######## block 1 ########
==> block_1/layers.png <==
Bar = 20 um. Only two layers are drawn.
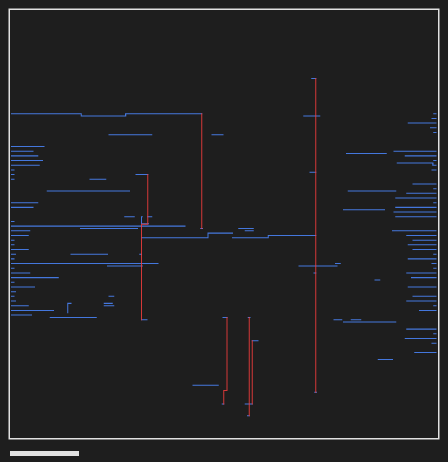
==> block_1/ff_map.png <==
Bar = 20 um. Other sequential cells in the stronger gray, the rest of the logic in the fainter gray.
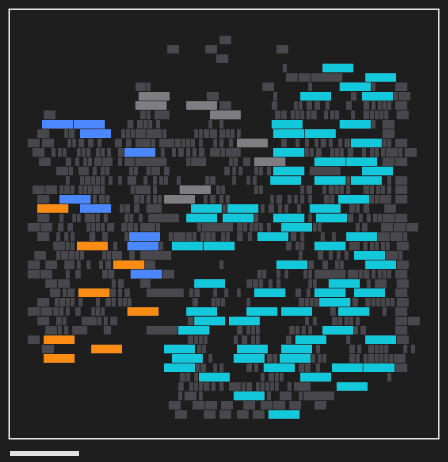
==> src/rtl/kv_pkg.sv <==
// kv_pkg: types and constants shared by the KV cache read-side blocks.
//   kv_pair_t     : one {K,V} element pair as delivered by kv_cache.
//   kv_entry_t    : skid FIFO entry, a pair plus its end-of-command marker.
//   kv_rd_state_e : reader sequencer states.
package kv_pkg;

  // Element width of kv_cache; the reader's DATA_WIDTH must equal this.
  localparam int KV_DATA_WIDTH = 16;

  // kv_cache read data is valid this many cycles after rd_en.
  localparam int KV_RD_LATENCY = 1;

  // Beats that may be outstanding (buffered plus in flight from the cache).
  localparam int KV_OCC_MAX = 2;

  typedef struct packed {
    logic [KV_DATA_WIDTH-1:0] k;
    logic [KV_DATA_WIDTH-1:0] v;
  } kv_pair_t;

  typedef struct packed {
    kv_pair_t pair;
    logic     last;
  } kv_entry_t;

  typedef enum logic [1:0] {
    IDLE  = 2'd0,
    ISSUE = 2'd1,
    DRAIN = 2'd2,
    DONE  = 2'd3
  } kv_rd_state_e;

endpackage

==> src/rtl/kv_skid_fifo.sv <==
// kv_skid_fifo: 2-entry registered FIFO of {kv_pair_t, last}.
//   clk, rst_n            : clock, asynchronous active-low reset
//   push, push_k/v/last   : write port (caller guarantees no push while full
//                           unless a pop happens in the same cycle)
//   pop_valid, pop_ready  : read-side handshake; pop_k/v/last show the head
//   count                 : current occupancy, 0..2
// The head is read straight out of the storage registers, so payload is
// stable for as long as it is not popped.
module kv_skid_fifo
  import kv_pkg::*;
(
  input  logic                     clk,
  input  logic                     rst_n,
  input  logic                     push,
  input  logic [KV_DATA_WIDTH-1:0] push_k,
  input  logic [KV_DATA_WIDTH-1:0] push_v,
  input  logic                     push_last,
  output logic                     pop_valid,
  input  logic                     pop_ready,
  output logic [KV_DATA_WIDTH-1:0] pop_k,
  output logic [KV_DATA_WIDTH-1:0] pop_v,
  output logic                     pop_last,
  output logic [1:0]               count
);

  kv_entry_t r_mem [2];
  logic      r_wr_ptr;
  logic      r_rd_ptr;
  logic [1:0] r_count;

  logic      w_pop;
  kv_entry_t w_push_entry;
  kv_entry_t w_head;

  assign w_pop        = pop_valid & pop_ready;
  assign w_push_entry = '{pair: '{k: push_k, v: push_v}, last: push_last};

  genvar gi;
  generate
    for (gi = 0; gi < 2; gi++) begin : g_entry
      always_ff @(posedge clk or negedge rst_n) begin
        if (!rst_n) begin
          r_mem[gi] <= '0;
        end else if (push && (r_wr_ptr == 1'(gi))) begin
          r_mem[gi] <= w_push_entry;
        end
      end
    end
  endgenerate

  always_ff @(posedge clk or negedge rst_n) begin
    if (!rst_n) begin
      r_wr_ptr <= 1'b0;
      r_rd_ptr <= 1'b0;
      r_count  <= 2'd0;
    end else begin
      if (push) r_wr_ptr <= ~r_wr_ptr;
      if (w_pop) r_rd_ptr <= ~r_rd_ptr;
      case ({push, w_pop})
        2'b10:   r_count <= r_count + 2'd1;
        2'b01:   r_count <= r_count - 2'd1;
        default: r_count <= r_count;
      endcase
    end
  end

  assign w_head    = r_mem[r_rd_ptr];
  assign pop_valid = (r_count != 2'd0);
  assign pop_k     = w_head.pair.k;
  assign pop_v     = w_head.pair.v;
  assign pop_last  = w_head.last;
  assign count     = r_count;

endmodule

==> src/rtl/kv_cache_reader.sv <==
// kv_cache_reader: read-side sequencer for kv_cache.
//   clk, rst_n                 : clock, asynchronous active-low reset
//   start, base_addr, length   : command (sampled in IDLE only)
//   busy, done                 : command status; done is a one-cycle pulse
//   mem_rd_en, mem_rd_addr     : kv_cache read port
//   mem_k_data, mem_v_data     : kv_cache read data, one cycle after rd_en
//   out_valid/ready/k/v/last   : {K,V} output stream, last on final beat
// Reads are issued only when the 2-entry skid FIFO is guaranteed to have
// room for the returning data, so cache data never needs to be stalled.
module kv_cache_reader
  import kv_pkg::*;
#(
  parameter int DATA_WIDTH = KV_DATA_WIDTH,
  parameter int DEPTH      = 256,
  localparam int ADDR_W    = $clog2(DEPTH)
) (
  input  logic                  clk,
  input  logic                  rst_n,
  input  logic                  start,
  input  logic [ADDR_W-1:0]     base_addr,
  input  logic [ADDR_W:0]       length,
  output logic                  busy,
  output logic                  done,
  output logic                  mem_rd_en,
  output logic [ADDR_W-1:0]     mem_rd_addr,
  input  logic [DATA_WIDTH-1:0] mem_k_data,
  input  logic [DATA_WIDTH-1:0] mem_v_data,
  output logic                  out_valid,
  input  logic                  out_ready,
  output logic [DATA_WIDTH-1:0] out_k,
  output logic [DATA_WIDTH-1:0] out_v,
  output logic                  out_last
);

  localparam logic [ADDR_W:0] REM_ONE = (ADDR_W+1)'(1);

  kv_rd_state_e r_state;
  kv_rd_state_e w_next_state;

  logic [ADDR_W-1:0] r_addr;
  logic [ADDR_W:0]   r_remaining;
  logic              r_inflight;       // a read was issued last cycle
  logic              r_inflight_last;  // ...and it was the command's final one

  logic [1:0] w_fifo_count;
  logic [1:0] w_occ;
  logic       w_pop;
  logic       w_credit_ok;
  logic       w_start_ok;

  assign w_start_ok = (r_state == IDLE) && start;
  assign w_pop      = out_valid & out_ready;
  assign w_occ      = w_fifo_count + {1'b0, r_inflight};
  // A full FIFO+pipeline can still take a read if a beat leaves this cycle.
  assign w_credit_ok = (w_occ < 2'(KV_OCC_MAX)) ||
                       ((w_occ == 2'(KV_OCC_MAX)) && w_pop);

  // State register
  always_ff @(posedge clk or negedge rst_n) begin
    if (!rst_n) r_state <= IDLE;
    else        r_state <= w_next_state;
  end

  // Next-state logic
  always_comb begin
    w_next_state = r_state;
    case (r_state)
      IDLE: begin
        // A zero-length command passes through DRAIN with nothing
        // outstanding so that busy is seen for one cycle before done.
        if (start) w_next_state = (length != '0) ? ISSUE : DRAIN;
      end
      ISSUE: begin
        if (mem_rd_en && (r_remaining == REM_ONE)) w_next_state = DRAIN;
      end
      DRAIN: begin
        if ((w_pop && out_last) || ((w_fifo_count == 2'd0) && !r_inflight))
          w_next_state = DONE;
      end
      DONE: begin
        w_next_state = IDLE;
      end
      default: w_next_state = IDLE;
    endcase
  end

  // Output logic
  always_comb begin
    busy      = 1'b0;
    done      = 1'b0;
    mem_rd_en = 1'b0;
    case (r_state)
      ISSUE: begin
        busy      = 1'b1;
        mem_rd_en = (r_remaining != '0) && w_credit_ok;
      end
      DRAIN: busy = 1'b1;
      DONE:  done = 1'b1;
      default: ;
    endcase
  end

  // Address / remaining counters and the one-deep read pipeline tracker.
  always_ff @(posedge clk or negedge rst_n) begin
    if (!rst_n) begin
      r_addr          <= '0;
      r_remaining     <= '0;
      r_inflight      <= 1'b0;
      r_inflight_last <= 1'b0;
    end else begin
      if (w_start_ok) begin
        r_addr      <= base_addr;
        r_remaining <= length;
      end else if (mem_rd_en) begin
        r_addr      <= r_addr + 1'b1;  // natural wrap modulo DEPTH
        r_remaining <= r_remaining - REM_ONE;
      end
      r_inflight      <= mem_rd_en;
      r_inflight_last <= mem_rd_en && (r_remaining == REM_ONE);
    end
  end

  assign mem_rd_addr = r_addr;

  kv_skid_fifo u_fifo (
    .clk       (clk),
    .rst_n     (rst_n),
    .push      (r_inflight),
    .push_k    (mem_k_data),
    .push_v    (mem_v_data),
    .push_last (r_inflight_last),
    .pop_valid (out_valid),
    .pop_ready (out_ready),
    .pop_k     (out_k),
    .pop_v     (out_v),
    .pop_last  (out_last),
    .count     (w_fifo_count)
  );

endmodule
==> config.mk <==
export PLATFORM = sky130hd
export DESIGN_NAME = kv_cache_reader
export DESIGN_NICKNAME = d
export VERILOG_FILES = /design/src/rtl/kv_pkg.sv /design/src/rtl/kv_skid_fifo.sv /design/src/rtl/kv_cache_reader.sv
export SDC_FILE = /design/constraint.sdc
export NUM_CORES = 1
export LEC_CHECK = 0
export ABC_AREA = 1
export CAP_MARGIN = 20
export CORE_MARGIN = 5
export CORE_UTILIZATION = 35
export CTS_CLUSTER_DIAMETER = 120
export DETAILED_ROUTE_END_ITERATION = 6
export GPL_TIMING_DRIVEN = 0
export PLACE_DENSITY = 0.69
export RECOVER_POWER = 100
export SYNTH_ARGS = -nofsm -noshare
export SYNTH_HDL_FRONTEND = slang
export SYNTH_HIERARCHICAL = 1
export SYNTH_SLANG_ARGS = --single-unit
==> constraint.sdc <==
create_clock -name clk -period 4.65 [get_ports clk]
set_clock_uncertainty 0.1 [all_clocks]
set_input_delay 0.465 -clock clk [delete_from_list [all_inputs] [get_ports clk]]
set_output_delay 0.465 -clock clk [all_outputs]
set_load 0.05 [all_outputs]
==> qor.yml <==
outcome: "finished, violations left"
violations: "capacitance limit, slew limit"
crit_path_cell_trace: "clkbuf_1 -> clkinv_1 -> clkbuf_1 -> nand2_1 -> nand2_1 -> dlygate4sd3_1"
synth.top_cells.by_area: "sky130_fd_sc_hd__dfrtp_1, sky130_fd_sc_hd__nand2_1, sky130_fd_sc_hd__inv_1, sky130_fd_sc_hd__o21ai_0, sky130_fd_sc_hd__o21ai_1"
p_comb_w: 0.00276
setup_viol_count_final: 0
route.final.wire_length_um: 11930
iteration_0_drc_markers: 326
postSynth.asyncResetShare_pct: 100.0
critical_path.startpoint: "u_fifo/r_rd_ptr$_DFFE_PN0P_"
maxSlewViolCount: 37
timing_hold_violations_final: 0
postSynth.topFlopCell: "sky130_fd_sc_hd__dfrtp_1"
maxClockFrequency_ghz: 0.3046
top_logic_kind: "simple AND/OR/NAND/NOR gates"
most-common-layout-cells: "sky130_fd_sc_hd__nand2_1, sky130_fd_sc_hd__dfrtp_1, sky130_fd_sc_hd__o21ai_0"
grt.met2_usage_pct: 25.38
critPathCapture: "out_last"
number_of_enable_type_register_cells_in_the_synthesized_netlist: 0
min_period_over_period_pct: 70.59
area_delta_synth_final_pct: 30.53
drv.max_cap_violation_count: 1
dp_area_sq_um: 5784
timing.reg2reg.setup_slack_ps: 2310
busiest_layer: "met2"
synth.cells.most_frequent: "sky130_fd_sc_hd__nand2_1, sky130_fd_sc_hd__dfrtp_1, sky130_fd_sc_hd__inv_1"
## Picture notes: block_1/layers.png
[M4] red | wire length: 241 um
[M3] blue | wire length: 785 um

## Picture notes: block_1/ff_map.png
[mem_rd_addr] orange | flops: 8
[u_fifo/r_mem] cyan | flops: 66
[r_remaining] blue | flops: 9 | where: middle left
not colored: 8

## layout make-up
type	count	area, sq um	share of cell area [%]
clock buffer	11	242.7	4.066
multi-input combinational	409	1851	31.00
clock inverter	5	60.06	1.006
timing repair buffer	98	969.7	16.24
tap	172	215.2	3.605
inverter	68	256.5	4.297
sequential	91	2277	38.15
buffer	25	97.59	1.635
## through the flow
stage | cells | setup WS, ps | TNS [ps] | hold slack, ps | utilization (%)
floorplan | 593 | 2434 | 0 | 69.41 | -
global placement | 862 | -287.7 | -25730 | 364.0 | 45.27
detailed placement | 863 | 1675 | 0 | 369.1 | 45.47
CTS | 879 | 1575 | 0 | 5.081 | 47.85
global route | 879 | 901.9 | 0 | 407.3 | 46.92
finish | 879 | 1367 | 0 | 380.4 | 46.92
## registers in the layout (all words and copies together), names as in the netlist
signal,flops
r_inflight_last,1
u_fifo/count,2
mem_rd_addr,8
u_fifo/r_wr_ptr,1
r_remaining,9
r_state,2
u_fifo/r_mem,66
u_fifo/r_rd_ptr,1
r_inflight,1
## worst max-delay path: cells and delay by family, from the launching register on
kind / cells / cell delay (ps)
and+or+nand+nor: 2 / 230
DFF: 1 / 320
buffers and inverters: 4 / 1830

######## block 2 ########
<file path="src/rtl/lsu_pkg.sv">
// Shared encodings for the load/store unit: funct3 values, memory port codes,
// FSM states and access sizes, plus small decode helpers.
package lsu_pkg;

    localparam logic [2:0] F3_LB  = 3'b000;
    localparam logic [2:0] F3_LH  = 3'b001;
    localparam logic [2:0] F3_LW  = 3'b010;
    localparam logic [2:0] F3_LBU = 3'b100;
    localparam logic [2:0] F3_LHU = 3'b101;
    localparam logic [2:0] F3_SB  = 3'b000;
    localparam logic [2:0] F3_SH  = 3'b001;
    localparam logic [2:0] F3_SW  = 3'b010;

    localparam logic [2:0] RD_NONE = 3'b000;
    localparam logic [2:0] RD_LB   = 3'b001;
    localparam logic [2:0] RD_LBU  = 3'b010;
    localparam logic [2:0] RD_LH   = 3'b011;
    localparam logic [2:0] RD_LHU  = 3'b100;
    localparam logic [2:0] RD_LW   = 3'b101;

    localparam logic [1:0] WR_NONE = 2'b00;
    localparam logic [1:0] WR_B    = 2'b01;
    localparam logic [1:0] WR_H    = 2'b10;
    localparam logic [1:0] WR_W    = 2'b11;

    typedef enum logic [1:0] {
        ST_IDLE,
        ST_ACCESS,
        ST_RESP
    } lsu_state_e;

    // Encoded as the byte count so it can feed the range adder directly.
    typedef enum logic [2:0] {
        SZ_B = 3'd1,
        SZ_H = 3'd2,
        SZ_W = 3'd4
    } lsu_size_e;

    function automatic lsu_size_e f3_size(input logic [2:0] f3);
        case (f3[1:0])
            2'b00:   return SZ_B;
            2'b01:   return SZ_H;
            default: return SZ_W;
        endcase
    endfunction

    function automatic logic f3_legal(input logic we, input logic [2:0] f3);
        if (we) return (f3 == F3_SB) || (f3 == F3_SH) || (f3 == F3_SW);
        return (f3 == F3_LB) || (f3 == F3_LH) || (f3 == F3_LW) ||
               (f3 == F3_LBU) || (f3 == F3_LHU);
    endfunction

    function automatic logic [2:0] rd_code(input logic [2:0] f3);
        case (f3)
            F3_LB:   return RD_LB;
            F3_LH:   return RD_LH;
            F3_LW:   return RD_LW;
            F3_LBU:  return RD_LBU;
            F3_LHU:  return RD_LHU;
            default: return RD_NONE;
        endcase
    endfunction

    function automatic logic [1:0] wr_code(input logic [2:0] f3);
        case (f3)
            F3_SB:   return WR_B;
            F3_SH:   return WR_H;
            F3_SW:   return WR_W;
            default: return WR_NONE;
        endcase
    endfunction

endpackage

</file>
<file path="src/rtl/lsu_ctrl_if.sv">
// Request/response channel and memory data port of the load/store unit.
interface lsu_ctrl_if #(
    parameter int ADDR_W = 32
) ();
    logic              req_valid;
    logic              req_ready;
    logic              req_we;
    logic [2:0]        req_funct3;
    logic [ADDR_W-1:0] req_addr;
    logic [31:0]       req_wdata;
    logic              rsp_valid;
    logic              rsp_ready;
    logic [31:0]       rsp_rdata;
    logic              rsp_err;
    logic [2:0]        dm_rd_ctrl;
    logic [1:0]        dm_wr_ctrl;
    logic [ADDR_W-1:0] dm_addr;
    logic [31:0]       dm_din;
    logic [31:0]       dm_dout;

    modport slave (
        input  req_valid, req_we, req_funct3, req_addr, req_wdata, rsp_ready, dm_dout,
        output req_ready, rsp_valid, rsp_rdata, rsp_err,
               dm_rd_ctrl, dm_wr_ctrl, dm_addr, dm_din
    );

    modport master (
        output req_valid, req_we, req_funct3, req_addr, req_wdata, rsp_ready, dm_dout,
        input  req_ready, rsp_valid, rsp_rdata, rsp_err,
               dm_rd_ctrl, dm_wr_ctrl, dm_addr, dm_din
    );
endinterface

</file>
<file path="src/rtl/lsu_load_ext.sv">
// Sign/zero extension of right-aligned load data to 32 bits.
module lsu_load_ext
    import lsu_pkg::*;
(
    input  logic [31:0] raw_i,
    input  lsu_size_e   size_i,
    input  logic        unsigned_i,
    output logic [31:0] data_o
);
    logic sext;

    always_comb begin
        sext   = !unsigned_i;
        data_o = raw_i;
        case (size_i)
            SZ_B:    data_o = {{24{sext & raw_i[7]}}, raw_i[7:0]};
            SZ_H:    data_o = {{16{sext & raw_i[15]}}, raw_i[15:0]};
            default: data_o = raw_i;
        endcase
    end
endmodule

</file>
<file path="src/rtl/lsu_ctrl.sv">
// Load/store unit: validates one request at a time, drives the memory port for
// one ACCESS cycle and returns data/error. LSU_MISALIGN_SPLIT_EN splits misaligned accesses into byte beats.
module lsu_ctrl
    import lsu_pkg::*;
#(
    parameter int MEM_BYTES = 16384,
    parameter int ADDR_W    = 32
) (
    input logic       clk,
    input logic       rst_n,
    lsu_ctrl_if.slave bus
);
    lsu_state_e        state_q;
    logic              ready_q, rsp_valid_q, rsp_err_q, we_q;
    logic [31:0]       rsp_rdata_q, dm_din_q;
    logic [2:0]        f3_q, rd_ctrl_q;
    logic [1:0]        wr_ctrl_q;
    logic [ADDR_W-1:0] dm_addr_q;

    lsu_size_e         req_size, acc_size;
    logic              req_misal, req_oor, req_err;
    logic [ADDR_W:0]   req_last;
    logic [2:0]        rd_ctrl_d;
    logic [1:0]        wr_ctrl_d;
    logic [31:0]       dm_din_d, ext_raw, ext_data;

    assign req_size  = f3_size(bus.req_funct3);
    assign req_misal = ((req_size == SZ_H) && bus.req_addr[0]) ||
                       ((req_size == SZ_W) && (bus.req_addr[1:0] != 2'b00));
    // One extra bit so an access wrapping past the top of the address space still faults.
    assign req_last  = {1'b0, bus.req_addr} + {{(ADDR_W-2){1'b0}}, req_size} - (ADDR_W+1)'(1);
    assign req_oor   = (req_last >= (ADDR_W+1)'(MEM_BYTES));

`ifdef LSU_MISALIGN_SPLIT_EN
    logic        split_q;
    logic [1:0]  beat_q, last_beat;
    logic [31:0] asm_q, wdata_q, wdata_sh;

    assign req_err   = !f3_legal(bus.req_we, bus.req_funct3) || req_oor;
    assign last_beat = (f3_q[1:0] == 2'b01) ? 2'd1 : 2'd3;
    assign wdata_sh  = wdata_q >> {beat_q + 2'd1, 3'b000};
    assign ext_raw   = split_q ? (asm_q | ({24'h0, bus.dm_dout[7:0]} << {beat_q, 3'b000}))
                               : bus.dm_dout;
`else
    assign req_err   = !f3_legal(bus.req_we, bus.req_funct3) || req_oor || req_misal;
    assign ext_raw   = bus.dm_dout;
`endif

    always_comb begin
        rd_ctrl_d = bus.req_we ? RD_NONE : rd_code(bus.req_funct3);
        wr_ctrl_d = bus.req_we ? wr_code(bus.req_funct3) : WR_NONE;
        dm_din_d  = bus.req_we ? bus.req_wdata : 32'h0;
`ifdef LSU_MISALIGN_SPLIT_EN
        // First byte beat of a split access.
        if (req_misal) begin
            rd_ctrl_d = bus.req_we ? RD_NONE : RD_LBU;
            wr_ctrl_d = bus.req_we ? WR_B : WR_NONE;
            dm_din_d  = {24'h0, dm_din_d[7:0]};
        end
`endif
    end

    assign acc_size = f3_size(f3_q);

    lsu_load_ext u_ext (
        .raw_i      (ext_raw),
        .size_i     (acc_size),
        .unsigned_i (f3_q[2]),
        .data_o     (ext_data)
    );

    always_ff @(posedge clk or negedge rst_n) begin
        if (!rst_n) begin
            state_q     <= ST_IDLE;
            ready_q     <= 1'b1;
            rsp_valid_q <= 1'b0;
            rsp_rdata_q <= '0;
            rsp_err_q   <= 1'b0;
            rd_ctrl_q   <= RD_NONE;
            wr_ctrl_q   <= WR_NONE;
            dm_addr_q   <= '0;
            dm_din_q    <= '0;
            we_q        <= 1'b0;
            f3_q        <= '0;
`ifdef LSU_MISALIGN_SPLIT_EN
            split_q     <= 1'b0;
            beat_q      <= '0;
            asm_q       <= '0;
            wdata_q     <= '0;
`endif
        end else begin
            case (state_q)
                ST_IDLE: begin
                    if (bus.req_valid) begin
                        ready_q <= 1'b0;
                        we_q    <= bus.req_we;
                        f3_q    <= bus.req_funct3;
`ifdef LSU_MISALIGN_SPLIT_EN
                        split_q <= req_misal;
                        beat_q  <= '0;
                        asm_q   <= '0;
                        wdata_q <= bus.req_wdata;
`endif
                        if (req_err) begin
                            state_q     <= ST_RESP;
                            rsp_valid_q <= 1'b1;
                            rsp_err_q   <= 1'b1;
                            rsp_rdata_q <= '0;
                        end else begin
                            state_q   <= ST_ACCESS;
                            rd_ctrl_q <= rd_ctrl_d;
                            wr_ctrl_q <= wr_ctrl_d;
                            dm_addr_q <= bus.req_addr;
                            dm_din_q  <= dm_din_d;
                        end
                    end
                end
                ST_ACCESS: begin
`ifdef LSU_MISALIGN_SPLIT_EN
                    if (split_q && (beat_q != last_beat)) begin
                        beat_q    <= beat_q + 2'd1;
                        asm_q     <= ext_raw;
                        dm_addr_q <= dm_addr_q + ADDR_W'(1);
                        dm_din_q  <= we_q ? {24'h0, wdata_sh[7:0]} : 32'h0;
                    end else begin
`endif
                        state_q     <= ST_RESP;
                        rsp_valid_q <= 1'b1;
                        rsp_err_q   <= 1'b0;
                        rsp_rdata_q <= we_q ? 32'h0 : ext_data;
                        rd_ctrl_q   <= RD_NONE;
                        wr_ctrl_q   <= WR_NONE;
                        dm_addr_q   <= '0;
                        dm_din_q    <= '0;
`ifdef LSU_MISALIGN_SPLIT_EN
                    end
`endif
                end
                ST_RESP: begin
                    if (bus.rsp_ready) begin
                        state_q     <= ST_IDLE;
                        ready_q     <= 1'b1;
                        rsp_valid_q <= 1'b0;
                        rsp_rdata_q <= '0;
                        rsp_err_q   <= 1'b0;
                    end
                end
                default: state_q <= ST_IDLE;
            endcase
        end
    end

    assign bus.req_ready  = ready_q;
    assign bus.rsp_valid  = rsp_valid_q;
    assign bus.rsp_rdata  = rsp_rdata_q;
    assign bus.rsp_err    = rsp_err_q;
    assign bus.dm_rd_ctrl = rd_ctrl_q;
    assign bus.dm_wr_ctrl = wr_ctrl_q;
    assign bus.dm_addr    = dm_addr_q;
    assign bus.dm_din     = dm_din_q;
endmodule

</file>
<file path="src/flat_wrapper.sv">
// flat-port wrapper written by rule: the top's interface ports become plain ports
module lsu_ctrl_flat import lsu_pkg::*;
#(
    parameter int MEM_BYTES = 16384,
    parameter int ADDR_W    = 32
)
  (clk, rst_n, bus_req_valid, bus_req_we, bus_req_funct3, bus_req_addr, bus_req_wdata, bus_rsp_ready, bus_dm_dout, bus_req_ready, bus_rsp_valid, bus_rsp_rdata, bus_rsp_err, bus_dm_rd_ctrl, bus_dm_wr_ctrl, bus_dm_addr, bus_dm_din);
  lsu_ctrl_if #(.ADDR_W(ADDR_W)) bus_i ();
  input logic clk;
  input logic rst_n;
  input wire logic [$bits(bus_i.req_valid)-1:0] bus_req_valid;
  input wire logic [$bits(bus_i.req_we)-1:0] bus_req_we;
  input wire logic [$bits(bus_i.req_funct3)-1:0] bus_req_funct3;
  input wire logic [$bits(bus_i.req_addr)-1:0] bus_req_addr;
  input wire logic [$bits(bus_i.req_wdata)-1:0] bus_req_wdata;
  input wire logic [$bits(bus_i.rsp_ready)-1:0] bus_rsp_ready;
  input wire logic [$bits(bus_i.dm_dout)-1:0] bus_dm_dout;
  output wire logic [$bits(bus_i.req_ready)-1:0] bus_req_ready;
  output wire logic [$bits(bus_i.rsp_valid)-1:0] bus_rsp_valid;
  output wire logic [$bits(bus_i.rsp_rdata)-1:0] bus_rsp_rdata;
  output wire logic [$bits(bus_i.rsp_err)-1:0] bus_rsp_err;
  output wire logic [$bits(bus_i.dm_rd_ctrl)-1:0] bus_dm_rd_ctrl;
  output wire logic [$bits(bus_i.dm_wr_ctrl)-1:0] bus_dm_wr_ctrl;
  output wire logic [$bits(bus_i.dm_addr)-1:0] bus_dm_addr;
  output wire logic [$bits(bus_i.dm_din)-1:0] bus_dm_din;
  assign bus_i.req_valid = bus_req_valid;
  assign bus_i.req_we = bus_req_we;
  assign bus_i.req_funct3 = bus_req_funct3;
  assign bus_i.req_addr = bus_req_addr;
  assign bus_i.req_wdata = bus_req_wdata;
  assign bus_i.rsp_ready = bus_rsp_ready;
  assign bus_i.dm_dout = bus_dm_dout;
  assign bus_req_ready = bus_i.req_ready;
  assign bus_rsp_valid = bus_i.rsp_valid;
  assign bus_rsp_rdata = bus_i.rsp_rdata;
  assign bus_rsp_err = bus_i.rsp_err;
  assign bus_dm_rd_ctrl = bus_i.dm_rd_ctrl;
  assign bus_dm_wr_ctrl = bus_i.dm_wr_ctrl;
  assign bus_dm_addr = bus_i.dm_addr;
  assign bus_dm_din = bus_i.dm_din;
  lsu_ctrl #(.MEM_BYTES(MEM_BYTES), .ADDR_W(ADDR_W)) u_core (.clk(clk), .rst_n(rst_n), .bus(bus_i));
endmodule
</file>
<file path="config.mk">
export PLATFORM = sky130hd
export DESIGN_NAME = lsu_ctrl_flat
export DESIGN_NICKNAME = d
export VERILOG_FILES = /design/src/rtl/lsu_pkg.sv /design/src/rtl/lsu_ctrl_if.sv /design/src/rtl/lsu_load_ext.sv /design/src/rtl/lsu_ctrl.sv /design/src/flat_wrapper.sv
export SDC_FILE = /design/constraint.sdc
export NUM_CORES = 1
export LEC_CHECK = 0
export CAP_MARGIN = 20
export CELL_PAD_IN_SITES_DETAIL_PLACEMENT = 1
export CELL_PAD_IN_SITES_GLOBAL_PLACEMENT = 1
export CORE_MARGIN = 10
export CORE_UTILIZATION = 29
export DETAILED_ROUTE_END_ITERATION = 8
export PLACE_DENSITY = 0.76
export SYNTH_ARGS = -nofsm -noshare
export SYNTH_HDL_FRONTEND = slang
export SYNTH_SLANG_ARGS = --single-unit
</file>
<file path="constraint.sdc">
create_clock -name clk -period 2.96 [get_ports clk]
set_input_delay 0.444 -clock clk [delete_from_list [all_inputs] [get_ports clk]]
set_output_delay 0.444 -clock clk [all_outputs]
set_load 0.1 [all_outputs]
</file>
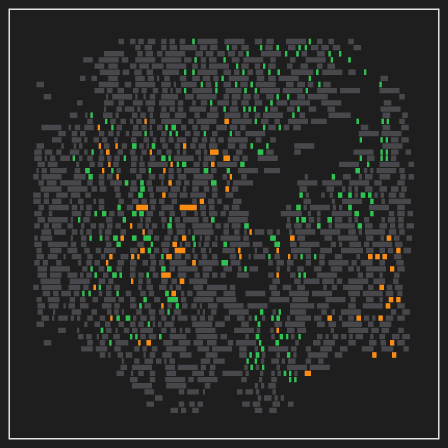
(block_2/gates.png)
[nand cells] green | cells: 196
[nor cells] orange | cells: 70

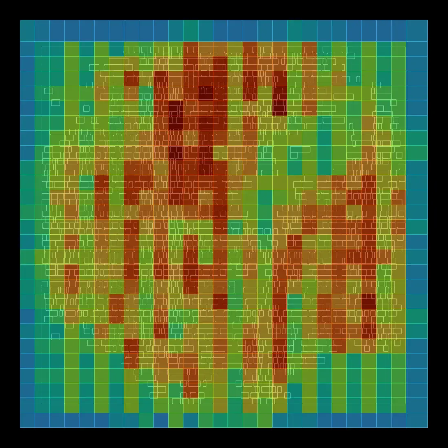
(block_2/congestion_map.png)
Finished Core Util: 47.80%
fraction of met1 tracks used by global routing: 22.72%
WL/cell: 22.11 um
Global Route Usage Sum: 19.40%
peak-usage layer in the global routing report: met2

==> qor.yml <==
final_critical_path_setup_slack_ps: -1194
lay_top_count: "sky130_fd_sc_hd__buf_4"
power.leakage_nw: 5.912
postSynth.asyncResetShare_pct: 100.0
vias: 9547
tritoncts.num_buffers: 9
clk_share_pct: 2.280
synth_largest_type_area_fraction_pct: 32.79
outcome: "finished, violations left"
whs_ps: 36.43
timing.critical_path.max_delay_family: "simple AND/OR/NAND/NOR gates"
antenna_left: 0
pin_count: 208
gp_congestion: 0.9300
n_antenna_cell: 2
tightestPinTransition_ps: 954.8
dp_area_sq_um: 12050
netSwitchingFraction_pct: 41.39
max_slew_headroom_at_the_worst_pin_pct: 36.19
violations: "setup timing"
worst-path-stages: 21
routed-wl-met3_um: 1594
grt_pass1_wl_um: 56600
maxClockFrequency_ghz: 0.2407
setup_viol_count_final: 105
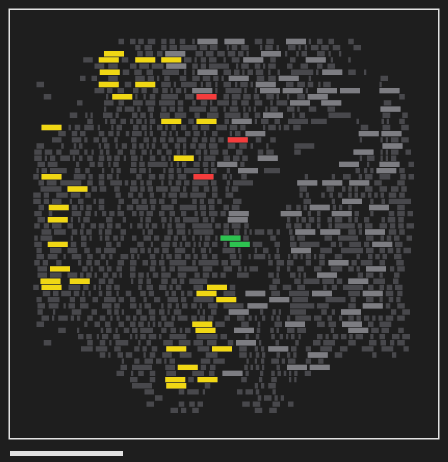
(block_2/ff_map.png)
Bar = 50 um. Other sequential cells in the stronger gray, the rest of the logic in the fainter gray.
[u_core.bus.dm_rd_ctrl] red | flops: 3
[u_core.bus.dm_addr] yellow | flops: 32
[u_core.state_q] green | flops: 2
not colored: 73
area of all sequential standard cells: 2754 sq um
sequential cell area share: 20.57%
sequential group power: 0.00163 W

==> cells in the mapped netlist (all sizes together), types with 2 or more instances <==
cell type,count
nor4,5
o22ai,3
o211a,3
o311ai,2
a21o,7
o21ai,67
o21bai,5
o211ai,6
mux2,4
or2,3
o31ai,50
and3,5
nor3,10
o21a,8
a2bb2oi,2
and2,7
or3,2
nand2b,5
dfrtp,109
a21oi,63
a211o,3
o31a,3
nand3,30
o221ai,32
xnor2,7
a31oi,8
nand3b,4
inv,54
nand4,26
ha,38
nand2,130
and4,2
mux2i,38
xor2,8
nor2,28
a221oi,2
nor2b,25
buf,18
a2111oi,20
a2111o,2
a22oi,2
clkbuf,70
a311o,34
a211oi,6
==> state kept, by name, summed over array words and instances (netlist names) <==
register / count
u_core.bus.dm_addr: 32
u_core.bus.dm_din: 32
u_core.bus.dm_rd_ctrl: 3
u_core.bus.dm_wr_ctrl: 2
u_core.bus.req_ready: 1
u_core.bus.rsp_err: 1
u_core.bus.rsp_rdata: 32
u_core.bus.rsp_valid: 1
u_core.f3_q: 3
u_core.state_q: 2
u_core.we_q: 1

######## block 3 ########
==> block_3/gates.png <==
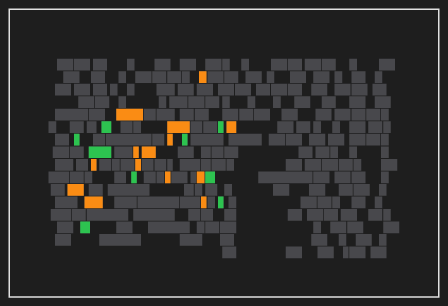
[config.mk]
export PLATFORM = sky130hd
export DESIGN_NAME = mnd_issue
export DESIGN_NICKNAME = d
export VERILOG_FILES = /design/src/rtl/mnd_issue.sv
export SDC_FILE = /design/constraint.sdc
export NUM_CORES = 1
export LEC_CHECK = 0
export CAP_MARGIN = 5
export CORE_ASPECT_RATIO = 0.6
export CORE_MARGIN = 8
export CORE_UTILIZATION = 25
export CTS_CLUSTER_DIAMETER = 100
export DETAILED_ROUTE_END_ITERATION = 6
export PLACE_DENSITY = 0.83
export SLEW_MARGIN = 20
export SYNTH_ARGS = -nofsm -noshare
export SYNTH_HDL_FRONTEND = slang
export SYNTH_SLANG_ARGS = --single-unit
[constraint.sdc]
create_clock -name clk -period 1.8 [get_ports clk]
set_input_delay 0.27 -clock clk [delete_from_list [all_inputs] [get_ports clk]]
set_output_delay 0.27 -clock clk [all_outputs]
set_load 0.01 [all_outputs]
[src/rtl/mnd_issue.sv]
// ==== mnd_issue : E-stage issue/stall controller for the mult/div unit (rev 1.0) ====
`default_nettype none

module mnd_issue #(
  parameter int MULT_BUSY = 6,
  parameter int DIV_BUSY  = 11
) (
  input  logic        clk,
  input  logic        reset,
  input  logic [3:0]  d_mdOp,
  input  logic [3:0]  e_mdOp,
  input  logic        e_valid,
  input  logic        requestInt,
  input  logic        mnd_busy,
  input  logic [31:0] mnd_HI,
  input  logic [31:0] mnd_LO,
  output logic        start,
  output logic [3:0]  MNDType,
  output logic [1:0]  MNDWE,
  output logic        stall_D,
  output logic [31:0] md_rdata,
  output logic        sync_err
);

  localparam logic [3:0] c_MNDTYPEDEFAULT = 4'd0;
  localparam logic [3:0] c_MNDMULT        = 4'd1;
  localparam logic [3:0] c_MNDMULTU       = 4'd2;
  localparam logic [3:0] c_MNDDIV         = 4'd3;
  localparam logic [3:0] c_MNDDIVU        = 4'd4;
  localparam logic [1:0] c_MNDWRITEHI     = 2'b01;
  localparam logic [1:0] c_MNDWRITELO     = 2'b10;

  localparam logic [3:0] c_OP_MULT  = 4'd1;
  localparam logic [3:0] c_OP_MULTU = 4'd2;
  localparam logic [3:0] c_OP_DIV   = 4'd3;
  localparam logic [3:0] c_OP_DIVU  = 4'd4;
  localparam logic [3:0] c_OP_MFHI  = 4'd5;
  localparam logic [3:0] c_OP_MFLO  = 4'd6;
  localparam logic [3:0] c_OP_MTHI  = 4'd7;
  localparam logic [3:0] c_OP_MTLO  = 4'd8;

  localparam int c_CNT_W = $clog2(((MULT_BUSY > DIV_BUSY) ? MULT_BUSY : DIV_BUSY) + 1);
  localparam logic [c_CNT_W-1:0] c_MULT_LOAD = c_CNT_W'(MULT_BUSY);
  localparam logic [c_CNT_W-1:0] c_DIV_LOAD  = c_CNT_W'(DIV_BUSY);
  localparam logic [c_CNT_W-1:0] c_CNT_ONE   = c_CNT_W'(1);

  typedef enum logic [0:0] {
    S_IDLE = 1'b0,
    S_BUSY = 1'b1
  } state_t;

  state_t             r_state;
  state_t             w_state_nxt;
  logic [c_CNT_W-1:0] r_cnt;
  logic [c_CNT_W-1:0] w_cnt_nxt;
  logic               r_sync_err;

  logic w_issue_ok;
  logic w_idle;
  logic w_e_start_op;
  logic w_e_md;
  logic w_d_md;
  logic w_e_is_mult;
  logic w_busy_model;

  assign w_issue_ok   = e_valid && !requestInt;
  assign w_idle       = (r_state == S_IDLE);
  assign w_e_start_op = (e_mdOp >= c_OP_MULT) && (e_mdOp <= c_OP_DIVU);
  assign w_e_md       = (e_mdOp >= c_OP_MULT) && (e_mdOp <= c_OP_MTLO);
  assign w_d_md       = (d_mdOp >= c_OP_MULT) && (d_mdOp <= c_OP_MTLO);
  assign w_e_is_mult  = (e_mdOp == c_OP_MULT) || (e_mdOp == c_OP_MULTU);

  always_comb begin
    start    = w_issue_ok && w_e_start_op && w_idle;
    MNDType  = c_MNDTYPEDEFAULT;
    MNDWE    = 2'b00;
    md_rdata = 32'd0;
    if (w_issue_ok) begin
      case (e_mdOp)
        c_OP_MULT:  MNDType = c_MNDMULT;
        c_OP_MULTU: MNDType = c_MNDMULTU;
        c_OP_DIV:   MNDType = c_MNDDIV;
        c_OP_DIVU:  MNDType = c_MNDDIVU;
        default:    MNDType = c_MNDTYPEDEFAULT;
      endcase
      if (w_idle && (e_mdOp == c_OP_MTHI)) MNDWE = c_MNDWRITEHI;
      if (w_idle && (e_mdOp == c_OP_MTLO)) MNDWE = c_MNDWRITELO;
    end
    if (e_mdOp == c_OP_MFHI) md_rdata = mnd_HI;
    if (e_mdOp == c_OP_MFLO) md_rdata = mnd_LO;
  end

  // The start cycle already counts as busy so D stalls before the unit reacts.
  assign w_busy_model = !w_idle || start;
  assign stall_D      = (w_d_md && w_busy_model) || (e_valid && w_e_md && !w_idle);
  assign sync_err     = r_sync_err;

  always_comb begin
    w_state_nxt = r_state;
    w_cnt_nxt   = r_cnt;
    case (r_state)
      S_IDLE: begin
        if (start) begin
          w_state_nxt = S_BUSY;
          w_cnt_nxt   = w_e_is_mult ? c_MULT_LOAD : c_DIV_LOAD;
        end
      end
      S_BUSY: begin
        // The unit freezes while an interrupt is taken; mirror that.
        if (!requestInt) begin
          if (r_cnt <= c_CNT_ONE) begin
            w_state_nxt = S_IDLE;
            w_cnt_nxt   = '0;
          end else begin
            w_cnt_nxt = r_cnt - c_CNT_ONE;
          end
        end
      end
      default: begin
        w_state_nxt = S_IDLE;
        w_cnt_nxt   = '0;
      end
    endcase
  end

  always_ff @(posedge clk or negedge reset) begin
    if (!reset) begin
      r_state    <= S_IDLE;
      r_cnt      <= '0;
      r_sync_err <= 1'b0;
    end else begin
      r_state    <= w_state_nxt;
      r_cnt      <= w_cnt_nxt;
      r_sync_err <= r_sync_err | (mnd_busy != (r_state == S_BUSY));
    end
  end

endmodule

`default_nettype wire

==> qor.yml <==
simple_gate_area_share_pct: 20.14
power.leakage_nw: 1.003
final_cells: 275
globalRouteMet1Util_pct: 19.31
area_dominant_class: "non-clock buffers"
flops: 6
critical_path_arrival_ps: 1500
yosys-stat-area_sq_um: 888.4
whs_ps: 284.3
worst_r2r_path_depth: 6
synth-seq-area-share_pct: 16.90
nNonClkInverters: 2
required_time_worst_endpoint_ps: 1530
critical_path.startpoint: "e_mdOp[1]"
final_critical_path_setup_slack_ps: 31.41
critical_path_buf_inv_count: 2
h-tree-depth: 1
crit_path_cell_trace: "buf_2 -> o21a_1 -> or4_4 -> nor2_4 -> o2bb2a_4 -> buf_6"
netSwitchingFraction_pct: 35.60
layout.core_utilization_pct: 63.59
final_layout_size_suffix_gt1_share_pct: 30.00
postSynth.topFlopCell: "sky130_fd_sc_hd__dfrtp_1"
clock_power_share_pct: 17.5
min_period_over_period_pct: 98.26
ys_sh_adder_pct: 2.817
rows: 16
p_comb_w: 0.000663
layout.nonclk_buf_share_pct: 54.71
total_overflow_reported_by_the_global_router: 0
maximum_fanout_count_along_the_critical_path: 4
syn_area_sq_um: 888.4
setup_viol_count_final: 0
tritoncts.num_buffers: 3
pin_count: 118
synth_warnings: 0
antenna_left: 0
worstSetupStartpointType: "primary input"
post_cts_hold_buffer_count: 0
design_area_sq_um: 2113
tritoncts: "done"
wire_per_inst_um: 19.12
post-cts-setup-buffers: 3
outcome: "complete, no violations"
## Picture notes: block_3/gates.png
[nor cells] orange | cells: 14
[nand cells] green | cells: 9
most used logic cell in the final layout: sky130_fd_sc_hd__clkdlybuf4s50_1
logic share of the area: 33.21%

sequential cells by signal, indices dropped and copies added (netlist names):
signal,cells
r_cnt,4
r_state,1
sync_err,1
layer usage:
layer | part of all wire [%] | wire (um) | vias to the layer above
li1 | - | - | 664
met1 | 44 | 2294 | 588
met2 | 49 | 2601 | 67
met3 | 6.9 | 363 | 0
met4 | 0 | 0 | 0
met5 | 0 | 0 | -
synthesized netlist by cell type (2+ instances only):
master	instances
sky130_fd_sc_hd__a22o_1	33
sky130_fd_sc_hd__nor2_1	8
sky130_fd_sc_hd__o21ai_0	7
sky130_fd_sc_hd__buf_2	6
sky130_fd_sc_hd__dfrtp_1	6
sky130_fd_sc_hd__nand2_1	5
sky130_fd_sc_hd__and3_1	3
sky130_fd_sc_hd__nand2b_1	3
sky130_fd_sc_hd__nor3_1	3
sky130_fd_sc_hd__buf_4	2
sky130_fd_sc_hd__ha_1	2
sky130_fd_sc_hd__inv_1	2
sky130_fd_sc_hd__nor2b_1	2
sky130_fd_sc_hd__o21a_1	2
sky130_fd_sc_hd__xnor2_1	2
sky130_fd_sc_hd__xor2_1	2

######## block 4 ########
--- src/rtl/rv32i_types.sv ---
// rv32i_types: shared line/beat geometry and arbiter state encoding.
package rv32i_types;
    localparam int LINE_W    = 256;
    localparam int BEAT_W    = 64;
    localparam int BURST_LEN = 4;
    typedef enum logic [2:0] {IDLE, RD_REQ, RD_WAIT, WR_BURST, DONE} mem_arb_state_t;
endpackage

--- src/rtl/mem_arbiter_if.sv ---
// mem_arbiter_if: I-cache, D-cache and burst-memory signals seen by the arbiter.
interface mem_arbiter_if;
    import rv32i_types::*;
    logic [31:0]       i_addr;
    logic              i_read;
    logic [LINE_W-1:0] i_rdata;
    logic              i_resp;
    logic [31:0]       d_addr;
    logic              d_read;
    logic              d_write;
    logic [LINE_W-1:0] d_wdata;
    logic [LINE_W-1:0] d_rdata;
    logic              d_resp;
    logic [31:0]       bmem_addr;
    logic              bmem_read;
    logic              bmem_write;
    logic [BEAT_W-1:0] bmem_wdata;
    logic              bmem_ready;
    logic [31:0]       bmem_raddr;
    logic [BEAT_W-1:0] bmem_rdata;
    logic              bmem_rvalid;
    // The arbiter never looks at the returning address tag.
    modport master (
        input  i_addr, i_read, d_addr, d_read, d_write, d_wdata,
               bmem_ready, bmem_rdata, bmem_rvalid,
        output i_rdata, i_resp, d_rdata, d_resp,
               bmem_addr, bmem_read, bmem_write, bmem_wdata
    );
    modport slave (
        output i_addr, i_read, d_addr, d_read, d_write, d_wdata,
               bmem_ready, bmem_raddr, bmem_rdata, bmem_rvalid,
        input  i_rdata, i_resp, d_rdata, d_resp,
               bmem_addr, bmem_read, bmem_write, bmem_wdata
    );
endinterface

--- src/rtl/line_burst_buffer.sv ---
// line_burst_buffer: line register with a 2-bit beat index for burst assembly and slicing.
module line_burst_buffer
    import rv32i_types::*;
(
    input  logic              clk,
    input  logic              rst,
    input  logic              clr_i,
    input  logic              load_i,
    input  logic              step_i,
    input  logic [BEAT_W-1:0] beat_i,
    input  logic [LINE_W-1:0] src_i,
    output logic [LINE_W-1:0] line_o,
    output logic [1:0]        idx_o,
    output logic [BEAT_W-1:0] slice_o
);
    logic [LINE_W-1:0] line_q, line_d;
    logic [1:0]        idx_q, idx_d;

    always_comb begin
        line_d = line_q;
        if (load_i) line_d[{idx_q, 6'b0} +: BEAT_W] = beat_i;
        idx_d = clr_i ? 2'd0 : (load_i || step_i) ? idx_q + 2'd1 : idx_q;
    end

    always_ff @(posedge clk) begin
        if (rst) begin
            line_q <= '0;
            idx_q  <= '0;
        end else begin
            line_q <= line_d;
            idx_q  <= idx_d;
        end
    end

    assign line_o  = line_q;
    assign idx_o   = idx_q;
    assign slice_o = src_i[{idx_q, 6'b0} +: BEAT_W];
endmodule

--- src/rtl/mem_arbiter.sv ---
// mem_arbiter: round-robin I/D cacheline arbiter onto a single 64-bit burst memory port.
module mem_arbiter
    import rv32i_types::*;
(
    input logic           clk,
    input logic           rst,
    mem_arbiter_if.master bus
);
    mem_arb_state_t    state_q, state_d;
    logic              prio_q, prio_d;
    logic              gnt_d_q, gnt_d_d;
    logic [31:0]       addr_q, addr_d, sel_addr;
    logic              pick_d, clr, load, step;
    logic [LINE_W-1:0] line;
    logic [1:0]        idx;
    logic [BEAT_W-1:0] slice;

    line_burst_buffer u_buf (
        .clk    (clk),
        .rst    (rst),
        .clr_i  (clr),
        .load_i (load),
        .step_i (step),
        .beat_i (bus.bmem_rdata),
        .src_i  (bus.d_wdata),
        .line_o (line),
        .idx_o  (idx),
        .slice_o(slice)
    );

    // prio 0 favours D; a lone requester always wins.
    assign pick_d   = (bus.d_read | bus.d_write) & (~bus.i_read | ~prio_q);
    assign sel_addr = pick_d ? bus.d_addr : bus.i_addr;

    always_comb begin
        state_d = state_q;
        prio_d  = prio_q;
        gnt_d_d = gnt_d_q;
        addr_d  = addr_q;
        clr     = 1'b0;
        load    = 1'b0;
        step    = 1'b0;
        case (state_q)
            IDLE: if (bus.i_read | bus.d_read | bus.d_write) begin
                gnt_d_d = pick_d;
                prio_d  = pick_d;
                addr_d  = sel_addr & ~32'h1f;
                clr     = 1'b1;
                state_d = (pick_d & bus.d_write) ? WR_BURST : RD_REQ;
            end
            RD_REQ: if (bus.bmem_ready) begin
                clr     = 1'b1;
                state_d = RD_WAIT;
            end
            RD_WAIT: if (bus.bmem_rvalid) begin
                load    = 1'b1;
                state_d = (idx == 2'd3) ? DONE : RD_WAIT;
            end
            WR_BURST: if (bus.bmem_ready) begin
                step    = 1'b1;
                state_d = (idx == 2'd3) ? DONE : WR_BURST;
            end
            default: state_d = IDLE;
        endcase
    end

    always_ff @(posedge clk) begin
        if (rst) begin
            state_q <= IDLE;
            prio_q  <= 1'b0;
            gnt_d_q <= 1'b0;
            addr_q  <= '0;
        end else begin
            state_q <= state_d;
            prio_q  <= prio_d;
            gnt_d_q <= gnt_d_d;
            addr_q  <= addr_d;
        end
    end

    assign bus.i_rdata    = line;
    assign bus.d_rdata    = line;
    assign bus.i_resp     = (state_q == DONE) & ~gnt_d_q;
    assign bus.d_resp     = (state_q == DONE) & gnt_d_q;
    assign bus.bmem_read  = state_q == RD_REQ;
    assign bus.bmem_write = state_q == WR_BURST;
    assign bus.bmem_addr  = (state_q == RD_REQ || state_q == WR_BURST) ? addr_q : '0;
    assign bus.bmem_wdata = (state_q == WR_BURST) ? slice : '0;
endmodule

--- src/flat_wrapper.sv ---
// flat-port wrapper written by rule: the top's interface ports become plain ports
module mem_arbiter_flat import rv32i_types::*;
  (clk, rst, bus_i_addr, bus_i_read, bus_d_addr, bus_d_read, bus_d_write, bus_d_wdata, bus_bmem_ready, bus_bmem_rdata, bus_bmem_rvalid, bus_i_rdata, bus_i_resp, bus_d_rdata, bus_d_resp, bus_bmem_addr, bus_bmem_read, bus_bmem_write, bus_bmem_wdata);
  mem_arbiter_if bus_i ();
  input logic clk;
  input logic rst;
  input wire logic [$bits(bus_i.i_addr)-1:0] bus_i_addr;
  input wire logic [$bits(bus_i.i_read)-1:0] bus_i_read;
  input wire logic [$bits(bus_i.d_addr)-1:0] bus_d_addr;
  input wire logic [$bits(bus_i.d_read)-1:0] bus_d_read;
  input wire logic [$bits(bus_i.d_write)-1:0] bus_d_write;
  input wire logic [$bits(bus_i.d_wdata)-1:0] bus_d_wdata;
  input wire logic [$bits(bus_i.bmem_ready)-1:0] bus_bmem_ready;
  input wire logic [$bits(bus_i.bmem_rdata)-1:0] bus_bmem_rdata;
  input wire logic [$bits(bus_i.bmem_rvalid)-1:0] bus_bmem_rvalid;
  output wire logic [$bits(bus_i.i_rdata)-1:0] bus_i_rdata;
  output wire logic [$bits(bus_i.i_resp)-1:0] bus_i_resp;
  output wire logic [$bits(bus_i.d_rdata)-1:0] bus_d_rdata;
  output wire logic [$bits(bus_i.d_resp)-1:0] bus_d_resp;
  output wire logic [$bits(bus_i.bmem_addr)-1:0] bus_bmem_addr;
  output wire logic [$bits(bus_i.bmem_read)-1:0] bus_bmem_read;
  output wire logic [$bits(bus_i.bmem_write)-1:0] bus_bmem_write;
  output wire logic [$bits(bus_i.bmem_wdata)-1:0] bus_bmem_wdata;
  assign bus_i.i_addr = bus_i_addr;
  assign bus_i.i_read = bus_i_read;
  assign bus_i.d_addr = bus_d_addr;
  assign bus_i.d_read = bus_d_read;
  assign bus_i.d_write = bus_d_write;
  assign bus_i.d_wdata = bus_d_wdata;
  assign bus_i.bmem_ready = bus_bmem_ready;
  assign bus_i.bmem_rdata = bus_bmem_rdata;
  assign bus_i.bmem_rvalid = bus_bmem_rvalid;
  assign bus_i_rdata = bus_i.i_rdata;
  assign bus_i_resp = bus_i.i_resp;
  assign bus_d_rdata = bus_i.d_rdata;
  assign bus_d_resp = bus_i.d_resp;
  assign bus_bmem_addr = bus_i.bmem_addr;
  assign bus_bmem_read = bus_i.bmem_read;
  assign bus_bmem_write = bus_i.bmem_write;
  assign bus_bmem_wdata = bus_i.bmem_wdata;
  mem_arbiter u_core (.clk(clk), .rst(rst), .bus(bus_i));
endmodule
--- config.mk ---
export PLATFORM = sky130hd
export DESIGN_NAME = mem_arbiter_flat
export DESIGN_NICKNAME = d
export VERILOG_FILES = /design/src/rtl/rv32i_types.sv /design/src/rtl/mem_arbiter_if.sv /design/src/rtl/line_burst_buffer.sv /design/src/rtl/mem_arbiter.sv /design/src/flat_wrapper.sv
export SDC_FILE = /design/constraint.sdc
export NUM_CORES = 1
export LEC_CHECK = 0
export ABC_AREA = 1
export CAP_MARGIN = 15
export CORE_AREA = 5 5 390 392
export CTS_CLUSTER_SIZE = 20
export DETAILED_ROUTE_END_ITERATION = 8
export DIE_AREA = 0 0 395 397
export SETUP_SLACK_MARGIN = 0.02
export SLEW_MARGIN = 25
export SYNTH_ARGS = -nofsm -noshare
export SYNTH_HDL_FRONTEND = slang
export SYNTH_SLANG_ARGS = --single-unit
--- constraint.sdc ---
create_clock -name clk -period 2.1 [get_ports clk]
set_clock_uncertainty 0.05 [all_clocks]
set_input_delay 0.63 -clock clk [delete_from_list [all_inputs] [get_ports clk]]
set_output_delay 0.63 -clock clk [all_outputs]
set_load 0.02 [all_outputs]
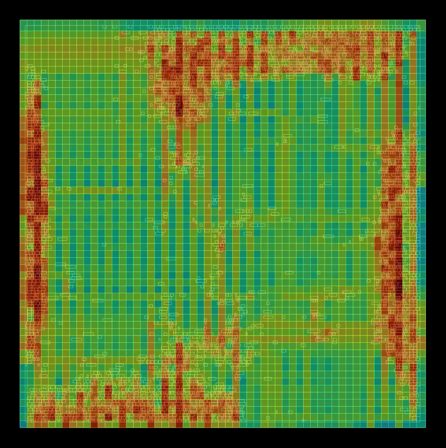
(block_4/congestion_map.png)
met3 demand-to-capacity share in global routing: 7.614%
WL/cell: 25.70 um

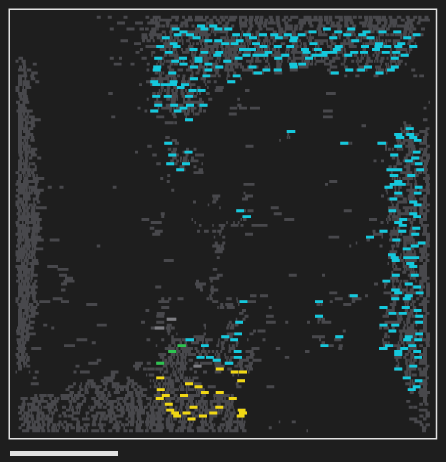
(block_4/ff_map.png)
Bar = 100 um. Other sequential cells in the stronger gray, the rest of the logic in the fainter gray.
[u_core.u_buf.line_o] cyan | flops: 256
[u_core.state_q] green | flops: 3
[u_core.addr_q] yellow | flops: 27 | where: bottom center
not colored: 3
sequential cell area share: 17.41%
Finished Core Util: 22.48%
area of all sequential standard cells: 5814 sq um
sequential group power: 0.00649 W

-- logic make-up (layout without fill, tap and decap cells) --
family / after synthesis / count (layout)
compound gates: 554 / 554
fa+ha+maj: 5 / 5
buf+inv: 543 / 1477
flops: 289 / 289
other cells: 1 / 13
simple gates: 1069 / 1069
-- worst max-delay path by stage --
| stage | from | endpoint | slack [ps] | cells after the start |
|---|---|---|---|---|
| after floorplan | u_core.u_buf.idx_o[0]$_SDFFE_PP0P_ | u_core.u_buf.line_o[68]$_SDFFE_PP0P_ | -70 | 11 |
| after global placement | bus_d_wdata[7] | bus_bmem_wdata[7] | -1300 | 7 |
| after detailed placement | bus_d_wdata[7] | bus_bmem_wdata[7] | -1230 | 7 |
| after CTS | u_core.u_buf.idx_o[0]$_SDFFE_PP0P_ | bus_bmem_wdata[8] | -670 | 9 |
| after global routing | u_core.u_buf.idx_o[1]$_SDFFE_PP0P_ | bus_bmem_wdata[8] | -670 | 8 |
| final | u_core.u_buf.idx_o[0]$_SDFFE_PP0P_ | bus_bmem_wdata[8] | -580 | 9 |
-- per-layer routing --
layer / vias up / global-route usage [%]
met5: - / 0
met2: 1082 / 27.60
met3: 208 / 7.614
met4: 38 / 5.096
met1: 10050 / 17.36
li1: 9635 / -
==> qor.yml <==
vias: 21010
n_antenna_cell: 8
fillerInstances: 16340
dieWidth_um: 395
synth-seq-area-share_pct: 35.52
synth.cellmix.xorXnorShare_pct: 0
postSynth.topFlopCell: "sky130_fd_sc_hd__dfxtp_1"
place_hpwl_um: 105500
multiInputGateArea_sq_um: 8970
route.final.wire_length_um: 137500
yosys-stat-area_sq_um: 16290
grt_max_degree: 106
ys_sh_adder_pct: 0.3841
pwr-share-seq_pct: 26.4
chip_area_sq_um: 156800
critical_path_buf_inv_count: 7
flops: 289
final_critical_path_setup_slack_ps: -578.5
simple_gate_area_share_pct: 26.89
antenna_found_initial: 50
min_period_over_period_pct: 127.5
design_area_sq_um: 33390
critical_path_arrival_ps: 2000
synth_stat.cells: 2461
maximum_fanout_count_along_the_critical_path: 8
tightestPinTransition_ps: 581.4
post-cts-setup-buffers: 56
routed_via_density: 3.927
synth_largest_type_area_fraction_pct: 35.52
critical_path_class: "reg2out"
layout.nonclk_buf_share_pct: 43.85
violations: "setup timing"
worst_r2r_path_depth: 17
crit_path_cell_trace: "buf_12 -> inv_16 -> buf_16 -> buf_8 -> buf_6 -> o21ai_4 -> buf_6 -> a21oi_4 -> buf_6"
num-multi-input-gates: 1633
timing_hold_violations_final: 0
routed-wl-met3_um: 16410
nNonClkInverters: 88
place.port_buffers: 987
worstSkewPairLatency_ps: 540
combinational_group_share_of_total_power_pct: 48.4
cts_buffer_depth: 3
number_of_enable_type_register_cells_in_the_synthesized_netlist: 0
total_nets_final: 3771
pin_count: 1003
setup_viol_count_final: 622
outcome: "finished, violations left"
total_switching_power_w: 0.009827
place.detailed.instances: 5168
tap_cells: 1944
clock_power_share_pct: 25.2
library_cell_with_the_highest_instance_count_after_synthesis: "sky130_fd_sc_hd__nor2_1"
yosysTopAreaCell: "sky130_fd_sc_hd__dfxtp_1"

######## block 5 ########
===== src/rtl/axil_pkg.sv =====
// ============================================================================
// Module      : axil_pkg
// Description : Shared AXI4-Lite constants and FSM encodings for the masters.
// Revision    : 1.0 - initial release
// ============================================================================
`timescale 1ns/1ps
`default_nettype none

package axil_pkg;

    localparam logic [1:0] RESP_OKAY   = 2'b00;
    localparam logic [1:0] RESP_EXOKAY = 2'b01;
    localparam logic [1:0] RESP_SLVERR = 2'b10;
    localparam logic [1:0] RESP_DECERR = 2'b11;

    localparam logic [1:0] S_IDLE = 2'd0;
    localparam logic [1:0] S_ADDR = 2'd1;
    localparam logic [1:0] S_DATA = 2'd2;
    localparam logic [1:0] S_RESP = 2'd3;

    localparam logic [2:0] PROT_DEFAULT = 3'b000;

endpackage

`default_nettype wire


===== src/rtl/axil_timeout_ctr.sv =====
// ============================================================================
// Module      : axil_timeout_ctr
// Description : Saturating cycle counter; expired flags the last allowed cycle.
// Revision    : 1.0 - initial release
// ============================================================================
`timescale 1ns/1ps
`default_nettype none

module axil_timeout_ctr #(
    parameter int TIMEOUT_CYCLES = 256
) (
    input  logic clk,
    input  logic resetn,
    input  logic enable,
    input  logic clear,
    output logic expired
);

    generate
        if (TIMEOUT_CYCLES == 0) begin : g_disabled
            logic w_unused;
            assign w_unused = ^{clk, resetn, enable, clear};
            assign expired  = 1'b0;
        end else begin : g_enabled
            localparam int c_CW = $clog2(TIMEOUT_CYCLES + 1);
            localparam logic [c_CW-1:0] c_MAX  = c_CW'(TIMEOUT_CYCLES);
            localparam logic [c_CW-1:0] c_LAST = c_CW'(TIMEOUT_CYCLES - 1);

            logic [c_CW-1:0] r_count;

            always_ff @(posedge clk or negedge resetn) begin
                if (!resetn) begin
                    r_count <= '0;
                end else if (clear) begin
                    r_count <= '0;
                end else if (enable && (r_count != c_MAX)) begin
                    r_count <= r_count + 1'b1;
                end
            end

            // Asserted during the TIMEOUT_CYCLES-th enabled cycle so the
            // owner can leave its wait state on that same edge.
            assign expired = enable && (r_count >= c_LAST);
        end
    endgenerate

endmodule

`default_nettype wire


===== src/rtl/axil_read_master.sv =====
// ============================================================================
// Module      : axil_read_master
// Description : Single-outstanding AXI4-Lite read initiator with R watchdog.
// Revision    : 1.0 - initial release
// ============================================================================
`timescale 1ns/1ps
`default_nettype none

module axil_read_master
    import axil_pkg::*;
#(
    parameter int ADDR_WIDTH     = 32,
    parameter int DATA_WIDTH     = 32,
    parameter int TIMEOUT_CYCLES = 256
) (
    input  logic                  clk,
    input  logic                  resetn,
    input  logic                  req_valid,
    output logic                  req_ready,
    input  logic [ADDR_WIDTH-1:0] req_addr,
    input  logic [2:0]            req_prot,
    output logic                  rsp_valid,
    input  logic                  rsp_ready,
    output logic [DATA_WIDTH-1:0] rsp_data,
    output logic [1:0]            rsp_resp,
    output logic                  rsp_timeout,
    output logic                  ARVALID,
    input  logic                  ARREADY,
    output logic [ADDR_WIDTH-1:0] ARADDR,
    output logic [2:0]            ARPROT,
    input  logic                  RVALID,
    output logic                  RREADY,
    input  logic [DATA_WIDTH-1:0] RDATA,
    input  logic [1:0]            RRESP
);

    logic [1:0] r_state;
    logic [1:0] w_state_nxt;
    logic       r_drain;
    logic       w_drain_nxt;
    logic       w_capture;
    logic       w_timeout_fire;
    logic       w_expired;

    logic       w_req_hs;
    logic       w_ar_hs;
    logic       w_r_hs;
    logic       w_rsp_hs;

    assign w_req_hs = req_valid && req_ready;
    assign w_ar_hs  = ARVALID && ARREADY;
    assign w_r_hs   = RVALID && RREADY;
    assign w_rsp_hs = rsp_valid && rsp_ready;

    axil_timeout_ctr #(
        .TIMEOUT_CYCLES (TIMEOUT_CYCLES)
    ) u_timeout_ctr (
        .clk     (clk),
        .resetn  (resetn),
        .enable  (r_state == S_DATA),
        .clear   (w_rsp_hs),
        .expired (w_expired)
    );

    always_comb begin
        w_state_nxt    = r_state;
        w_drain_nxt    = r_drain;
        w_capture      = 1'b0;
        w_timeout_fire = 1'b0;
        case (r_state)
            S_IDLE: if (w_req_hs) w_state_nxt = S_ADDR;
            S_ADDR: if (w_ar_hs)  w_state_nxt = S_DATA;
            S_DATA: begin
                // A beat arriving on the expiry cycle takes priority.
                if (w_r_hs) begin
                    w_state_nxt = S_RESP;
                    w_capture   = 1'b1;
                end else if (w_expired) begin
                    w_state_nxt    = S_RESP;
                    w_drain_nxt    = 1'b1;
                    w_timeout_fire = 1'b1;
                end
            end
            S_RESP: if (w_rsp_hs) w_state_nxt = S_IDLE;
            default: w_state_nxt = S_IDLE;
        endcase
        // The abandoned transaction's late beat is swallowed outside DATA.
        if (r_drain && w_r_hs && (r_state != S_DATA)) begin
            w_drain_nxt = 1'b0;
        end
    end

    // Every output is decoded from the next state so it is a flop output.
    always_ff @(posedge clk or negedge resetn) begin
        if (!resetn) begin
            r_state     <= S_IDLE;
            r_drain     <= 1'b0;
            req_ready   <= 1'b0;
            ARVALID     <= 1'b0;
            RREADY      <= 1'b0;
            rsp_valid   <= 1'b0;
            ARADDR      <= '0;
            ARPROT      <= PROT_DEFAULT;
            rsp_data    <= '0;
            rsp_resp    <= RESP_OKAY;
            rsp_timeout <= 1'b0;
        end else begin
            r_state   <= w_state_nxt;
            r_drain   <= w_drain_nxt;
            req_ready <= (w_state_nxt == S_IDLE) && !w_drain_nxt;
            ARVALID   <= (w_state_nxt == S_ADDR);
            RREADY    <= (w_state_nxt == S_DATA) || w_drain_nxt;
            rsp_valid <= (w_state_nxt == S_RESP);
            if (w_req_hs) begin
                ARADDR <= req_addr;
                ARPROT <= req_prot;
            end
            if (w_capture) begin
                rsp_data    <= RDATA;
                rsp_resp    <= RRESP;
                rsp_timeout <= 1'b0;
            end else if (w_timeout_fire) begin
                rsp_data    <= '0;
                rsp_resp    <= RESP_SLVERR;
                rsp_timeout <= 1'b1;
            end
        end
    end

endmodule

`default_nettype wire


===== config.mk =====
export PLATFORM = sky130hd
export DESIGN_NAME = axil_read_master
export DESIGN_NICKNAME = d
export VERILOG_FILES = /design/src/rtl/axil_pkg.sv /design/src/rtl/axil_timeout_ctr.sv /design/src/rtl/axil_read_master.sv
export SDC_FILE = /design/constraint.sdc
export NUM_CORES = 1
export LEC_CHECK = 0
export ABC_AREA = 1
export ABC_CLOCK_PERIOD_IN_PS = 2000
export CORE_MARGIN = 2
export CORE_UTILIZATION = 42
export DETAILED_ROUTE_END_ITERATION = 16
export GPL_TIMING_DRIVEN = 0
export PLACE_DENSITY = 0.79
export SLEW_MARGIN = 40
export SYNTH_ARGS = -nofsm -noshare
export SYNTH_HDL_FRONTEND = slang
export SYNTH_HIERARCHICAL = 1
export SYNTH_SLANG_ARGS = --single-unit

===== constraint.sdc =====
create_clock -name clk -period 2 [get_ports clk]
set_input_delay 0.3 -clock clk [delete_from_list [all_inputs] [get_ports clk]]
set_output_delay 0.3 -clock clk [all_outputs]
set_load 0.01 [all_outputs]

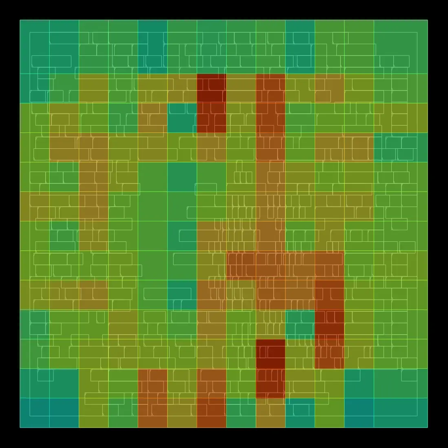
(block_5/congestion_map.png)
Finished Core Util: 67.68%
Global Route Usage Sum: 18.72%
peak-usage layer in the global routing report: met2
met3 demand-to-capacity share in global routing: 6.245%
global routing usage on met2: 31.87%

==> qor.yml <==
total_switching_power_w: 0.002447
gp_congestion: 0.8204
total_nets_final: 537
drv.max_cap_violation_count: 0
worst_hold_path_type: "in2async"
clockBufferCount: 11
total_overflow_reported_by_the_global_router: 0
yosysTopAreaCell: "sky130_fd_sc_hd__dfrtp_1"
critPathMostFrequentCell: "sky130_fd_sc_hd__nor2_2"
tritoncts.num_buffers: 9
timing.rr.end: "rsp_data[31]$_DFFE_PN0P_"
p_comb_w: 0.00346
violations: "setup timing"
flops: 86
antenna_found_initial: 0
seq-cell-share_pct: 39.11
setup_viol_count_final: 36
final_critical_path_setup_slack_ps: -72.78
num-nonclk-buffers: 170
library_cell_with_the_highest_instance_count_after_synthesis: "sky130_fd_sc_hd__dfrtp_1"
worst_r2r_startpoint: "u_timeout_ctr/g_enabled.r_count[1]$_DFFE_PN0P_"
min_period_over_period_pct: 103.6
fin_total_pwr_w: 0.007518
max_slew_headroom_at_the_worst_pin_pct: 77.19
outcome: "finished, violations left"
tritoncts_num_sinks: 86
fillerInstances: 631
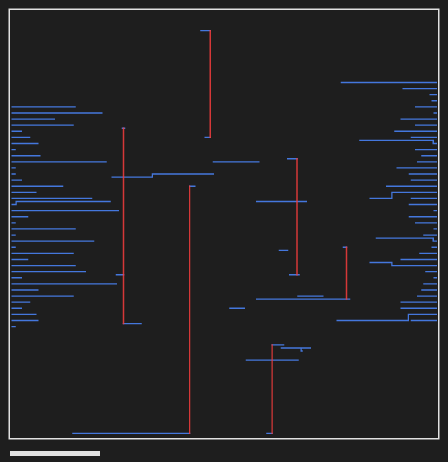
(block_5/layers.png)
Bar = 20 um. Only two layers are drawn.
[M4] red | wire length: 180 um
[M3] blue | wire length: 731 um

registers in the layout, summed over array words and instances (netlist names):
register,count
ARADDR,32
ARPROT,3
ARVALID,1
RREADY,1
r_drain,1
r_state,2
req_ready,1
rsp_data,32
rsp_resp,2
rsp_timeout,1
rsp_valid,1
u_timeout_ctr/g_enabled.r_count,9
logic make-up after synthesis:
logic type	synth area share, %
compound gates	8.958
mux	11.24
buf+inv	4.390
xor+xnor	0.2499
flops	61.38
simple gates	12.71
fa+ha+maj	1.071
layer usage:
layer	up-vias	track usage, %	share of wire, %
li1	1319	-	-
met1	1378	21.37	39
met2	109	31.87	50
met3	14	6.245	8.5
met4	0	8.333	2.1
met5	-	0	0
worst max-delay path, delay by kind of cell (launching register included):
kind / cells / cell delay, ps
AOI/OAI and AO/OA: 2 / 420
adders and majority gates: 2 / 370
buffers and inverters: 2 / 240
DFF: 1 / 370
and+or+nand+nor: 7 / 550
repair_timing:
item,in CTS,in global routing
pin swaps,1,9
gates resized,4,16
endpoints found under the setup margin,33,39
hold buffers,1,0
setup buffers,2,8
hold endpoints to repair,33,0

######## block 6 ########
### src/rtl/sram_ana_master.sv
// Digital request/response initiator for the level-coded SRAM macro.
// Encodes address/data as 0/FULL_SCALE levels, pulses clk_a once, threshold-decodes dout_a.
module sram_ana_lane #(
  parameter int ANA_WIDTH = 8,
  parameter int THRESH    = 127,
  parameter int MARGIN    = 16
) (
  input  logic [ANA_WIDTH-1:0] level,
  output logic                 hi,
  output logic                 marg
);
  // One extra bit of headroom keeps THRESH+-MARGIN from wrapping.
  localparam int BAND_LO = THRESH - MARGIN;
  localparam int BAND_HI = THRESH + MARGIN;
  localparam logic [ANA_WIDTH:0] TH_W = THRESH[ANA_WIDTH:0];
  localparam logic [ANA_WIDTH:0] LO_W = (BAND_LO < 0) ? '0 : BAND_LO[ANA_WIDTH:0];
  localparam logic [ANA_WIDTH:0] HI_W = BAND_HI[ANA_WIDTH:0];

  logic [ANA_WIDTH:0] lvl;
  assign lvl  = {1'b0, level};
  assign hi   = lvl > TH_W;
  assign marg = ((BAND_LO < 0) || (lvl > LO_W)) && (lvl <= HI_W);
endmodule

module sram_ana_master #(
  parameter int DATA_WIDTH = 8,
  parameter int ADDR_WIDTH = 4,
  parameter int ANA_WIDTH  = 8,
  parameter int FULL_SCALE = 255,
  parameter int THRESH     = FULL_SCALE / 2,
  parameter int MARGIN     = 16
) (
  input  logic                  clk,
  input  logic                  rst,
  input  logic                  req_valid,
  output logic                  req_ready,
  input  logic                  req_we,
  input  logic [ADDR_WIDTH-1:0] req_addr,
  input  logic [DATA_WIDTH-1:0] req_wdata,
  output logic                  rsp_valid,
  input  logic                  rsp_ready,
  output logic                  rsp_we,
  output logic [DATA_WIDTH-1:0] rsp_rdata,
  output logic                  rsp_marginal,
  output logic [ANA_WIDTH-1:0]  clk_a,
  output logic [ANA_WIDTH-1:0]  we_a,
  output logic [ANA_WIDTH-1:0]  addr_a [ADDR_WIDTH],
  output logic [ANA_WIDTH-1:0]  din_a  [DATA_WIDTH],
  input  logic [ANA_WIDTH-1:0]  dout_a [DATA_WIDTH]
);
  localparam logic [2:0] S_IDLE   = 3'd0;
  localparam logic [2:0] S_SETUP  = 3'd1;
  localparam logic [2:0] S_EDGE   = 3'd2;
  localparam logic [2:0] S_SAMPLE = 3'd3;
  localparam logic [2:0] S_RESP   = 3'd4;

  localparam logic [ANA_WIDTH-1:0] LVL_HI = FULL_SCALE[ANA_WIDTH-1:0];
  localparam logic [ANA_WIDTH-1:0] LVL_LO = '0;

  logic [2:0]            state;
  logic                  we_q;
  logic [DATA_WIDTH-1:0] dec_bits;
  logic [DATA_WIDTH-1:0] dec_marg;

  for (genvar g = 0; g < DATA_WIDTH; g++) begin : g_lane
    sram_ana_lane #(.ANA_WIDTH(ANA_WIDTH), .THRESH(THRESH), .MARGIN(MARGIN)) u_lane (
      .level (dout_a[g]),
      .hi    (dec_bits[g]),
      .marg  (dec_marg[g])
    );
  end

  // Outputs are loaded one state early so every level is registered.
  always_ff @(posedge clk) begin
    if (rst) begin
      state        <= S_IDLE;
      we_q         <= 1'b0;
      req_ready    <= 1'b1;
      rsp_valid    <= 1'b0;
      rsp_we       <= 1'b0;
      rsp_rdata    <= '0;
      rsp_marginal <= 1'b0;
      clk_a        <= LVL_LO;
      we_a         <= LVL_LO;
      for (int i = 0; i < ADDR_WIDTH; i++) addr_a[i] <= LVL_LO;
      for (int i = 0; i < DATA_WIDTH; i++) din_a[i]  <= LVL_LO;
    end else begin
      case (state)
        S_IDLE: if (req_valid) begin
          state     <= S_SETUP;
          req_ready <= 1'b0;
          we_q      <= req_we;
          we_a      <= req_we ? LVL_HI : LVL_LO;
          for (int i = 0; i < ADDR_WIDTH; i++) addr_a[i] <= req_addr[i]  ? LVL_HI : LVL_LO;
          for (int i = 0; i < DATA_WIDTH; i++) din_a[i]  <= req_wdata[i] ? LVL_HI : LVL_LO;
        end
        S_SETUP: begin
          state <= S_EDGE;
          clk_a <= LVL_HI;
        end
        S_EDGE: begin
          state <= S_SAMPLE;
          clk_a <= LVL_LO;
          we_a  <= LVL_LO;
        end
        S_SAMPLE: begin
          state        <= S_RESP;
          rsp_valid    <= 1'b1;
          rsp_we       <= we_q;
          rsp_rdata    <= we_q ? '0 : dec_bits;
          rsp_marginal <= !we_q && (|dec_marg);
        end
        S_RESP: if (rsp_ready) begin
          state     <= S_IDLE;
          rsp_valid <= 1'b0;
          req_ready <= 1'b1;
        end
        default: state <= S_IDLE;
      endcase
    end
  end
endmodule

### config.mk
export PLATFORM = sky130hd
export DESIGN_NAME = sram_ana_master
export DESIGN_NICKNAME = d
export VERILOG_FILES = /design/src/rtl/sram_ana_master.sv
export SDC_FILE = /design/constraint.sdc
export NUM_CORES = 1
export LEC_CHECK = 0
export CELL_PAD_IN_SITES_DETAIL_PLACEMENT = 1
export CELL_PAD_IN_SITES_GLOBAL_PLACEMENT = 1
export CORE_ASPECT_RATIO = 1.75
export CORE_MARGIN = 2
export CORE_UTILIZATION = 19
export CTS_CLUSTER_DIAMETER = 100
export DETAILED_ROUTE_END_ITERATION = 6
export GPL_ROUTABILITY_DRIVEN = 1
export PLACE_DENSITY = 0.9
export SETUP_SLACK_MARGIN = 0.5
export SLEW_MARGIN = 30
export SYNTH_ARGS = -nofsm -noshare
export SYNTH_HDL_FRONTEND = slang
export SYNTH_HIERARCHICAL = 1
export SYNTH_SLANG_ARGS = --single-unit
export TNS_END_PERCENT = 30
### constraint.sdc
create_clock -name clk -period 1.95 [get_ports clk]
set_input_delay 0.2925 -clock clk [delete_from_list [all_inputs] [get_ports clk]]
set_output_delay 0.2925 -clock clk [all_outputs]
set_load 0.02 [all_outputs]
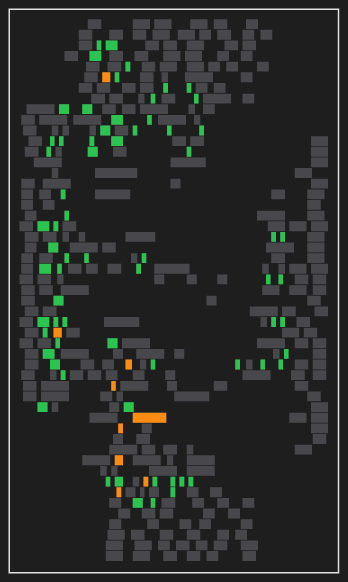
(block_6/gates.png)
[nand cells] green | cells: 67 | where: all over the die
[nor cells] orange | cells: 9
logic share of the area: 19.89%
most used logic cell in the final layout: sky130_fd_sc_hd__clkdlybuf4s50_1
final cell count without fillers: 472

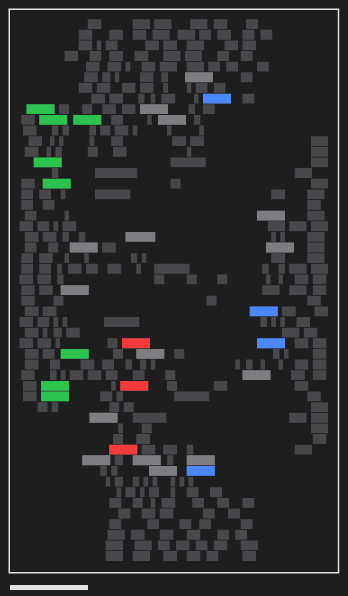
(block_6/ff_map.png)
Bar = 20 um. Other sequential cells in the stronger gray, the rest of the logic in the fainter gray.
[addr_a] blue | flops: 4
[state] red | flops: 3
[rsp_rdata] green | flops: 8
not colored: 15

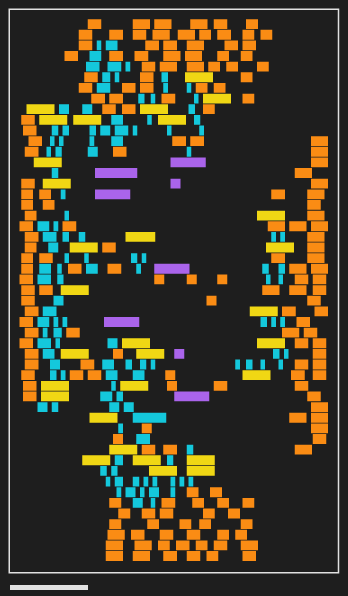
(block_6/class_map.png)
Bar = 20 um.
[clock drivers and dummy loads] purple | cells: 8 | share of their area: 5.2%
[remaining logic cells] cyan | cells: 121 | share of their area: 21%
[registers] yellow | cells: 30 | share of their area: 18%
[remaining buffers and delay cells] orange | cells: 181 | share of their area: 56%
final instance area: 3466 sq um
Finished Core Util: 31.58%
FP Rows: 51

==> qor.yml <==
outcome: "complete, no violations"
global_route_usage_sum_pct: 10.76
busiest_layer: "met2"
most-common-layout-cells: "sky130_fd_sc_hd__clkdlybuf4s50_1, sky130_fd_sc_hd__nand2_1, sky130_fd_sc_hd__dlygate4sd2_1"
critical_path_class: "reg2out"
power-per-cell-area_nw_per_um2: 718.0
reg_top3: "din_a (8), rsp_rdata (8), addr_a (4)"
globalRouteMet1Util_pct: 9.650
cts_buffer_depth: 2
multiInputGateArea_sq_um: 689.4
final_critical_path_setup_slack_ps: 257.0
place.port_buffers: 172
top_logic_kind: "buffers and inverters"
gp_congestion: 0.7195
route.final.wire_length_um: 6850
pin_count: 205
wire_per_inst_um: 14.51
top_layer_used: "met4"
setup_viol_count_final: 0
dieWidth_um: 83.82
iteration_0_drc_markers: 37
area_delta_synth_final_pct: 63.61
post-cts-setup-buffers: 0
synth_warnings: 6
clock_power_share_pct: 36.2
grt_pass1_vias: 1975
final_layout_size_suffix_gt1_share_pct: 5.588
pre_place_util_pct: 19.30
timing.critical_path.max_delay_family: "buffers and inverters"
holdPathStages: 2
grt_pass1_wl_um: 10320
power.leakage_nw: 2.007
critical-path-max-stage-delay_ps: 660
category_of_the_worst_setup_path_capture_point: "output port"
min_period_over_period_pct: 86.82
min_from: "rsp_rdata[2]$_SDFFE_PP0P_"
detail_route.first_pass.iterations: 4
total_switching_power_w: 0.0008129
worst_r2r_path_depth: 4
critical_path.slowest_cell: "sky130_fd_sc_hd__clkdlybuf4s50_1"
drv.max_cap_violation_count: 0
[how the worst max path moves through the flow]
stage                                  startpoint                   endpoint  cells after the start
after floorplan             state[0]$_SDFFE_PP0P_    addr_a[14]$_SDFFE_PP0P_                      6
after global placement                 dout_a[23]  rsp_marginal$_SDFFE_PP0P_                      6
after detailed placement               dout_a[23]  rsp_marginal$_SDFFE_PP0P_                      6
after CTS                  din_a[38]$_SDFFE_PP0P_                  din_a[36]                      1
after global routing      addr_a[14]$_SDFFE_PP0P_                  addr_a[9]                      1
final                     addr_a[14]$_SDFFE_PP0P_                  addr_a[9]                      1
[power groups by stage]
stage / combinational, W / sequential, W / clock (W)
after detailed placement: 0.000932 / 0.000746 / 0
after CTS: 0.000887 / 0.000730 / 0.000931
after floorplan: 0.000593 / 0.000760 / 0
after global placement: 0.000912 / 0.000737 / 0
after global routing: 0.000915 / 0.000739 / 0.000966
final: 0.000863 / 0.000725 / 0.000901
[layout make-up]
type,instances,share of cell area [%]
Timing Repair Buffer,181,52.96
Multi-Input combinational cell,120,19.89
Sequential cell,30,17.36
Tap cell,132,4.765
Clock buffer,5,3.610
Clock inverter,3,1.300
Inverter,1,0.1083

######## block 7 ########
## src/rtl/mem_reader_pkg.sv

```systemverilog
// Shared definitions for the burst reader slice. This package provides:
//   - the FSM state encoding;
//   - the output FIFO depth;
//   - the stall counter width;
//   - the non-power-of-two address wrap helper.
package mem_reader_pkg;

  typedef enum logic [1:0] {
    IDLE  = 2'd0,
    READ  = 2'd1,
    DRAIN = 2'd2
  } state_t;

  // Two slots are enough to absorb one in-flight read plus one stalled word.
  localparam int FIFO_DEPTH = 2;
  localparam int STALL_W    = 16;

  // Next sequential address, wrapping DEPTH-1 -> 0 by explicit compare so that
  // DEPTH does not have to be a power of two.
  function automatic int unsigned wrap_next(input int unsigned addr, input int unsigned depth);
    return (addr == depth - 1) ? 0 : addr + 1;
  endfunction

endpackage

```

## src/rtl/mbr_out_fifo.sv

```systemverilog
// Two-entry synchronous FIFO carrying {last, data} for the burst reader.
// The head entry is presented combinationally. The count output is used by the
// parent for read-credit accounting. flush empties the FIFO in one cycle.
module mbr_out_fifo
  import mem_reader_pkg::*;
#(
  parameter int W = 33
) (
  input  logic         clk,
  input  logic         rst,
  input  logic         flush,
  input  logic         push,
  input  logic [W-1:0] push_data,
  input  logic         pop,
  output logic [W-1:0] head_data,
  output logic [1:0]   count
);

  logic [W-1:0] mem_reg [FIFO_DEPTH];
  logic         wr_ptr_reg;
  logic         rd_ptr_reg;
  logic [1:0]   count_reg;

  genvar gi;
  generate
    for (gi = 0; gi < FIFO_DEPTH; gi++) begin : g_slot
      // Write the slot addressed by the write pointer; contents need no reset.
      always_ff @(posedge clk) begin
        if (push && !flush && (wr_ptr_reg == 1'(gi))) begin
          mem_reg[gi] <= push_data;
        end
      end
    end
  endgenerate

  // Pointer and occupancy tracking; flush wins over any push/pop.
  always_ff @(posedge clk or negedge rst) begin
    if (!rst) begin
      wr_ptr_reg <= 1'b0;
      rd_ptr_reg <= 1'b0;
      count_reg  <= 2'd0;
    end else if (flush) begin
      wr_ptr_reg <= 1'b0;
      rd_ptr_reg <= 1'b0;
      count_reg  <= 2'd0;
    end else begin
      if (push) wr_ptr_reg <= !wr_ptr_reg;
      if (pop)  rd_ptr_reg <= !rd_ptr_reg;
      count_reg <= count_reg + {1'b0, push} - {1'b0, pop};
    end
  end

  assign head_data = mem_reg[rd_ptr_reg];
  assign count     = count_reg;

endmodule

```

## src/rtl/mem_burst_reader.sv

```systemverilog
// Burst read engine for a 1-cycle-latency single-port SRAM.
//
// Operation: a command of (base, length) issues sequential reads. Addresses
// wrap at DEPTH. The words are streamed out over valid/ready with full
// back-pressure.
//
// Read credits: at most two words are ever outstanding (in flight plus
// buffered), so the 2-entry FIFO cannot overflow.
//
// Bypass path: when the FIFO is empty, the word returning from the SRAM is
// presented directly. This gives out_valid two cycles after start. If that
// word is not accepted, it is pushed into the FIFO, so the presented word
// stays stable.
//
// Optional build macro MEM_BURST_READER_PERF_EN adds a saturating stall
// counter. Without it, stall_cnt is tied to zero.
module mem_burst_reader
  import mem_reader_pkg::*;
#(
  parameter int ADDR_W = 10,
  parameter int DATA_W = 32,
  parameter int DEPTH  = 1024,
  parameter int LEN_W  = 11
) (
  input  logic              clk,
  input  logic              rst,
  input  logic              start,
  input  logic [ADDR_W-1:0] base_addr,
  input  logic [LEN_W-1:0]  length,
  input  logic              abort,
  output logic              mem_re,
  output logic [ADDR_W-1:0] mem_addr,
  input  logic [DATA_W-1:0] mem_rdata,
  output logic              out_valid,
  input  logic              out_ready,
  output logic [DATA_W-1:0] out_data,
  output logic              out_last,
  output logic              busy,
  output logic              done,
  output logic [15:0]       stall_cnt
);

  localparam logic [1:0] ST_IDLE  = IDLE;
  localparam logic [1:0] ST_READ  = READ;
  localparam logic [1:0] ST_DRAIN = DRAIN;

  logic [1:0]        state_reg;
  logic [ADDR_W-1:0] addr_reg;
  logic [ADDR_W-1:0] addr_next;
  logic [LEN_W-1:0]  len_reg;
  logic [LEN_W-1:0]  issue_cnt_reg;
  logic              inflight_reg;
  logic              inflight_last_reg;
  logic              done_reg;

  logic              issue;
  logic              issue_is_last;
  logic              abort_hit;
  logic              out_fire;
  logic [2:0]        credits_used;

  logic [DATA_W:0]   fifo_head;
  logic [1:0]        fifo_count;
  logic              fifo_empty;
  logic              fifo_push;
  logic              fifo_pop;

  assign addr_next     = ADDR_W'(wrap_next(32'(addr_reg), 32'(DEPTH)));
  assign abort_hit     = abort && (state_reg != ST_IDLE);
  assign credits_used  = {1'b0, fifo_count} + {2'b00, inflight_reg};
  assign issue         = (state_reg == ST_READ) && (credits_used < 3'(FIFO_DEPTH));
  assign issue_is_last = (issue_cnt_reg == len_reg - LEN_W'(1));

  assign fifo_empty = (fifo_count == 2'd0);
  assign out_valid  = !fifo_empty || inflight_reg;
  assign out_data   = !fifo_empty  ? fifo_head[DATA_W-1:0] :
                      inflight_reg ? mem_rdata : '0;
  assign out_last   = !fifo_empty ? fifo_head[DATA_W] : (inflight_reg && inflight_last_reg);
  assign out_fire   = out_valid && out_ready;

  // A returning word goes to the FIFO unless it is consumed straight off the
  // bypass path; the FIFO pops only when it was the one presenting the word.
  assign fifo_push = inflight_reg && !(fifo_empty && out_ready);
  assign fifo_pop  = out_fire && !fifo_empty;

  assign mem_re   = issue;
  assign mem_addr = addr_reg;
  assign busy     = (state_reg != ST_IDLE);
  assign done     = done_reg;

  mbr_out_fifo #(
    .W (DATA_W + 1)
  ) u_fifo (
    .clk       (clk),
    .rst       (rst),
    .flush     (abort_hit),
    .push      (fifo_push),
    .push_data ({inflight_last_reg, mem_rdata}),
    .pop       (fifo_pop),
    .head_data (fifo_head),
    .count     (fifo_count)
  );

  // Command FSM, read issue and in-flight tracking; abort discards the in-flight read.
  always_ff @(posedge clk or negedge rst) begin
    if (!rst) begin
      state_reg         <= ST_IDLE;
      addr_reg          <= '0;
      len_reg           <= '0;
      issue_cnt_reg     <= '0;
      inflight_reg      <= 1'b0;
      inflight_last_reg <= 1'b0;
      done_reg          <= 1'b0;
    end else begin
      done_reg          <= 1'b0;
      inflight_reg      <= issue;
      inflight_last_reg <= issue && issue_is_last;
      if (abort_hit) begin
        state_reg         <= ST_IDLE;
        inflight_reg      <= 1'b0;
        inflight_last_reg <= 1'b0;
      end else begin
        case (state_reg)
          ST_IDLE: begin
            if (start) begin
              if (length != '0) begin
                state_reg     <= ST_READ;
                addr_reg      <= base_addr;
                len_reg       <= length;
                issue_cnt_reg <= '0;
              end else begin
                done_reg <= 1'b1;
              end
            end
          end
          ST_READ: begin
            if (issue) begin
              addr_reg      <= addr_next;
              issue_cnt_reg <= issue_cnt_reg + LEN_W'(1);
              if (issue_is_last) state_reg <= ST_DRAIN;
            end
          end
          ST_DRAIN: begin
            if (out_fire && out_last) begin
              state_reg <= ST_IDLE;
              done_reg  <= 1'b1;
            end
          end
          default: state_reg <= ST_IDLE;
        endcase
      end
    end
  end

`ifdef MEM_BURST_READER_PERF_EN
  logic [STALL_W-1:0] stall_cnt_reg;

  // Count back-pressured cycles, saturating; a start accepted in IDLE clears it.
  always_ff @(posedge clk or negedge rst) begin
    if (!rst) begin
      stall_cnt_reg <= '0;
    end else if (start && (state_reg == ST_IDLE)) begin
      stall_cnt_reg <= '0;
    end else if (out_valid && !out_ready && (stall_cnt_reg != '1)) begin
      stall_cnt_reg <= stall_cnt_reg + STALL_W'(1);
    end
  end

  assign stall_cnt = stall_cnt_reg;
`else
  assign stall_cnt = '0;
`endif

endmodule

```

## config.mk

```make
export PLATFORM = sky130hd
export DESIGN_NAME = mem_burst_reader
export DESIGN_NICKNAME = d
export VERILOG_FILES = /design/src/rtl/mem_reader_pkg.sv /design/src/rtl/mbr_out_fifo.sv /design/src/rtl/mem_burst_reader.sv
export SDC_FILE = /design/constraint.sdc
export NUM_CORES = 1
export LEC_CHECK = 0
export CAP_MARGIN = 40
export CORE_ASPECT_RATIO = 0.9
export CORE_MARGIN = 4
export CORE_UTILIZATION = 30
export DETAILED_ROUTE_END_ITERATION = 10
export PLACE_DENSITY = 0.65
export SLEW_MARGIN = 20
export SYNTH_ARGS = -nofsm -noshare
export SYNTH_HDL_FRONTEND = slang
export SYNTH_SLANG_ARGS = --single-unit
```

## constraint.sdc

```tcl
create_clock -name clk -period 6.6 [get_ports clk]
set_input_delay 0.66 -clock clk [delete_from_list [all_inputs] [get_ports clk]]
set_output_delay 0.66 -clock clk [all_outputs]
set_load 0.01 [all_outputs]
```

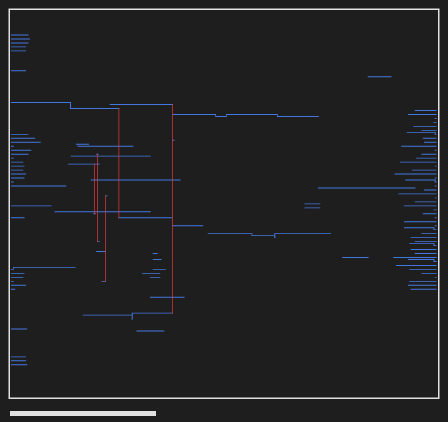
(block_7/layers.png)
Bar = 50 um. Only two layers are drawn.
[M4] red | wire length: 185 um
[M3] blue | wire length: 937 um
detailed-route wire length: 12,470 um
Global Route Usage Sum: 12.64%
WL/cell: 15.92 um

==> qor.yml <==
outcome: "complete, no violations"
drv.max_cap_violation_count: 0
synthMuxAreaShare_pct: 6.787
synth.top_cells.by_area: "sky130_fd_sc_hd__edfxtp_1, sky130_fd_sc_hd__dfrtp_1, sky130_fd_sc_hd__mux2i_1, sky130_fd_sc_hd__o21ai_0, sky130_fd_sc_hd__nand3_1"
synth-compound-area-share_pct: 9.541
iteration_0_drc_markers: 255
unrepaired_setup_endpoints_after_global_routing: "false"
synth.cellmix.xorXnorShare_pct: 3.551
n_antenna_cell: 0
grt_max_degree: 47
timing.rr.end: "mem_addr[2]$_DFFE_PN0P_"
dieWidth_um: 146.5
design_area_sq_um: 6750
worst_clock_skew_ps: 6.561
area_delta_synth_final_pct: 30.31
openroad_warning_count: 26
routed_via_density: 4.949
gp_congestion: 0.8934
number_of_enable_type_register_cells_in_the_synthesized_netlist: 66
yosysTopAreaCell: "sky130_fd_sc_hd__edfxtp_1"
p_int_w: 0.001696
synth_stat.cells: 470
maximum_fanout_count_along_the_critical_path: 46
post_synth.cell_area_avg_sq_um: 11.02
grt_pass1_wl_um: 19750
lay_top_count: "sky130_fd_sc_hd__clkdlybuf4s50_1"
antenna_left: 0
post_synth_inst_count: 470
maxSlewViolCount: 0
gr-usage-met3_pct: 4.384
busiest_layer: "met2"
library_cell_with_the_highest_instance_count_after_synthesis: "sky130_fd_sc_hd__edfxtp_1"
worst_hold_path_type: "in2async"
worstSkewPairLatency_ps: 350
vias: 3875
tightestPinTransition_ps: 779.0
total_switching_power_w: 0.001026
dp_area_sq_um: 6437
simple_gate_area_share_pct: 15.89
place.detailed.instances: 766
critPathCapture: "out_data[20]"
yosys-stat-area_sq_um: 5180
tritoncts_num_sinks: 107
[critical path, cell delays in order (launching register included)]
cell	delay, ps
sky130_fd_sc_hd__dfrtp_1	440
sky130_fd_sc_hd__nor2_4	450
sky130_fd_sc_hd__buf_12	270
sky130_fd_sc_hd__nand3_1	90
sky130_fd_sc_hd__o21ai_0	150
sky130_fd_sc_hd__clkdlybuf4s50_1	600
[layout make-up]
| type | count | area, sq um |
|---|---|---|
| clock inverter | 7 | 67.56 |
| sequential | 107 | 3009 |
| inverter | 9 | 33.78 |
| multi-input combinational | 329 | 1992 |
| fill | 1614 | 10140 |
| tap | 211 | 264.0 |
| timing repair buffer | 111 | 1159 |
| clock buffer | 9 | 225.2 |
[power by group through the flow]
| stage | registers [W] | clock network (W) | logic, W |
|---|---|---|---|
| 2_1_floorplan | 0.000954 | 0 | 0.000719 |
| 3_3_place_gp | 0.00102 | 0 | 0.00113 |
| 3_5_place_dp | 0.000992 | 0 | 0.00123 |
| 4_1_cts | 0.000979 | 0.000541 | 0.00124 |
| 5_1_grt | 0.000997 | 0.000568 | 0.00134 |
| 6_report | 0.000980 | 0.000518 | 0.00122 |

######## block 8 ########
`config.mk`:
```
export PLATFORM = sky130hd
export DESIGN_NAME = mem_request_unit
export DESIGN_NICKNAME = d
export VERILOG_FILES = /design/src/rtl/mem_request_unit.sv
export SDC_FILE = /design/constraint.sdc
export NUM_CORES = 1
export LEC_CHECK = 0
export ABC_AREA = 1
export CAP_MARGIN = 10
export CORE_ASPECT_RATIO = 1.5
export CORE_MARGIN = 4
export CORE_UTILIZATION = 25
export CTS_CLUSTER_DIAMETER = 80
export DETAILED_ROUTE_END_ITERATION = 8
export PLACE_DENSITY_LB_ADDON = 0.3
export SLEW_MARGIN = 25
export SYNTH_ARGS = -nofsm -noshare
export SYNTH_HDL_FRONTEND = slang
export SYNTH_SLANG_ARGS = --single-unit
```
`constraint.sdc`:
```
create_clock -name CLK -period 3.16 [get_ports CLK]
set_input_delay 0.316 -clock CLK [delete_from_list [all_inputs] [get_ports CLK]]
set_output_delay 0.316 -clock CLK [all_outputs]
set_load 0.005 [all_outputs]
```
`src/rtl/mem_request_unit.sv`:
```
// Memory request sequencer between control_unit and the caches.
// Drives cache read/write requests, PC/writeback qualifiers, halt and watchdog.
module mem_request_unit #(
    parameter int TIMEOUT = 256,
    parameter int STALL_W = 16
) (
    input  logic               CLK,
    input  logic               RST,
    input  logic               ihit,
    input  logic               dhit,
    input  logic               dmemreq,
    input  logic               dmemwreq,
    input  logic               halt,
    output logic               imemREN,
    output logic               dmemREN,
    output logic               dmemWEN,
    output logic               pc_en,
    output logic               wb_en,
    output logic               halt_out,
    output logic               timeout_err,
    output logic [STALL_W-1:0] stall_cnt
);

    localparam int WAIT_W = (TIMEOUT > 1) ? $clog2(TIMEOUT) : 1;
    localparam logic [WAIT_W-1:0] WAIT_MAX = WAIT_W'(TIMEOUT - 1);

    typedef enum logic [1:0] {
        FETCH,
        DATA_RD,
        DATA_WR,
        HALTED
    } state_e;

    state_e             state_q, state_d;
    logic [WAIT_W-1:0]  wait_q, wait_d;
    logic [STALL_W-1:0] stall_q, stall_d;
    logic               halt_q, halt_d;
    logic               terr_q, terr_d;
    logic               hit;
    logic               active;
    logic               pc_en_c;
    logic               wb_en_c;

    always_comb begin
        state_d = state_q;
        hit     = 1'b0;
        pc_en_c = 1'b0;
        wb_en_c = 1'b0;
        unique case (state_q)
            FETCH: begin
                hit = ihit;
                if (ihit) begin
                    if (halt) begin
                        state_d = HALTED;
                    end else if (dmemreq) begin
                        state_d = DATA_RD;
                    end else if (dmemwreq) begin
                        state_d = DATA_WR;
                    end else begin
                        pc_en_c = 1'b1;
                        wb_en_c = 1'b1;
                    end
                end
            end
            DATA_RD: begin
                hit = dhit;
                if (dhit) begin
                    pc_en_c = 1'b1;
                    wb_en_c = 1'b1;
                    state_d = FETCH;
                end
            end
            DATA_WR: begin
                hit = dhit;
                if (dhit) begin
                    pc_en_c = 1'b1;
                    state_d = FETCH;
                end
            end
            HALTED: begin
                state_d = HALTED;
            end
            default: begin
                state_d = FETCH;
            end
        endcase
    end

    // State only changes on the expected hit, so clearing on hit covers both.
    always_comb begin
        active = (state_q != HALTED);
        wait_d = wait_q;
        if (!active || hit) begin
            wait_d = '0;
        end else if (wait_q != WAIT_MAX) begin
            wait_d = wait_q + WAIT_W'(1);
        end
        terr_d  = terr_q | (active && !hit && (wait_q == WAIT_MAX));
        stall_d = stall_q;
        if (active && !pc_en_c && (stall_q != '1)) begin
            stall_d = stall_q + STALL_W'(1);
        end
        halt_d = halt_q | (state_d == HALTED);
    end

    always_ff @(posedge CLK) begin
        if (RST) begin
            state_q <= FETCH;
            wait_q  <= '0;
            stall_q <= '0;
            halt_q  <= 1'b0;
            terr_q  <= 1'b0;
        end else begin
            state_q <= state_d;
            wait_q  <= wait_d;
            stall_q <= stall_d;
            halt_q  <= halt_d;
            terr_q  <= terr_d;
        end
    end

    // Everything is forced low while reset is held, whatever the state.
    assign imemREN     = !RST && (state_q == FETCH);
    assign dmemREN     = !RST && (state_q == DATA_RD);
    assign dmemWEN     = !RST && (state_q == DATA_WR);
    assign pc_en       = !RST && pc_en_c;
    assign wb_en       = !RST && wb_en_c;
    assign halt_out    = !RST && halt_q;
    assign timeout_err = !RST && terr_q;
    assign stall_cnt   = RST ? '0 : stall_q;

endmodule

```
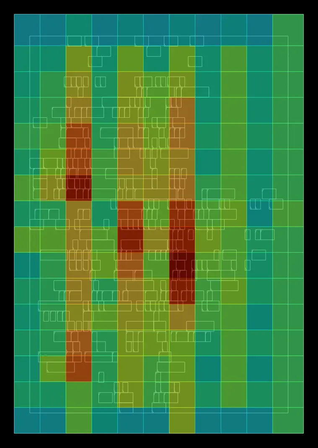
(block_8/congestion_map.png)
Global Route Usage Sum: 10.09%
WL/cell: 10.92 um
global routing usage on met2: 19.33%

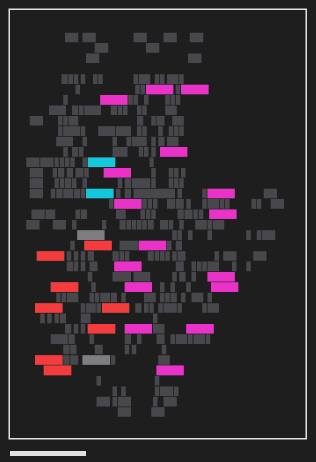
(block_8/ff_map.png)
Bar = 20 um. Other sequential cells in the stronger gray, the rest of the logic in the fainter gray.
[wait_q] red | flops: 8
[stall_q] magenta | flops: 16
[state_q] cyan | flops: 2
not colored: 2

==> qor.yml <==
final_critical_path_setup_slack_ps: 929.8
critPathCapture: "pc_en"
timing.rr.end: "stall_q[12]$_SDFFE_PP0P_"
timing_hold_violations_final: 0
critical_path.startpoint: "state_q[0]$_SDFF_PP0_"
area_delta_synth_final_pct: 23.37
worst_clock_skew_ps: 6.829
synth-seq-area-share_pct: 31.15
outcome: "complete, no violations"
clockBufferCount: 3
holdPathStages: 2
iteration_0_drc_markers: 43
route.detailed.drc: 0
syn_area_sq_um: 1799
routed_via_density: 4.487
yosys-stat-area_sq_um: 1799
multiInputGateArea_sq_um: 1035
setup_viol_count_final: 0
post-route-min-period_ps: 2230
category_of_the_worst_setup_path_capture_point: "output port"
layout.nonclk_buf_share_pct: 13.75
worst-path-stages: 7
worstSetupStartpointType: "flip-flop"
power.leakage_nw: 0.8343
num-nonclk-buffers: 31
clock_power_share_pct: 24.8
total_overflow_reported_by_the_global_router: 0
critical_path_buf_inv_count: 2
critical_path_arrival_ps: 1910
ir_drop_uv: 250.5
comb-cell-share_pct: 46.62
synth.cells.most_frequent: "sky130_fd_sc_hd__nand2_1, sky130_fd_sc_hd__nor2_1, sky130_fd_sc_hd__inv_1"
clk_pin_slew_worst_paths_ps: 110
ys_seq_elements: 28
whs_ps: 474.7
final.setup.tns_ps: 0
post-cts-setup-buffers: 0
fp_nets: 295
place.port_buffers: 29
grt_pass1_vias: 1693
drv.max_cap_violation_count: 0
max_slew_headroom_at_the_worst_pin_pct: 72.85
total_switching_power_w: 0.0004505
tap_cells: 78
grt_pass1_wl_um: 7189
route.final.wire_length_um: 4216
die_height_um: 111.9
rows: 37
fillerInstances: 761
lay_top_count: "sky130_fd_sc_hd__nand2_1"
worstSkewPairLatency_ps: 280
flops: 28
critPathMostFrequentCell: "sky130_fd_sc_hd__nand2_1"
synth_stat.cells: 281
p_comb_w: 0.000449
placement.setup.worst_slack_ps: 973.4
timing.critical_path.max_delay_family: "buffers and inverters"
dieWidth_um: 77.27
min_period_over_period_pct: 70.58
synth_warnings: 0
n_antenna_cell: 0
most-common-layout-cells: "sky130_fd_sc_hd__nand2_1, sky130_fd_sc_hd__nor2_1, sky130_fd_sc_hd__inv_1"
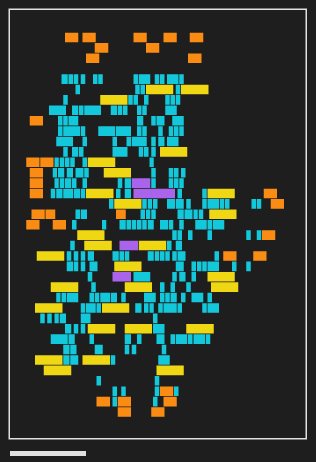
(block_8/class_map.png)
Bar = 20 um.
[clock drivers and dummy loads] purple | cells: 4 | share of their area: 3.4%
[registers] yellow | cells: 28 | share of their area: 26%
[remaining logic cells] cyan | cells: 245 | share of their area: 56%
[remaining buffers and delay cells] orange | cells: 31 | share of their area: 14%
final instance area: 2220 sq um
sequential cell area share: 25.25%
core box area: 6944 sq um

routing by layer:
layer,vias up,track usage (%),wire (um)
li1,928,-,-
met1,764,10.46,1809
met2,30,19.33,2172
met3,10,1.456,126
met4,0,4.869,108
met5,-,0,0
metrics by stage:
stage                     instances  total power, W  instance area (sq um)
after floorplan                 281       0.0007962                   1799
after global placement          382       0.0009083                   2148
after detailed placement        382       0.0009107                   2148
after CTS                       386        0.001203                   2220
after global routing            386        0.001275                   2220
final                           386        0.001186                   2220
kinds of logic (layout without fill, tap and decap cells):
family                     after synthesis  count (layout)  share of synthesized area [%]
DFF                                     28              28                          31.15
AOI/OAI and AO/OA                       38              38                          13.42
adders and majority gates                7               7                          4.868
and+or+nand+nor                        152             152                          35.33
buffers and inverters                   48              75                          11.33
xor gates and xnor gates                 8               8                          3.894
registers in the layout (all words and copies together) (netlist names):
name     flops
wait_q       8
terr_q       1
state_q      2
stall_q     16
halt_q       1

######## block 9 ########
==> block_9/layers.png <==
Bar = 20 um. Only two layers are drawn.
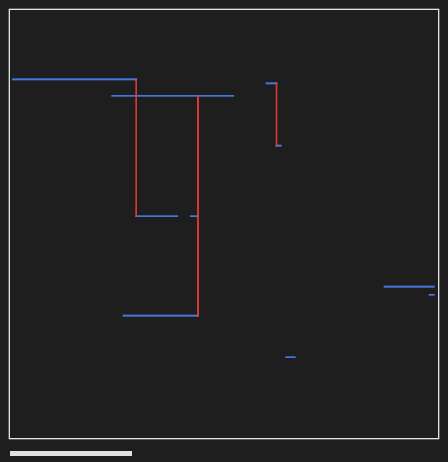
==> block_9/ff_map.png <==
Bar = 20 um. Other sequential cells in the stronger gray, the rest of the logic in the fainter gray.
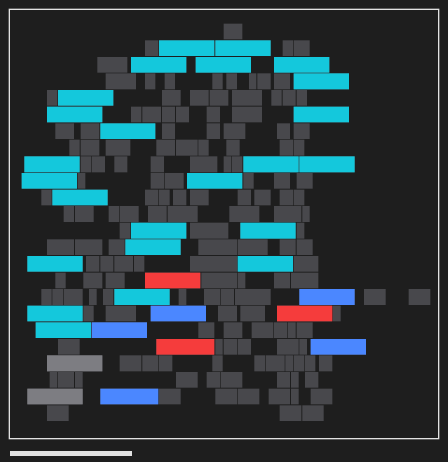
===== src/rtl/rst_pkg.sv =====
// Shared definitions for the system reset controller: one-hot FSM encoding,
// cause register bit positions and counter width.
package rst_pkg;

  // Shared HOLD/STAGE counter width; wide enough for the largest hold time.
  localparam int RST_CNT_W = 24;

  // Bit positions of the one-hot state flops.
  localparam int ST_HOLD_BIT  = 0;
  localparam int ST_STAGE_BIT = 1;
  localparam int ST_RUN_BIT   = 2;

  // One-hot sequencing states.
  typedef enum logic [2:0] {
    ST_HOLD  = 3'b001,
    ST_STAGE = 3'b010,
    ST_RUN   = 3'b100
  } rst_state_e;

  // Bit positions inside the 5-bit sticky cause register.
  localparam int CAUSE_SW  = 0;
  localparam int CAUSE_WD  = 1;
  localparam int CAUSE_BTN = 2;
  localparam int CAUSE_CLK = 3;
  localparam int CAUSE_POR = 4;
  localparam int CAUSE_W   = 5;

endpackage


===== src/rtl/sync2.sv =====
// Generic two-flop synchroniser for a single asynchronous level.
// Both flops clear to 0 on reset, so the synchronised level reads low
// until the input has been seen high for two clock edges.
module sync2 (
  input  logic clk,
  input  logic rst,
  input  logic d,
  output logic q
);

  logic meta_r;
  logic sync_r;

  // Two-stage capture of the asynchronous input.
  always_ff @(posedge clk or posedge rst) begin
    if (rst) begin
      meta_r <= 1'b0;
      sync_r <= 1'b0;
    end else begin
      meta_r <= d;
      sync_r <= meta_r;
    end
  end

  assign q = sync_r;

endmodule


===== src/rtl/rst_ctrl.sv =====
// System reset controller: arbitrates clock-loss, button, watchdog and
// software reset sources, records the last cause, and releases the
// peripheral reset first and the CPU reset a fixed number of cycles later.
module rst_ctrl
  import rst_pkg::*;
#(
  parameter logic [RST_CNT_W-1:0] HOLD_CYC  = 24'h0FFFFF,
  parameter logic [7:0]           STAGE_CYC = 8'd16
) (
  input  logic               clk,
  input  logic               rst,
  input  logic               clk_ok,
  input  logic               btn_rst,
  input  logic               wd_trig,
  input  logic               sw_rst,
  input  logic               cause_clr,
  output logic               rst_periph,
  output logic               rst_cpu,
  output logic               rst_cpu_n,
  output logic               busy,
  output logic [CAUSE_W-1:0] cause
);

  logic                 clk_ok_s;
  logic                 clk_lost_s;
  logic                 level_req_s;
  logic                 any_req_s;
  logic [CAUSE_W-1:0]   req_cause_s;
  logic                 cause_upd_s;
  logic [RST_CNT_W-1:0] hold_last_s;
  logic [RST_CNT_W-1:0] stage_last_s;

  rst_state_e           state_r;
  rst_state_e           state_nxt_s;
  logic [RST_CNT_W-1:0] cnt_r;
  logic [RST_CNT_W-1:0] cnt_nxt_s;
  logic [CAUSE_W-1:0]   cause_r;

  // PLL lock crosses into the clk domain here; it reads "lost" until seen.
  sync2 u_clk_ok_sync (
    .clk (clk),
    .rst (rst),
    .d   (clk_ok),
    .q   (clk_ok_s)
  );

  assign clk_lost_s   = ~clk_ok_s;
  assign level_req_s  = clk_lost_s | btn_rst;
  assign any_req_s    = level_req_s | wd_trig | sw_rst;
  assign hold_last_s  = HOLD_CYC - 24'd1;
  assign stage_last_s = {16'd0, STAGE_CYC - 8'd1};

  // Priority encoder: one-hot of the highest-priority active request.
  always_comb begin
    req_cause_s = 5'b00000;
    if (clk_lost_s) begin
      req_cause_s[CAUSE_CLK] = 1'b1;
    end else if (btn_rst) begin
      req_cause_s[CAUSE_BTN] = 1'b1;
    end else if (wd_trig) begin
      req_cause_s[CAUSE_WD] = 1'b1;
    end else if (sw_rst) begin
      req_cause_s[CAUSE_SW] = 1'b1;
    end else begin
      req_cause_s = 5'b00000;
    end
  end

  // Next-state and counter logic for the HOLD -> STAGE -> RUN sequence.
  always_comb begin
    state_nxt_s = state_r;
    cnt_nxt_s   = cnt_r;
    cause_upd_s = 1'b0;
    case (state_r)
      ST_HOLD: begin
        // Pulse requests are ignored here: resets are already asserted.
        if (level_req_s) begin
          cnt_nxt_s = 24'd0;
        end else if (cnt_r == hold_last_s) begin
          state_nxt_s = ST_STAGE;
          cnt_nxt_s   = 24'd0;
        end else begin
          cnt_nxt_s = cnt_r + 24'd1;
        end
      end
      ST_STAGE: begin
        if (any_req_s) begin
          state_nxt_s = ST_HOLD;
          cnt_nxt_s   = 24'd0;
          cause_upd_s = 1'b1;
        end else if (cnt_r == stage_last_s) begin
          state_nxt_s = ST_RUN;
          cnt_nxt_s   = 24'd0;
        end else begin
          cnt_nxt_s = cnt_r + 24'd1;
        end
      end
      ST_RUN: begin
        cnt_nxt_s = 24'd0;
        if (any_req_s) begin
          state_nxt_s = ST_HOLD;
          cause_upd_s = 1'b1;
        end else begin
          state_nxt_s = ST_RUN;
        end
      end
      default: begin
        // A corrupted state vector falls back to full reset.
        state_nxt_s = ST_HOLD;
        cnt_nxt_s   = 24'd0;
      end
    endcase
  end

  // State and shared counter registers.
  always_ff @(posedge clk or posedge rst) begin
    if (rst) begin
      state_r <= ST_HOLD;
      cnt_r   <= 24'd0;
    end else begin
      state_r <= state_nxt_s;
      cnt_r   <= cnt_nxt_s;
    end
  end

  // Sticky cause register: a new cause overwrites, and beats a clear.
  always_ff @(posedge clk or posedge rst) begin
    if (rst) begin
      cause_r <= 5'b10000;
    end else if (cause_upd_s) begin
      cause_r <= req_cause_s;
    end else if (cause_clr) begin
      cause_r <= 5'b00000;
    end else begin
      cause_r <= cause_r;
    end
  end

  // Outputs come straight off the state flops, no input-to-output path.
  // Any state other than RUN keeps the CPU in reset.
  assign rst_periph = state_r[ST_HOLD_BIT];
  assign rst_cpu    = ~state_r[ST_RUN_BIT];
  assign rst_cpu_n  = state_r[ST_RUN_BIT];
  assign busy       = ~state_r[ST_RUN_BIT];
  assign cause      = cause_r;

endmodule


===== config.mk =====
export PLATFORM = sky130hd
export DESIGN_NAME = rst_ctrl
export DESIGN_NICKNAME = d
export VERILOG_FILES = /design/src/rtl/rst_pkg.sv /design/src/rtl/sync2.sv /design/src/rtl/rst_ctrl.sv
export SDC_FILE = /design/constraint.sdc
export NUM_CORES = 1
export LEC_CHECK = 0
export CORE_UTILIZATION = 40
export DETAILED_ROUTE_END_ITERATION = 10
export GPL_ROUTABILITY_DRIVEN = 0
export HOLD_SLACK_MARGIN = 0.1
export PLACE_DENSITY = 0.61
export SLEW_MARGIN = 20
export SYNTH_ARGS = -nofsm -noshare
export SYNTH_HDL_FRONTEND = slang
export SYNTH_HIERARCHICAL = 1
export SYNTH_SLANG_ARGS = --single-unit

===== constraint.sdc =====
create_clock -name clk -period 2.8 [get_ports clk]
set_clock_uncertainty 0.05 [all_clocks]
set_input_delay 0.56 -clock clk [delete_from_list [all_inputs] [get_ports clk]]
set_output_delay 0.56 -clock clk [all_outputs]
set_load 0.02 [all_outputs]

==> qor.yml <==
layout.core_utilization_pct: 47.51
min_period_over_period_pct: 78.94
timing.critical_path.max_delay_family: "AND-OR/OR-AND gates"
holdPathStages: 0
cts.repair.resized: 0
crit_path_cell_trace: "ha_1 -> and3_1 -> nand2_1 -> o21ai_4 -> a22oi_1"
critical_path.slowest_cell: "sky130_fd_sc_hd__o21ai_4"
required_time_worst_endpoint_ps: 2870
total_overflow_reported_by_the_global_router: 0
antenna_left: 0
fin_total_pwr_w: 0.0009481
ys_sh_adder_pct: 1.346
dp_area_sq_um: 1987
pre_place_util_pct: 42.12
chip_area_sq_um: 4925
ys_seq_elements: 34
global_route_usage_sum_pct: 16.29
detail_route.first_pass.iterations: 4
tritoncts.num_buffers: 5
worst_hold_path_type: "reg2reg"
place.port_buffers: 15
critical-path-max-stage-delay_ps: 610
num-nonclk-buffers: 16
synth.top_cells.by_area: "sky130_fd_sc_hd__dfrtp_1, sky130_fd_sc_hd__xor2_1, sky130_fd_sc_hd__a21oi_1, sky130_fd_sc_hd__dfstp_2, sky130_fd_sc_hd__a22oi_1"
fillerInstances: 394
layout.nonclk_buf_share_pct: 7.518
worst_r2r_startpoint: "cnt_r[0]$_DFF_PP0_"
worst-path-stages: 5
outcome: "complete, no violations"
worstSetupStartpointType: "flip-flop"
final_layout_size_suffix_gt1_share_pct: 13.90
critical_path_class: "reg2reg"
post_synth_inst_count: 173
post-route-min-period_ps: 2210
p_clk_w: 0.000418
openroad_warning_count: 27
route.detailed.drc: 0
p_int_w: 0.0007546
library_cell_with_the_highest_instance_count_after_synthesis: "sky130_fd_sc_hd__dfrtp_1"
yosysTopAreaCell: "sky130_fd_sc_hd__dfrtp_1"
clk_share_pct: 5.251
pin_count: 16
synthMuxAreaShare_pct: 0.5384
h-tree-depth: 2
flops: 34
synth_stat.cells: 173
place_hpwl_um: 2489
post_synth.cell_area_avg_sq_um: 10.75
grt_pass1_vias: 1345
critical_path.startpoint: "cnt_r[0]$_DFF_PP0_"
synth-compound-area-share_pct: 13.19
ys_types: 44
clk_pin_slew_worst_paths_ps: 70
post_cts_hold_buffer_count: 0
cts-root-buf: "sky130_fd_sc_hd__clkbuf_8"
layout.area.seq_sq_um: 853.3
rows: 24
final_critical_path_setup_slack_ps: 589.8
synth-seq-area-share_pct: 45.90
iteration_0_drc_markers: 83
synth.cellmix.xorXnorShare_pct: 7.537
n_antenna_cell: 0
num-multi-input-gates: 123
worstSkewPairLatency_ps: 280
critical_path_arrival_ps: 2280
clockBufferCount: 8
maxSlewViolCount: 0
syn_area_sq_um: 1859
routed_via_density: 5.690
grt_max_degree: 33
## Picture notes: block_9/layers.png
[M3] blue | wire length: 72.5 um
[M4] red | wire length: 68.7 um
WL/cell: 15.06 um
via count: 1,360

## Picture notes: block_9/ff_map.png
[cause] blue | flops: 5
[cnt_r] cyan | flops: 24
[state_r] red | flops: 3

worst min path at each step:
stage | start | to
2_1_floorplan | rst | u_clk_ok_sync/meta_r$_DFF_PP0_
3_3_place_gp | u_clk_ok_sync/meta_r$_DFF_PP0_ | u_clk_ok_sync/q$_DFF_PP0_
3_5_place_dp | u_clk_ok_sync/meta_r$_DFF_PP0_ | u_clk_ok_sync/q$_DFF_PP0_
4_1_cts | u_clk_ok_sync/meta_r$_DFF_PP0_ | u_clk_ok_sync/q$_DFF_PP0_
5_1_grt | u_clk_ok_sync/meta_r$_DFF_PP0_ | u_clk_ok_sync/q$_DFF_PP0_
6_report | u_clk_ok_sync/meta_r$_DFF_PP0_ | u_clk_ok_sync/q$_DFF_PP0_
flip-flops by register name, summed over array words and instances, names as in the netlist:
| signal | cells |
|---|---|
| state_r | 3 |
| cause | 5 |
| cnt_r | 24 |
| u_clk_ok_sync/meta_r | 1 |
| u_clk_ok_sync/q | 1 |
layer usage:
layer	vias up	global-route usage [%]
li1	665	-
met1	677	22.40
met2	11	24.36
met3	7	4.040
met4	0	7.111
met5	-	0

######## block 10 ########
==> block_10/class_map.png <==
Bar = 50 um.
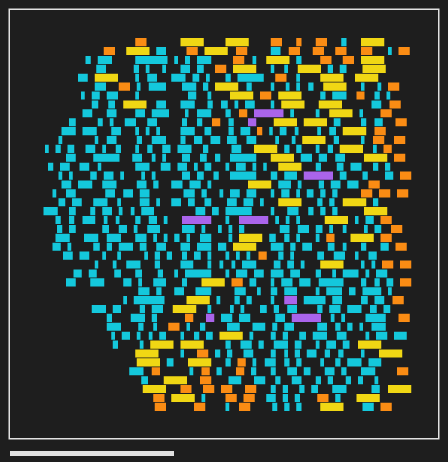
==> block_10/ff_map.png <==
Bar = 50 um. Other sequential cells in the stronger gray, the rest of the logic in the fainter gray.
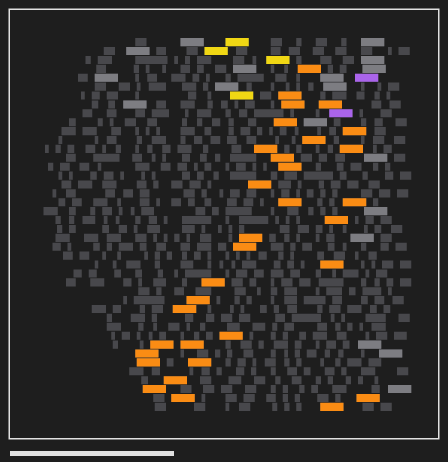
File: src/rtl/vote_tally_ctrl.sv
// vote_tally_ctrl: session FSM, round-robin vote tally, winner resolution and
// multiplexed 4-digit display feed for the 4-candidate voting machine.
module vote_tally_ctrl #(
    parameter int CNT_W    = 8,
    parameter int SCAN_DIV = 4
) (
    input  logic             clk,
    input  logic             reset,
    input  logic             open_i,
    input  logic             close_i,
    input  logic             clear_i,
    input  logic [3:0]       vote,
    output logic [1:0]       state_o,
    output logic [CNT_W-1:0] cnt0,
    output logic [CNT_W-1:0] cnt1,
    output logic [CNT_W-1:0] cnt2,
    output logic [CNT_W-1:0] cnt3,
    output logic [3:0]       pending_o,
    output logic [1:0]       winner,
    output logic             winner_valid,
    output logic             tie,
    output logic [3:0]       code,
    output logic [3:0]       dig_en
);

    typedef enum logic [1:0] {
        IDLE   = 2'b00,
        OPEN   = 2'b01,
        CLOSED = 2'b10
    } state_t;

    localparam int               DIV_W    = (SCAN_DIV > 1) ? $clog2(SCAN_DIV) : 1;
    localparam logic [CNT_W-1:0] CNT_MAX  = '1;
    localparam logic [DIV_W-1:0] DIV_LAST = DIV_W'(SCAN_DIV - 1);
    localparam logic [DIV_W-1:0] DIV_HALF = DIV_W'(SCAN_DIV / 2);
    localparam bit               BLINK_EN = (SCAN_DIV > 1);

    state_t           state;
    state_t           state_next;
    logic [CNT_W-1:0] cnt      [4];
    logic [CNT_W-1:0] cnt_next [4];
    logic [3:0]       pending;
    logic [3:0]       pending_next;
    logic [1:0]       rr;
    logic [1:0]       rr_next;

    logic             grant_found;
    logic [1:0]       grant_idx;
    logic [1:0]       cand;

    logic [1:0]       win_next;
    logic             tie_next;
    logic [CNT_W-1:0] best;
    logic [2:0]       n_best;

    logic [1:0]       scan;
    logic [1:0]       scan_next;
    logic [DIV_W-1:0] div;
    logic [DIV_W-1:0] div_next;
    logic [3:0]       code_next;

    // Round-robin search over pending requests, starting at rr and wrapping.
    always_comb begin
        grant_found = 1'b0;
        grant_idx   = '0;
        cand        = '0;
        for (int unsigned k = 0; k < 4; k++) begin
            cand = rr + 2'(k);
            if (!grant_found && pending[cand]) begin
                grant_found = 1'b1;
                grant_idx   = cand;
            end
        end
    end

    // Next session state, tallies, pending latches and arbitration pointer.
    always_comb begin
        state_next   = state;
        pending_next = pending;
        rr_next      = rr;
        for (int unsigned i = 0; i < 4; i++) begin
            cnt_next[2'(i)] = cnt[2'(i)];
        end
        case (state)
            IDLE: begin
                if (clear_i) begin
                    for (int unsigned i = 0; i < 4; i++) begin
                        cnt_next[2'(i)] = '0;
                    end
                end else if (open_i) begin
                    state_next = OPEN;
                end
            end
            OPEN: begin
                if (grant_found) begin
                    if (cnt[grant_idx] != CNT_MAX) begin
                        cnt_next[grant_idx] = cnt[grant_idx] + 1'b1;
                    end
                    pending_next[grant_idx] = 1'b0;
                    rr_next                 = grant_idx + 2'd1;
                end
                // A fresh request on the bit just granted re-arms it.
                pending_next = pending_next | vote;
                if (close_i) begin
                    state_next   = CLOSED;
                    pending_next = '0;
                end
            end
            CLOSED: begin
                if (clear_i) begin
                    state_next = IDLE;
                    for (int unsigned i = 0; i < 4; i++) begin
                        cnt_next[2'(i)] = '0;
                    end
                end
            end
            default: begin
                state_next = IDLE;
            end
        endcase
    end

    // Winner over the post-update tallies; strict compare keeps the lowest index.
    always_comb begin
        win_next = '0;
        best     = cnt_next[0];
        n_best   = '0;
        for (int unsigned i = 1; i < 4; i++) begin
            if (cnt_next[2'(i)] > best) begin
                best     = cnt_next[2'(i)];
                win_next = 2'(i);
            end
        end
        for (int unsigned i = 0; i < 4; i++) begin
            if (cnt_next[2'(i)] == best) begin
                n_best = n_best + 3'd1;
            end
        end
        tie_next = (n_best >= 3'd2);
    end

    // Digit scan timing and the code nibble for the digit being entered.
    always_comb begin
        if (div == DIV_LAST) begin
            div_next  = '0;
            scan_next = scan + 2'd1;
        end else begin
            div_next  = div + 1'b1;
            scan_next = scan;
        end
        code_next = cnt_next[scan_next][3:0];
        if (BLINK_EN && (state_next == CLOSED) && (scan_next == win_next) &&
            (div_next < DIV_HALF)) begin
            code_next = 4'hF;
        end
    end

    // Session FSM with tallies, pending requests and registered winner outputs.
    always_ff @(posedge clk) begin
        if (reset) begin
            state        <= IDLE;
            pending      <= '0;
            rr           <= '0;
            winner       <= '0;
            winner_valid <= 1'b0;
            tie          <= 1'b0;
            for (int unsigned i = 0; i < 4; i++) begin
                cnt[2'(i)] <= '0;
            end
        end else begin
            state        <= state_next;
            pending      <= pending_next;
            rr           <= rr_next;
            winner       <= (state_next == CLOSED) ? win_next : 2'd0;
            winner_valid <= (state_next == CLOSED);
            tie          <= (state_next == CLOSED) && tie_next;
            for (int unsigned i = 0; i < 4; i++) begin
                cnt[2'(i)] <= cnt_next[2'(i)];
            end
        end
    end

    // Display scan registers; code is built from next-cycle values to stay aligned with dig_en.
    always_ff @(posedge clk) begin
        if (reset) begin
            scan   <= '0;
            div    <= '0;
            dig_en <= 4'b0001;
            code   <= '0;
        end else begin
            scan   <= scan_next;
            div    <= div_next;
            dig_en <= 4'b0001 << scan_next;
            code   <= code_next;
        end
    end

    assign state_o   = state;
    assign cnt0      = cnt[0];
    assign cnt1      = cnt[1];
    assign cnt2      = cnt[2];
    assign cnt3      = cnt[3];
    assign pending_o = pending;

endmodule

File: config.mk
export PLATFORM = sky130hd
export DESIGN_NAME = vote_tally_ctrl
export DESIGN_NICKNAME = d
export VERILOG_FILES = /design/src/rtl/vote_tally_ctrl.sv
export SDC_FILE = /design/constraint.sdc
export NUM_CORES = 1
export LEC_CHECK = 0
export ABC_AREA = 0
export CAP_MARGIN = 20
export CELL_PAD_IN_SITES_DETAIL_PLACEMENT = 2
export CELL_PAD_IN_SITES_GLOBAL_PLACEMENT = 2
export CORE_MARGIN = 8
export CORE_UTILIZATION = 36
export DETAILED_ROUTE_END_ITERATION = 10
export PLACE_DENSITY = 0.89
export SETUP_SLACK_MARGIN = 0.02
export SLEW_MARGIN = 10
export SYNTH_ARGS = -nofsm -noshare
export SYNTH_HDL_FRONTEND = slang
export SYNTH_SLANG_ARGS = --single-unit
File: constraint.sdc
create_clock -name clk -period 15.35 [get_ports clk]
set_input_delay 1.535 -clock clk [delete_from_list [all_inputs] [get_ports clk]]
set_output_delay 1.535 -clock clk [all_outputs]
set_load 0.01 [all_outputs]
==> qor.yml <==
outcome: "complete, no violations"
nNonClkInverters: 40
tap_cells: 176
postSynth.topFlopCell: "sky130_fd_sc_hd__dfxtp_1"
area_delta_synth_final_pct: 19.30
worstSetupStartpointType: "flip-flop"
most-common-layout-cells: "sky130_fd_sc_hd__nor2_1, sky130_fd_sc_hd__clkdlybuf4s50_1, sky130_fd_sc_hd__dfxtp_1"
maxClockFrequency_ghz: 0.08315
synth_warnings: 0
dp_area_sq_um: 5517
synth_largest_type_area_fraction_pct: 23.60
fp_nets: 625
drv.max_cap_violation_count: 0
tritoncts.num_buffers: 5
clk_share_pct: 2.671
setup_viol_count_final: 0
final.setup.tns_ps: 0
tritoncts_num_sinks: 56
pwr-share-seq_pct: 37.4
cts.repair.resized: 0
grt_max_degree: 52
openroad_warning_count: 30
unrepaired_setup_endpoints_after_global_routing: "false"
timing.reg2reg.setup_slack_ps: 3320
simple_gate_area_share_pct: 22.97
syn_area_sq_um: 4751
yosys-stat-area_sq_um: 4751
min_period_over_period_pct: 78.35
maxPowerGroup: "registers"
p_int_w: 0.0002636
critical_path_buf_inv_count: 2
worst_r2r_startpoint: "rr[1]$_SDFFE_PP0P_"
cts_buffer_depth: 2
ys_sh_adder_pct: 8.428
synth-seq-area-share_pct: 23.60
gp_congestion: 0.9294
critical_path_class: "reg2reg"
grt_pass1_wl_um: 33370
num-multi-input-gates: 467
total_overflow_reported_by_the_global_router: 0
ir_drop_uv: 45.48
fin_total_pwr_w: 0.0004008
route.final.wire_length_um: 21840
global_route_usage_sum_pct: 26.11
placement.setup.worst_slack_ps: 3560
power-per-cell-area_nw_per_um2: 70.72
n_antenna_cell: 0
pre_place_util_pct: 36.31
ys_seq_elements: 56
fillerInstances: 1464
post_cts_hold_buffer_count: 0
worst_r2r_path_depth: 48
synth_stat.cells: 584
route.detailed.drc: 0
clock_power_share_pct: 30.9
post_synth.cell_area_avg_sq_um: 8.135
maximum_fanout_count_along_the_critical_path: 19
final_layout_size_suffix_gt1_share_pct: 11.70
synth-compound-area-share_pct: 20.65
critical_path.slowest_cell: "sky130_fd_sc_hd__a21oi_1"
flops: 56
total_nets_final: 681
ys_types: 79
detail_route.first_pass.iterations: 5
postSynth.asyncResetShare_pct: 0
critical-path-max-stage-delay_ps: 700
antenna_found_initial: 0
top_logic_kind: "simple AND/OR/NAND/NOR gates"
Notes on block_10/class_map.png above:
[clock drivers and dummy loads] purple | cells: 8 | share of their area: 2.8%
[remaining buffers and delay cells] orange | cells: 70 | share of their area: 12%
[remaining logic cells] cyan | cells: 507 | share of their area: 64%
[registers] yellow | cells: 56 | share of their area: 21%
core box area: 13,090 sq um
final instance area: 5668 sq um
FP Rows: 42
sequential cell area share: 19.78%

Notes on block_10/ff_map.png above:
[dig_en] yellow | flops: 4 | where: top center
[cnt] orange | flops: 32
[div] purple | flops: 2
not colored: 18
sequential group power: 0.000150 W
area of all sequential standard cells: 1121 sq um
Finished Core Util: 43.32%

registers in the layout, summed over array words and instances (netlist names):
name and count:
code 4, winner 2, winner_valid 1, cnt 32
tie 1, scan 2, pending_o 4, dig_en 4
div 2, rr 2, state_o 2
how the worst max path moves through the flow:
stage / start / end / slack [ps] / cells past startpoint
after floorplan: pending_o[2]$_SDFFE_PP0P_ / tie$_SDFF_PP0_ / 5580 / 56
after global placement: pending_o[1]$_SDFFE_PP0P_ / tie$_SDFF_PP0_ / 4220 / 48
after detailed placement: rr[1]$_SDFFE_PP0P_ / tie$_SDFF_PP0_ / 3560 / 48
after CTS: rr[1]$_SDFFE_PP0P_ / tie$_SDFF_PP0_ / 3380 / 48
after global routing: pending_o[2]$_SDFFE_PP0P_ / tie$_SDFF_PP0_ / 2540 / 48
final: rr[1]$_SDFFE_PP0P_ / tie$_SDFF_PP0_ / 3320 / 48
per-layer routing:
| layer | routed length, um | global-route usage (%) |
|---|---|---|
| met5 | 0 | 0 |
| met4 | 1127 | 13.77 |
| met3 | 1055 | 3.450 |
| met2 | 11140 | 47.17 |
| met1 | 8511 | 29.27 |


==> notes/layouts.md <==
Pictures saved along the way, in no particular order.

Wiring by layer.
picture 1
Bar = 20 um. Only two layers are drawn.
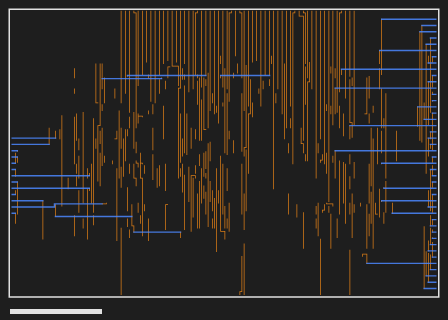
picture 2
Bar = 50 um. Only two layers are drawn.
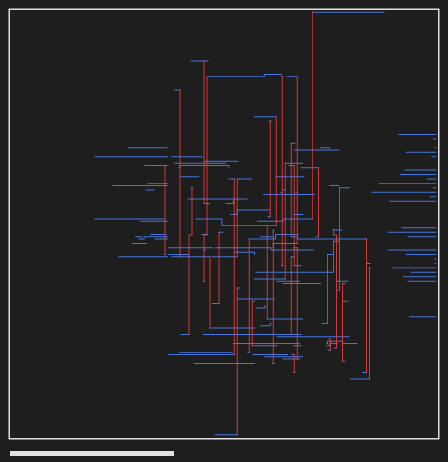
picture 3
Bar = 50 um. Only two layers are drawn.
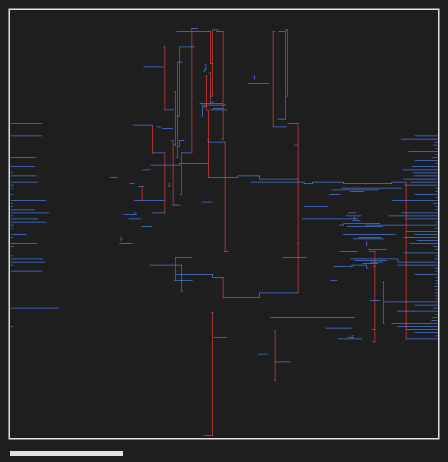
picture 4
Bar = 100 um. Only two layers are drawn.
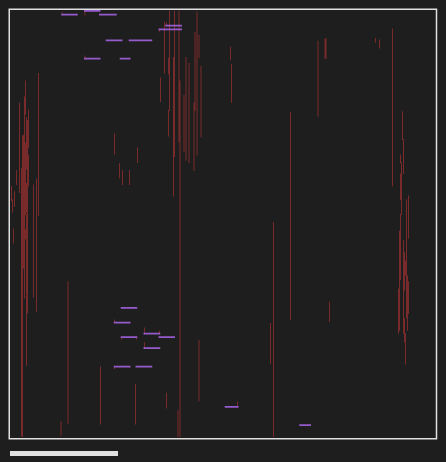
picture 5
Bar = 20 um. Only two layers are drawn.
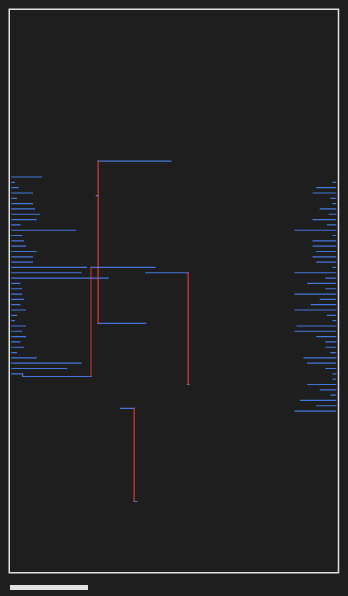
picture 6
Bar = 20 um. Only two layers are drawn.
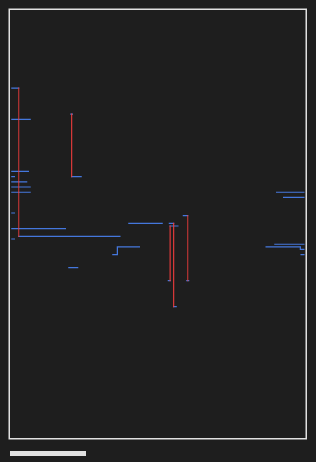
Of these, smallest die: picture 1
Picture 2 comes from block 10.
Picture 5 comes from block 6.
Picture 6 comes from block 8.
Picture 4 comes from block 4.
Picture 1 comes from block 3.
Picture 3 comes from block 2.

Key to picture 3:
[M3] blue | wire length: 1,590 um
[M4] red | wire length: 889 um


## Gallery

Track usage over the die.
(a)
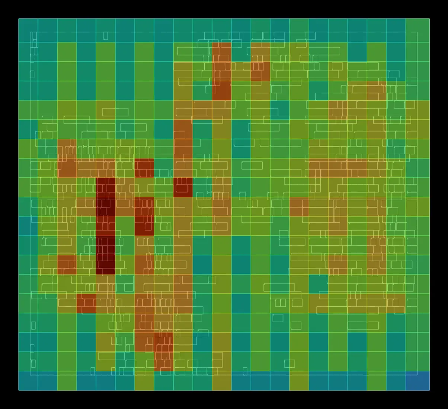
(b)
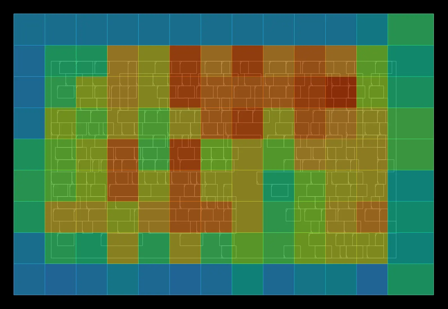
(c)
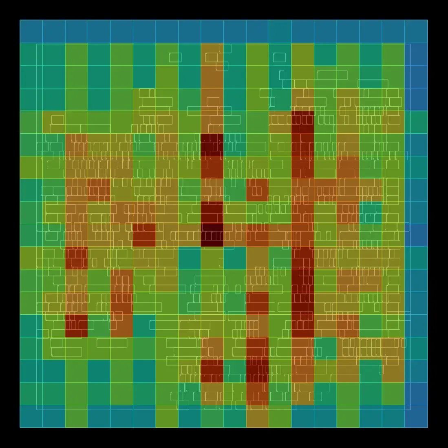
(d)
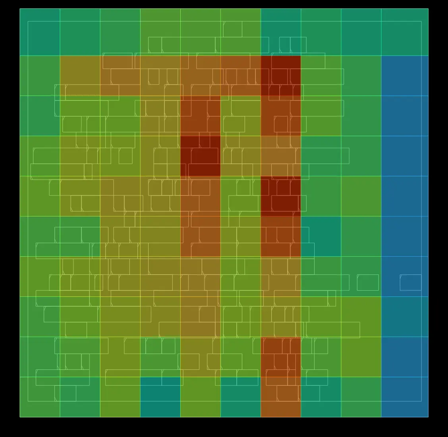
(e)
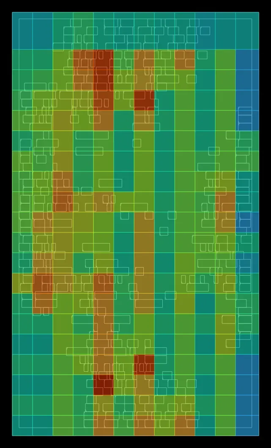
block 1: (c)
block 3: (b)
block 6: (e)
block 7: (a)
block 9: (d)

Power figures rest on the tool's default switching activity, not on a simulated workload.
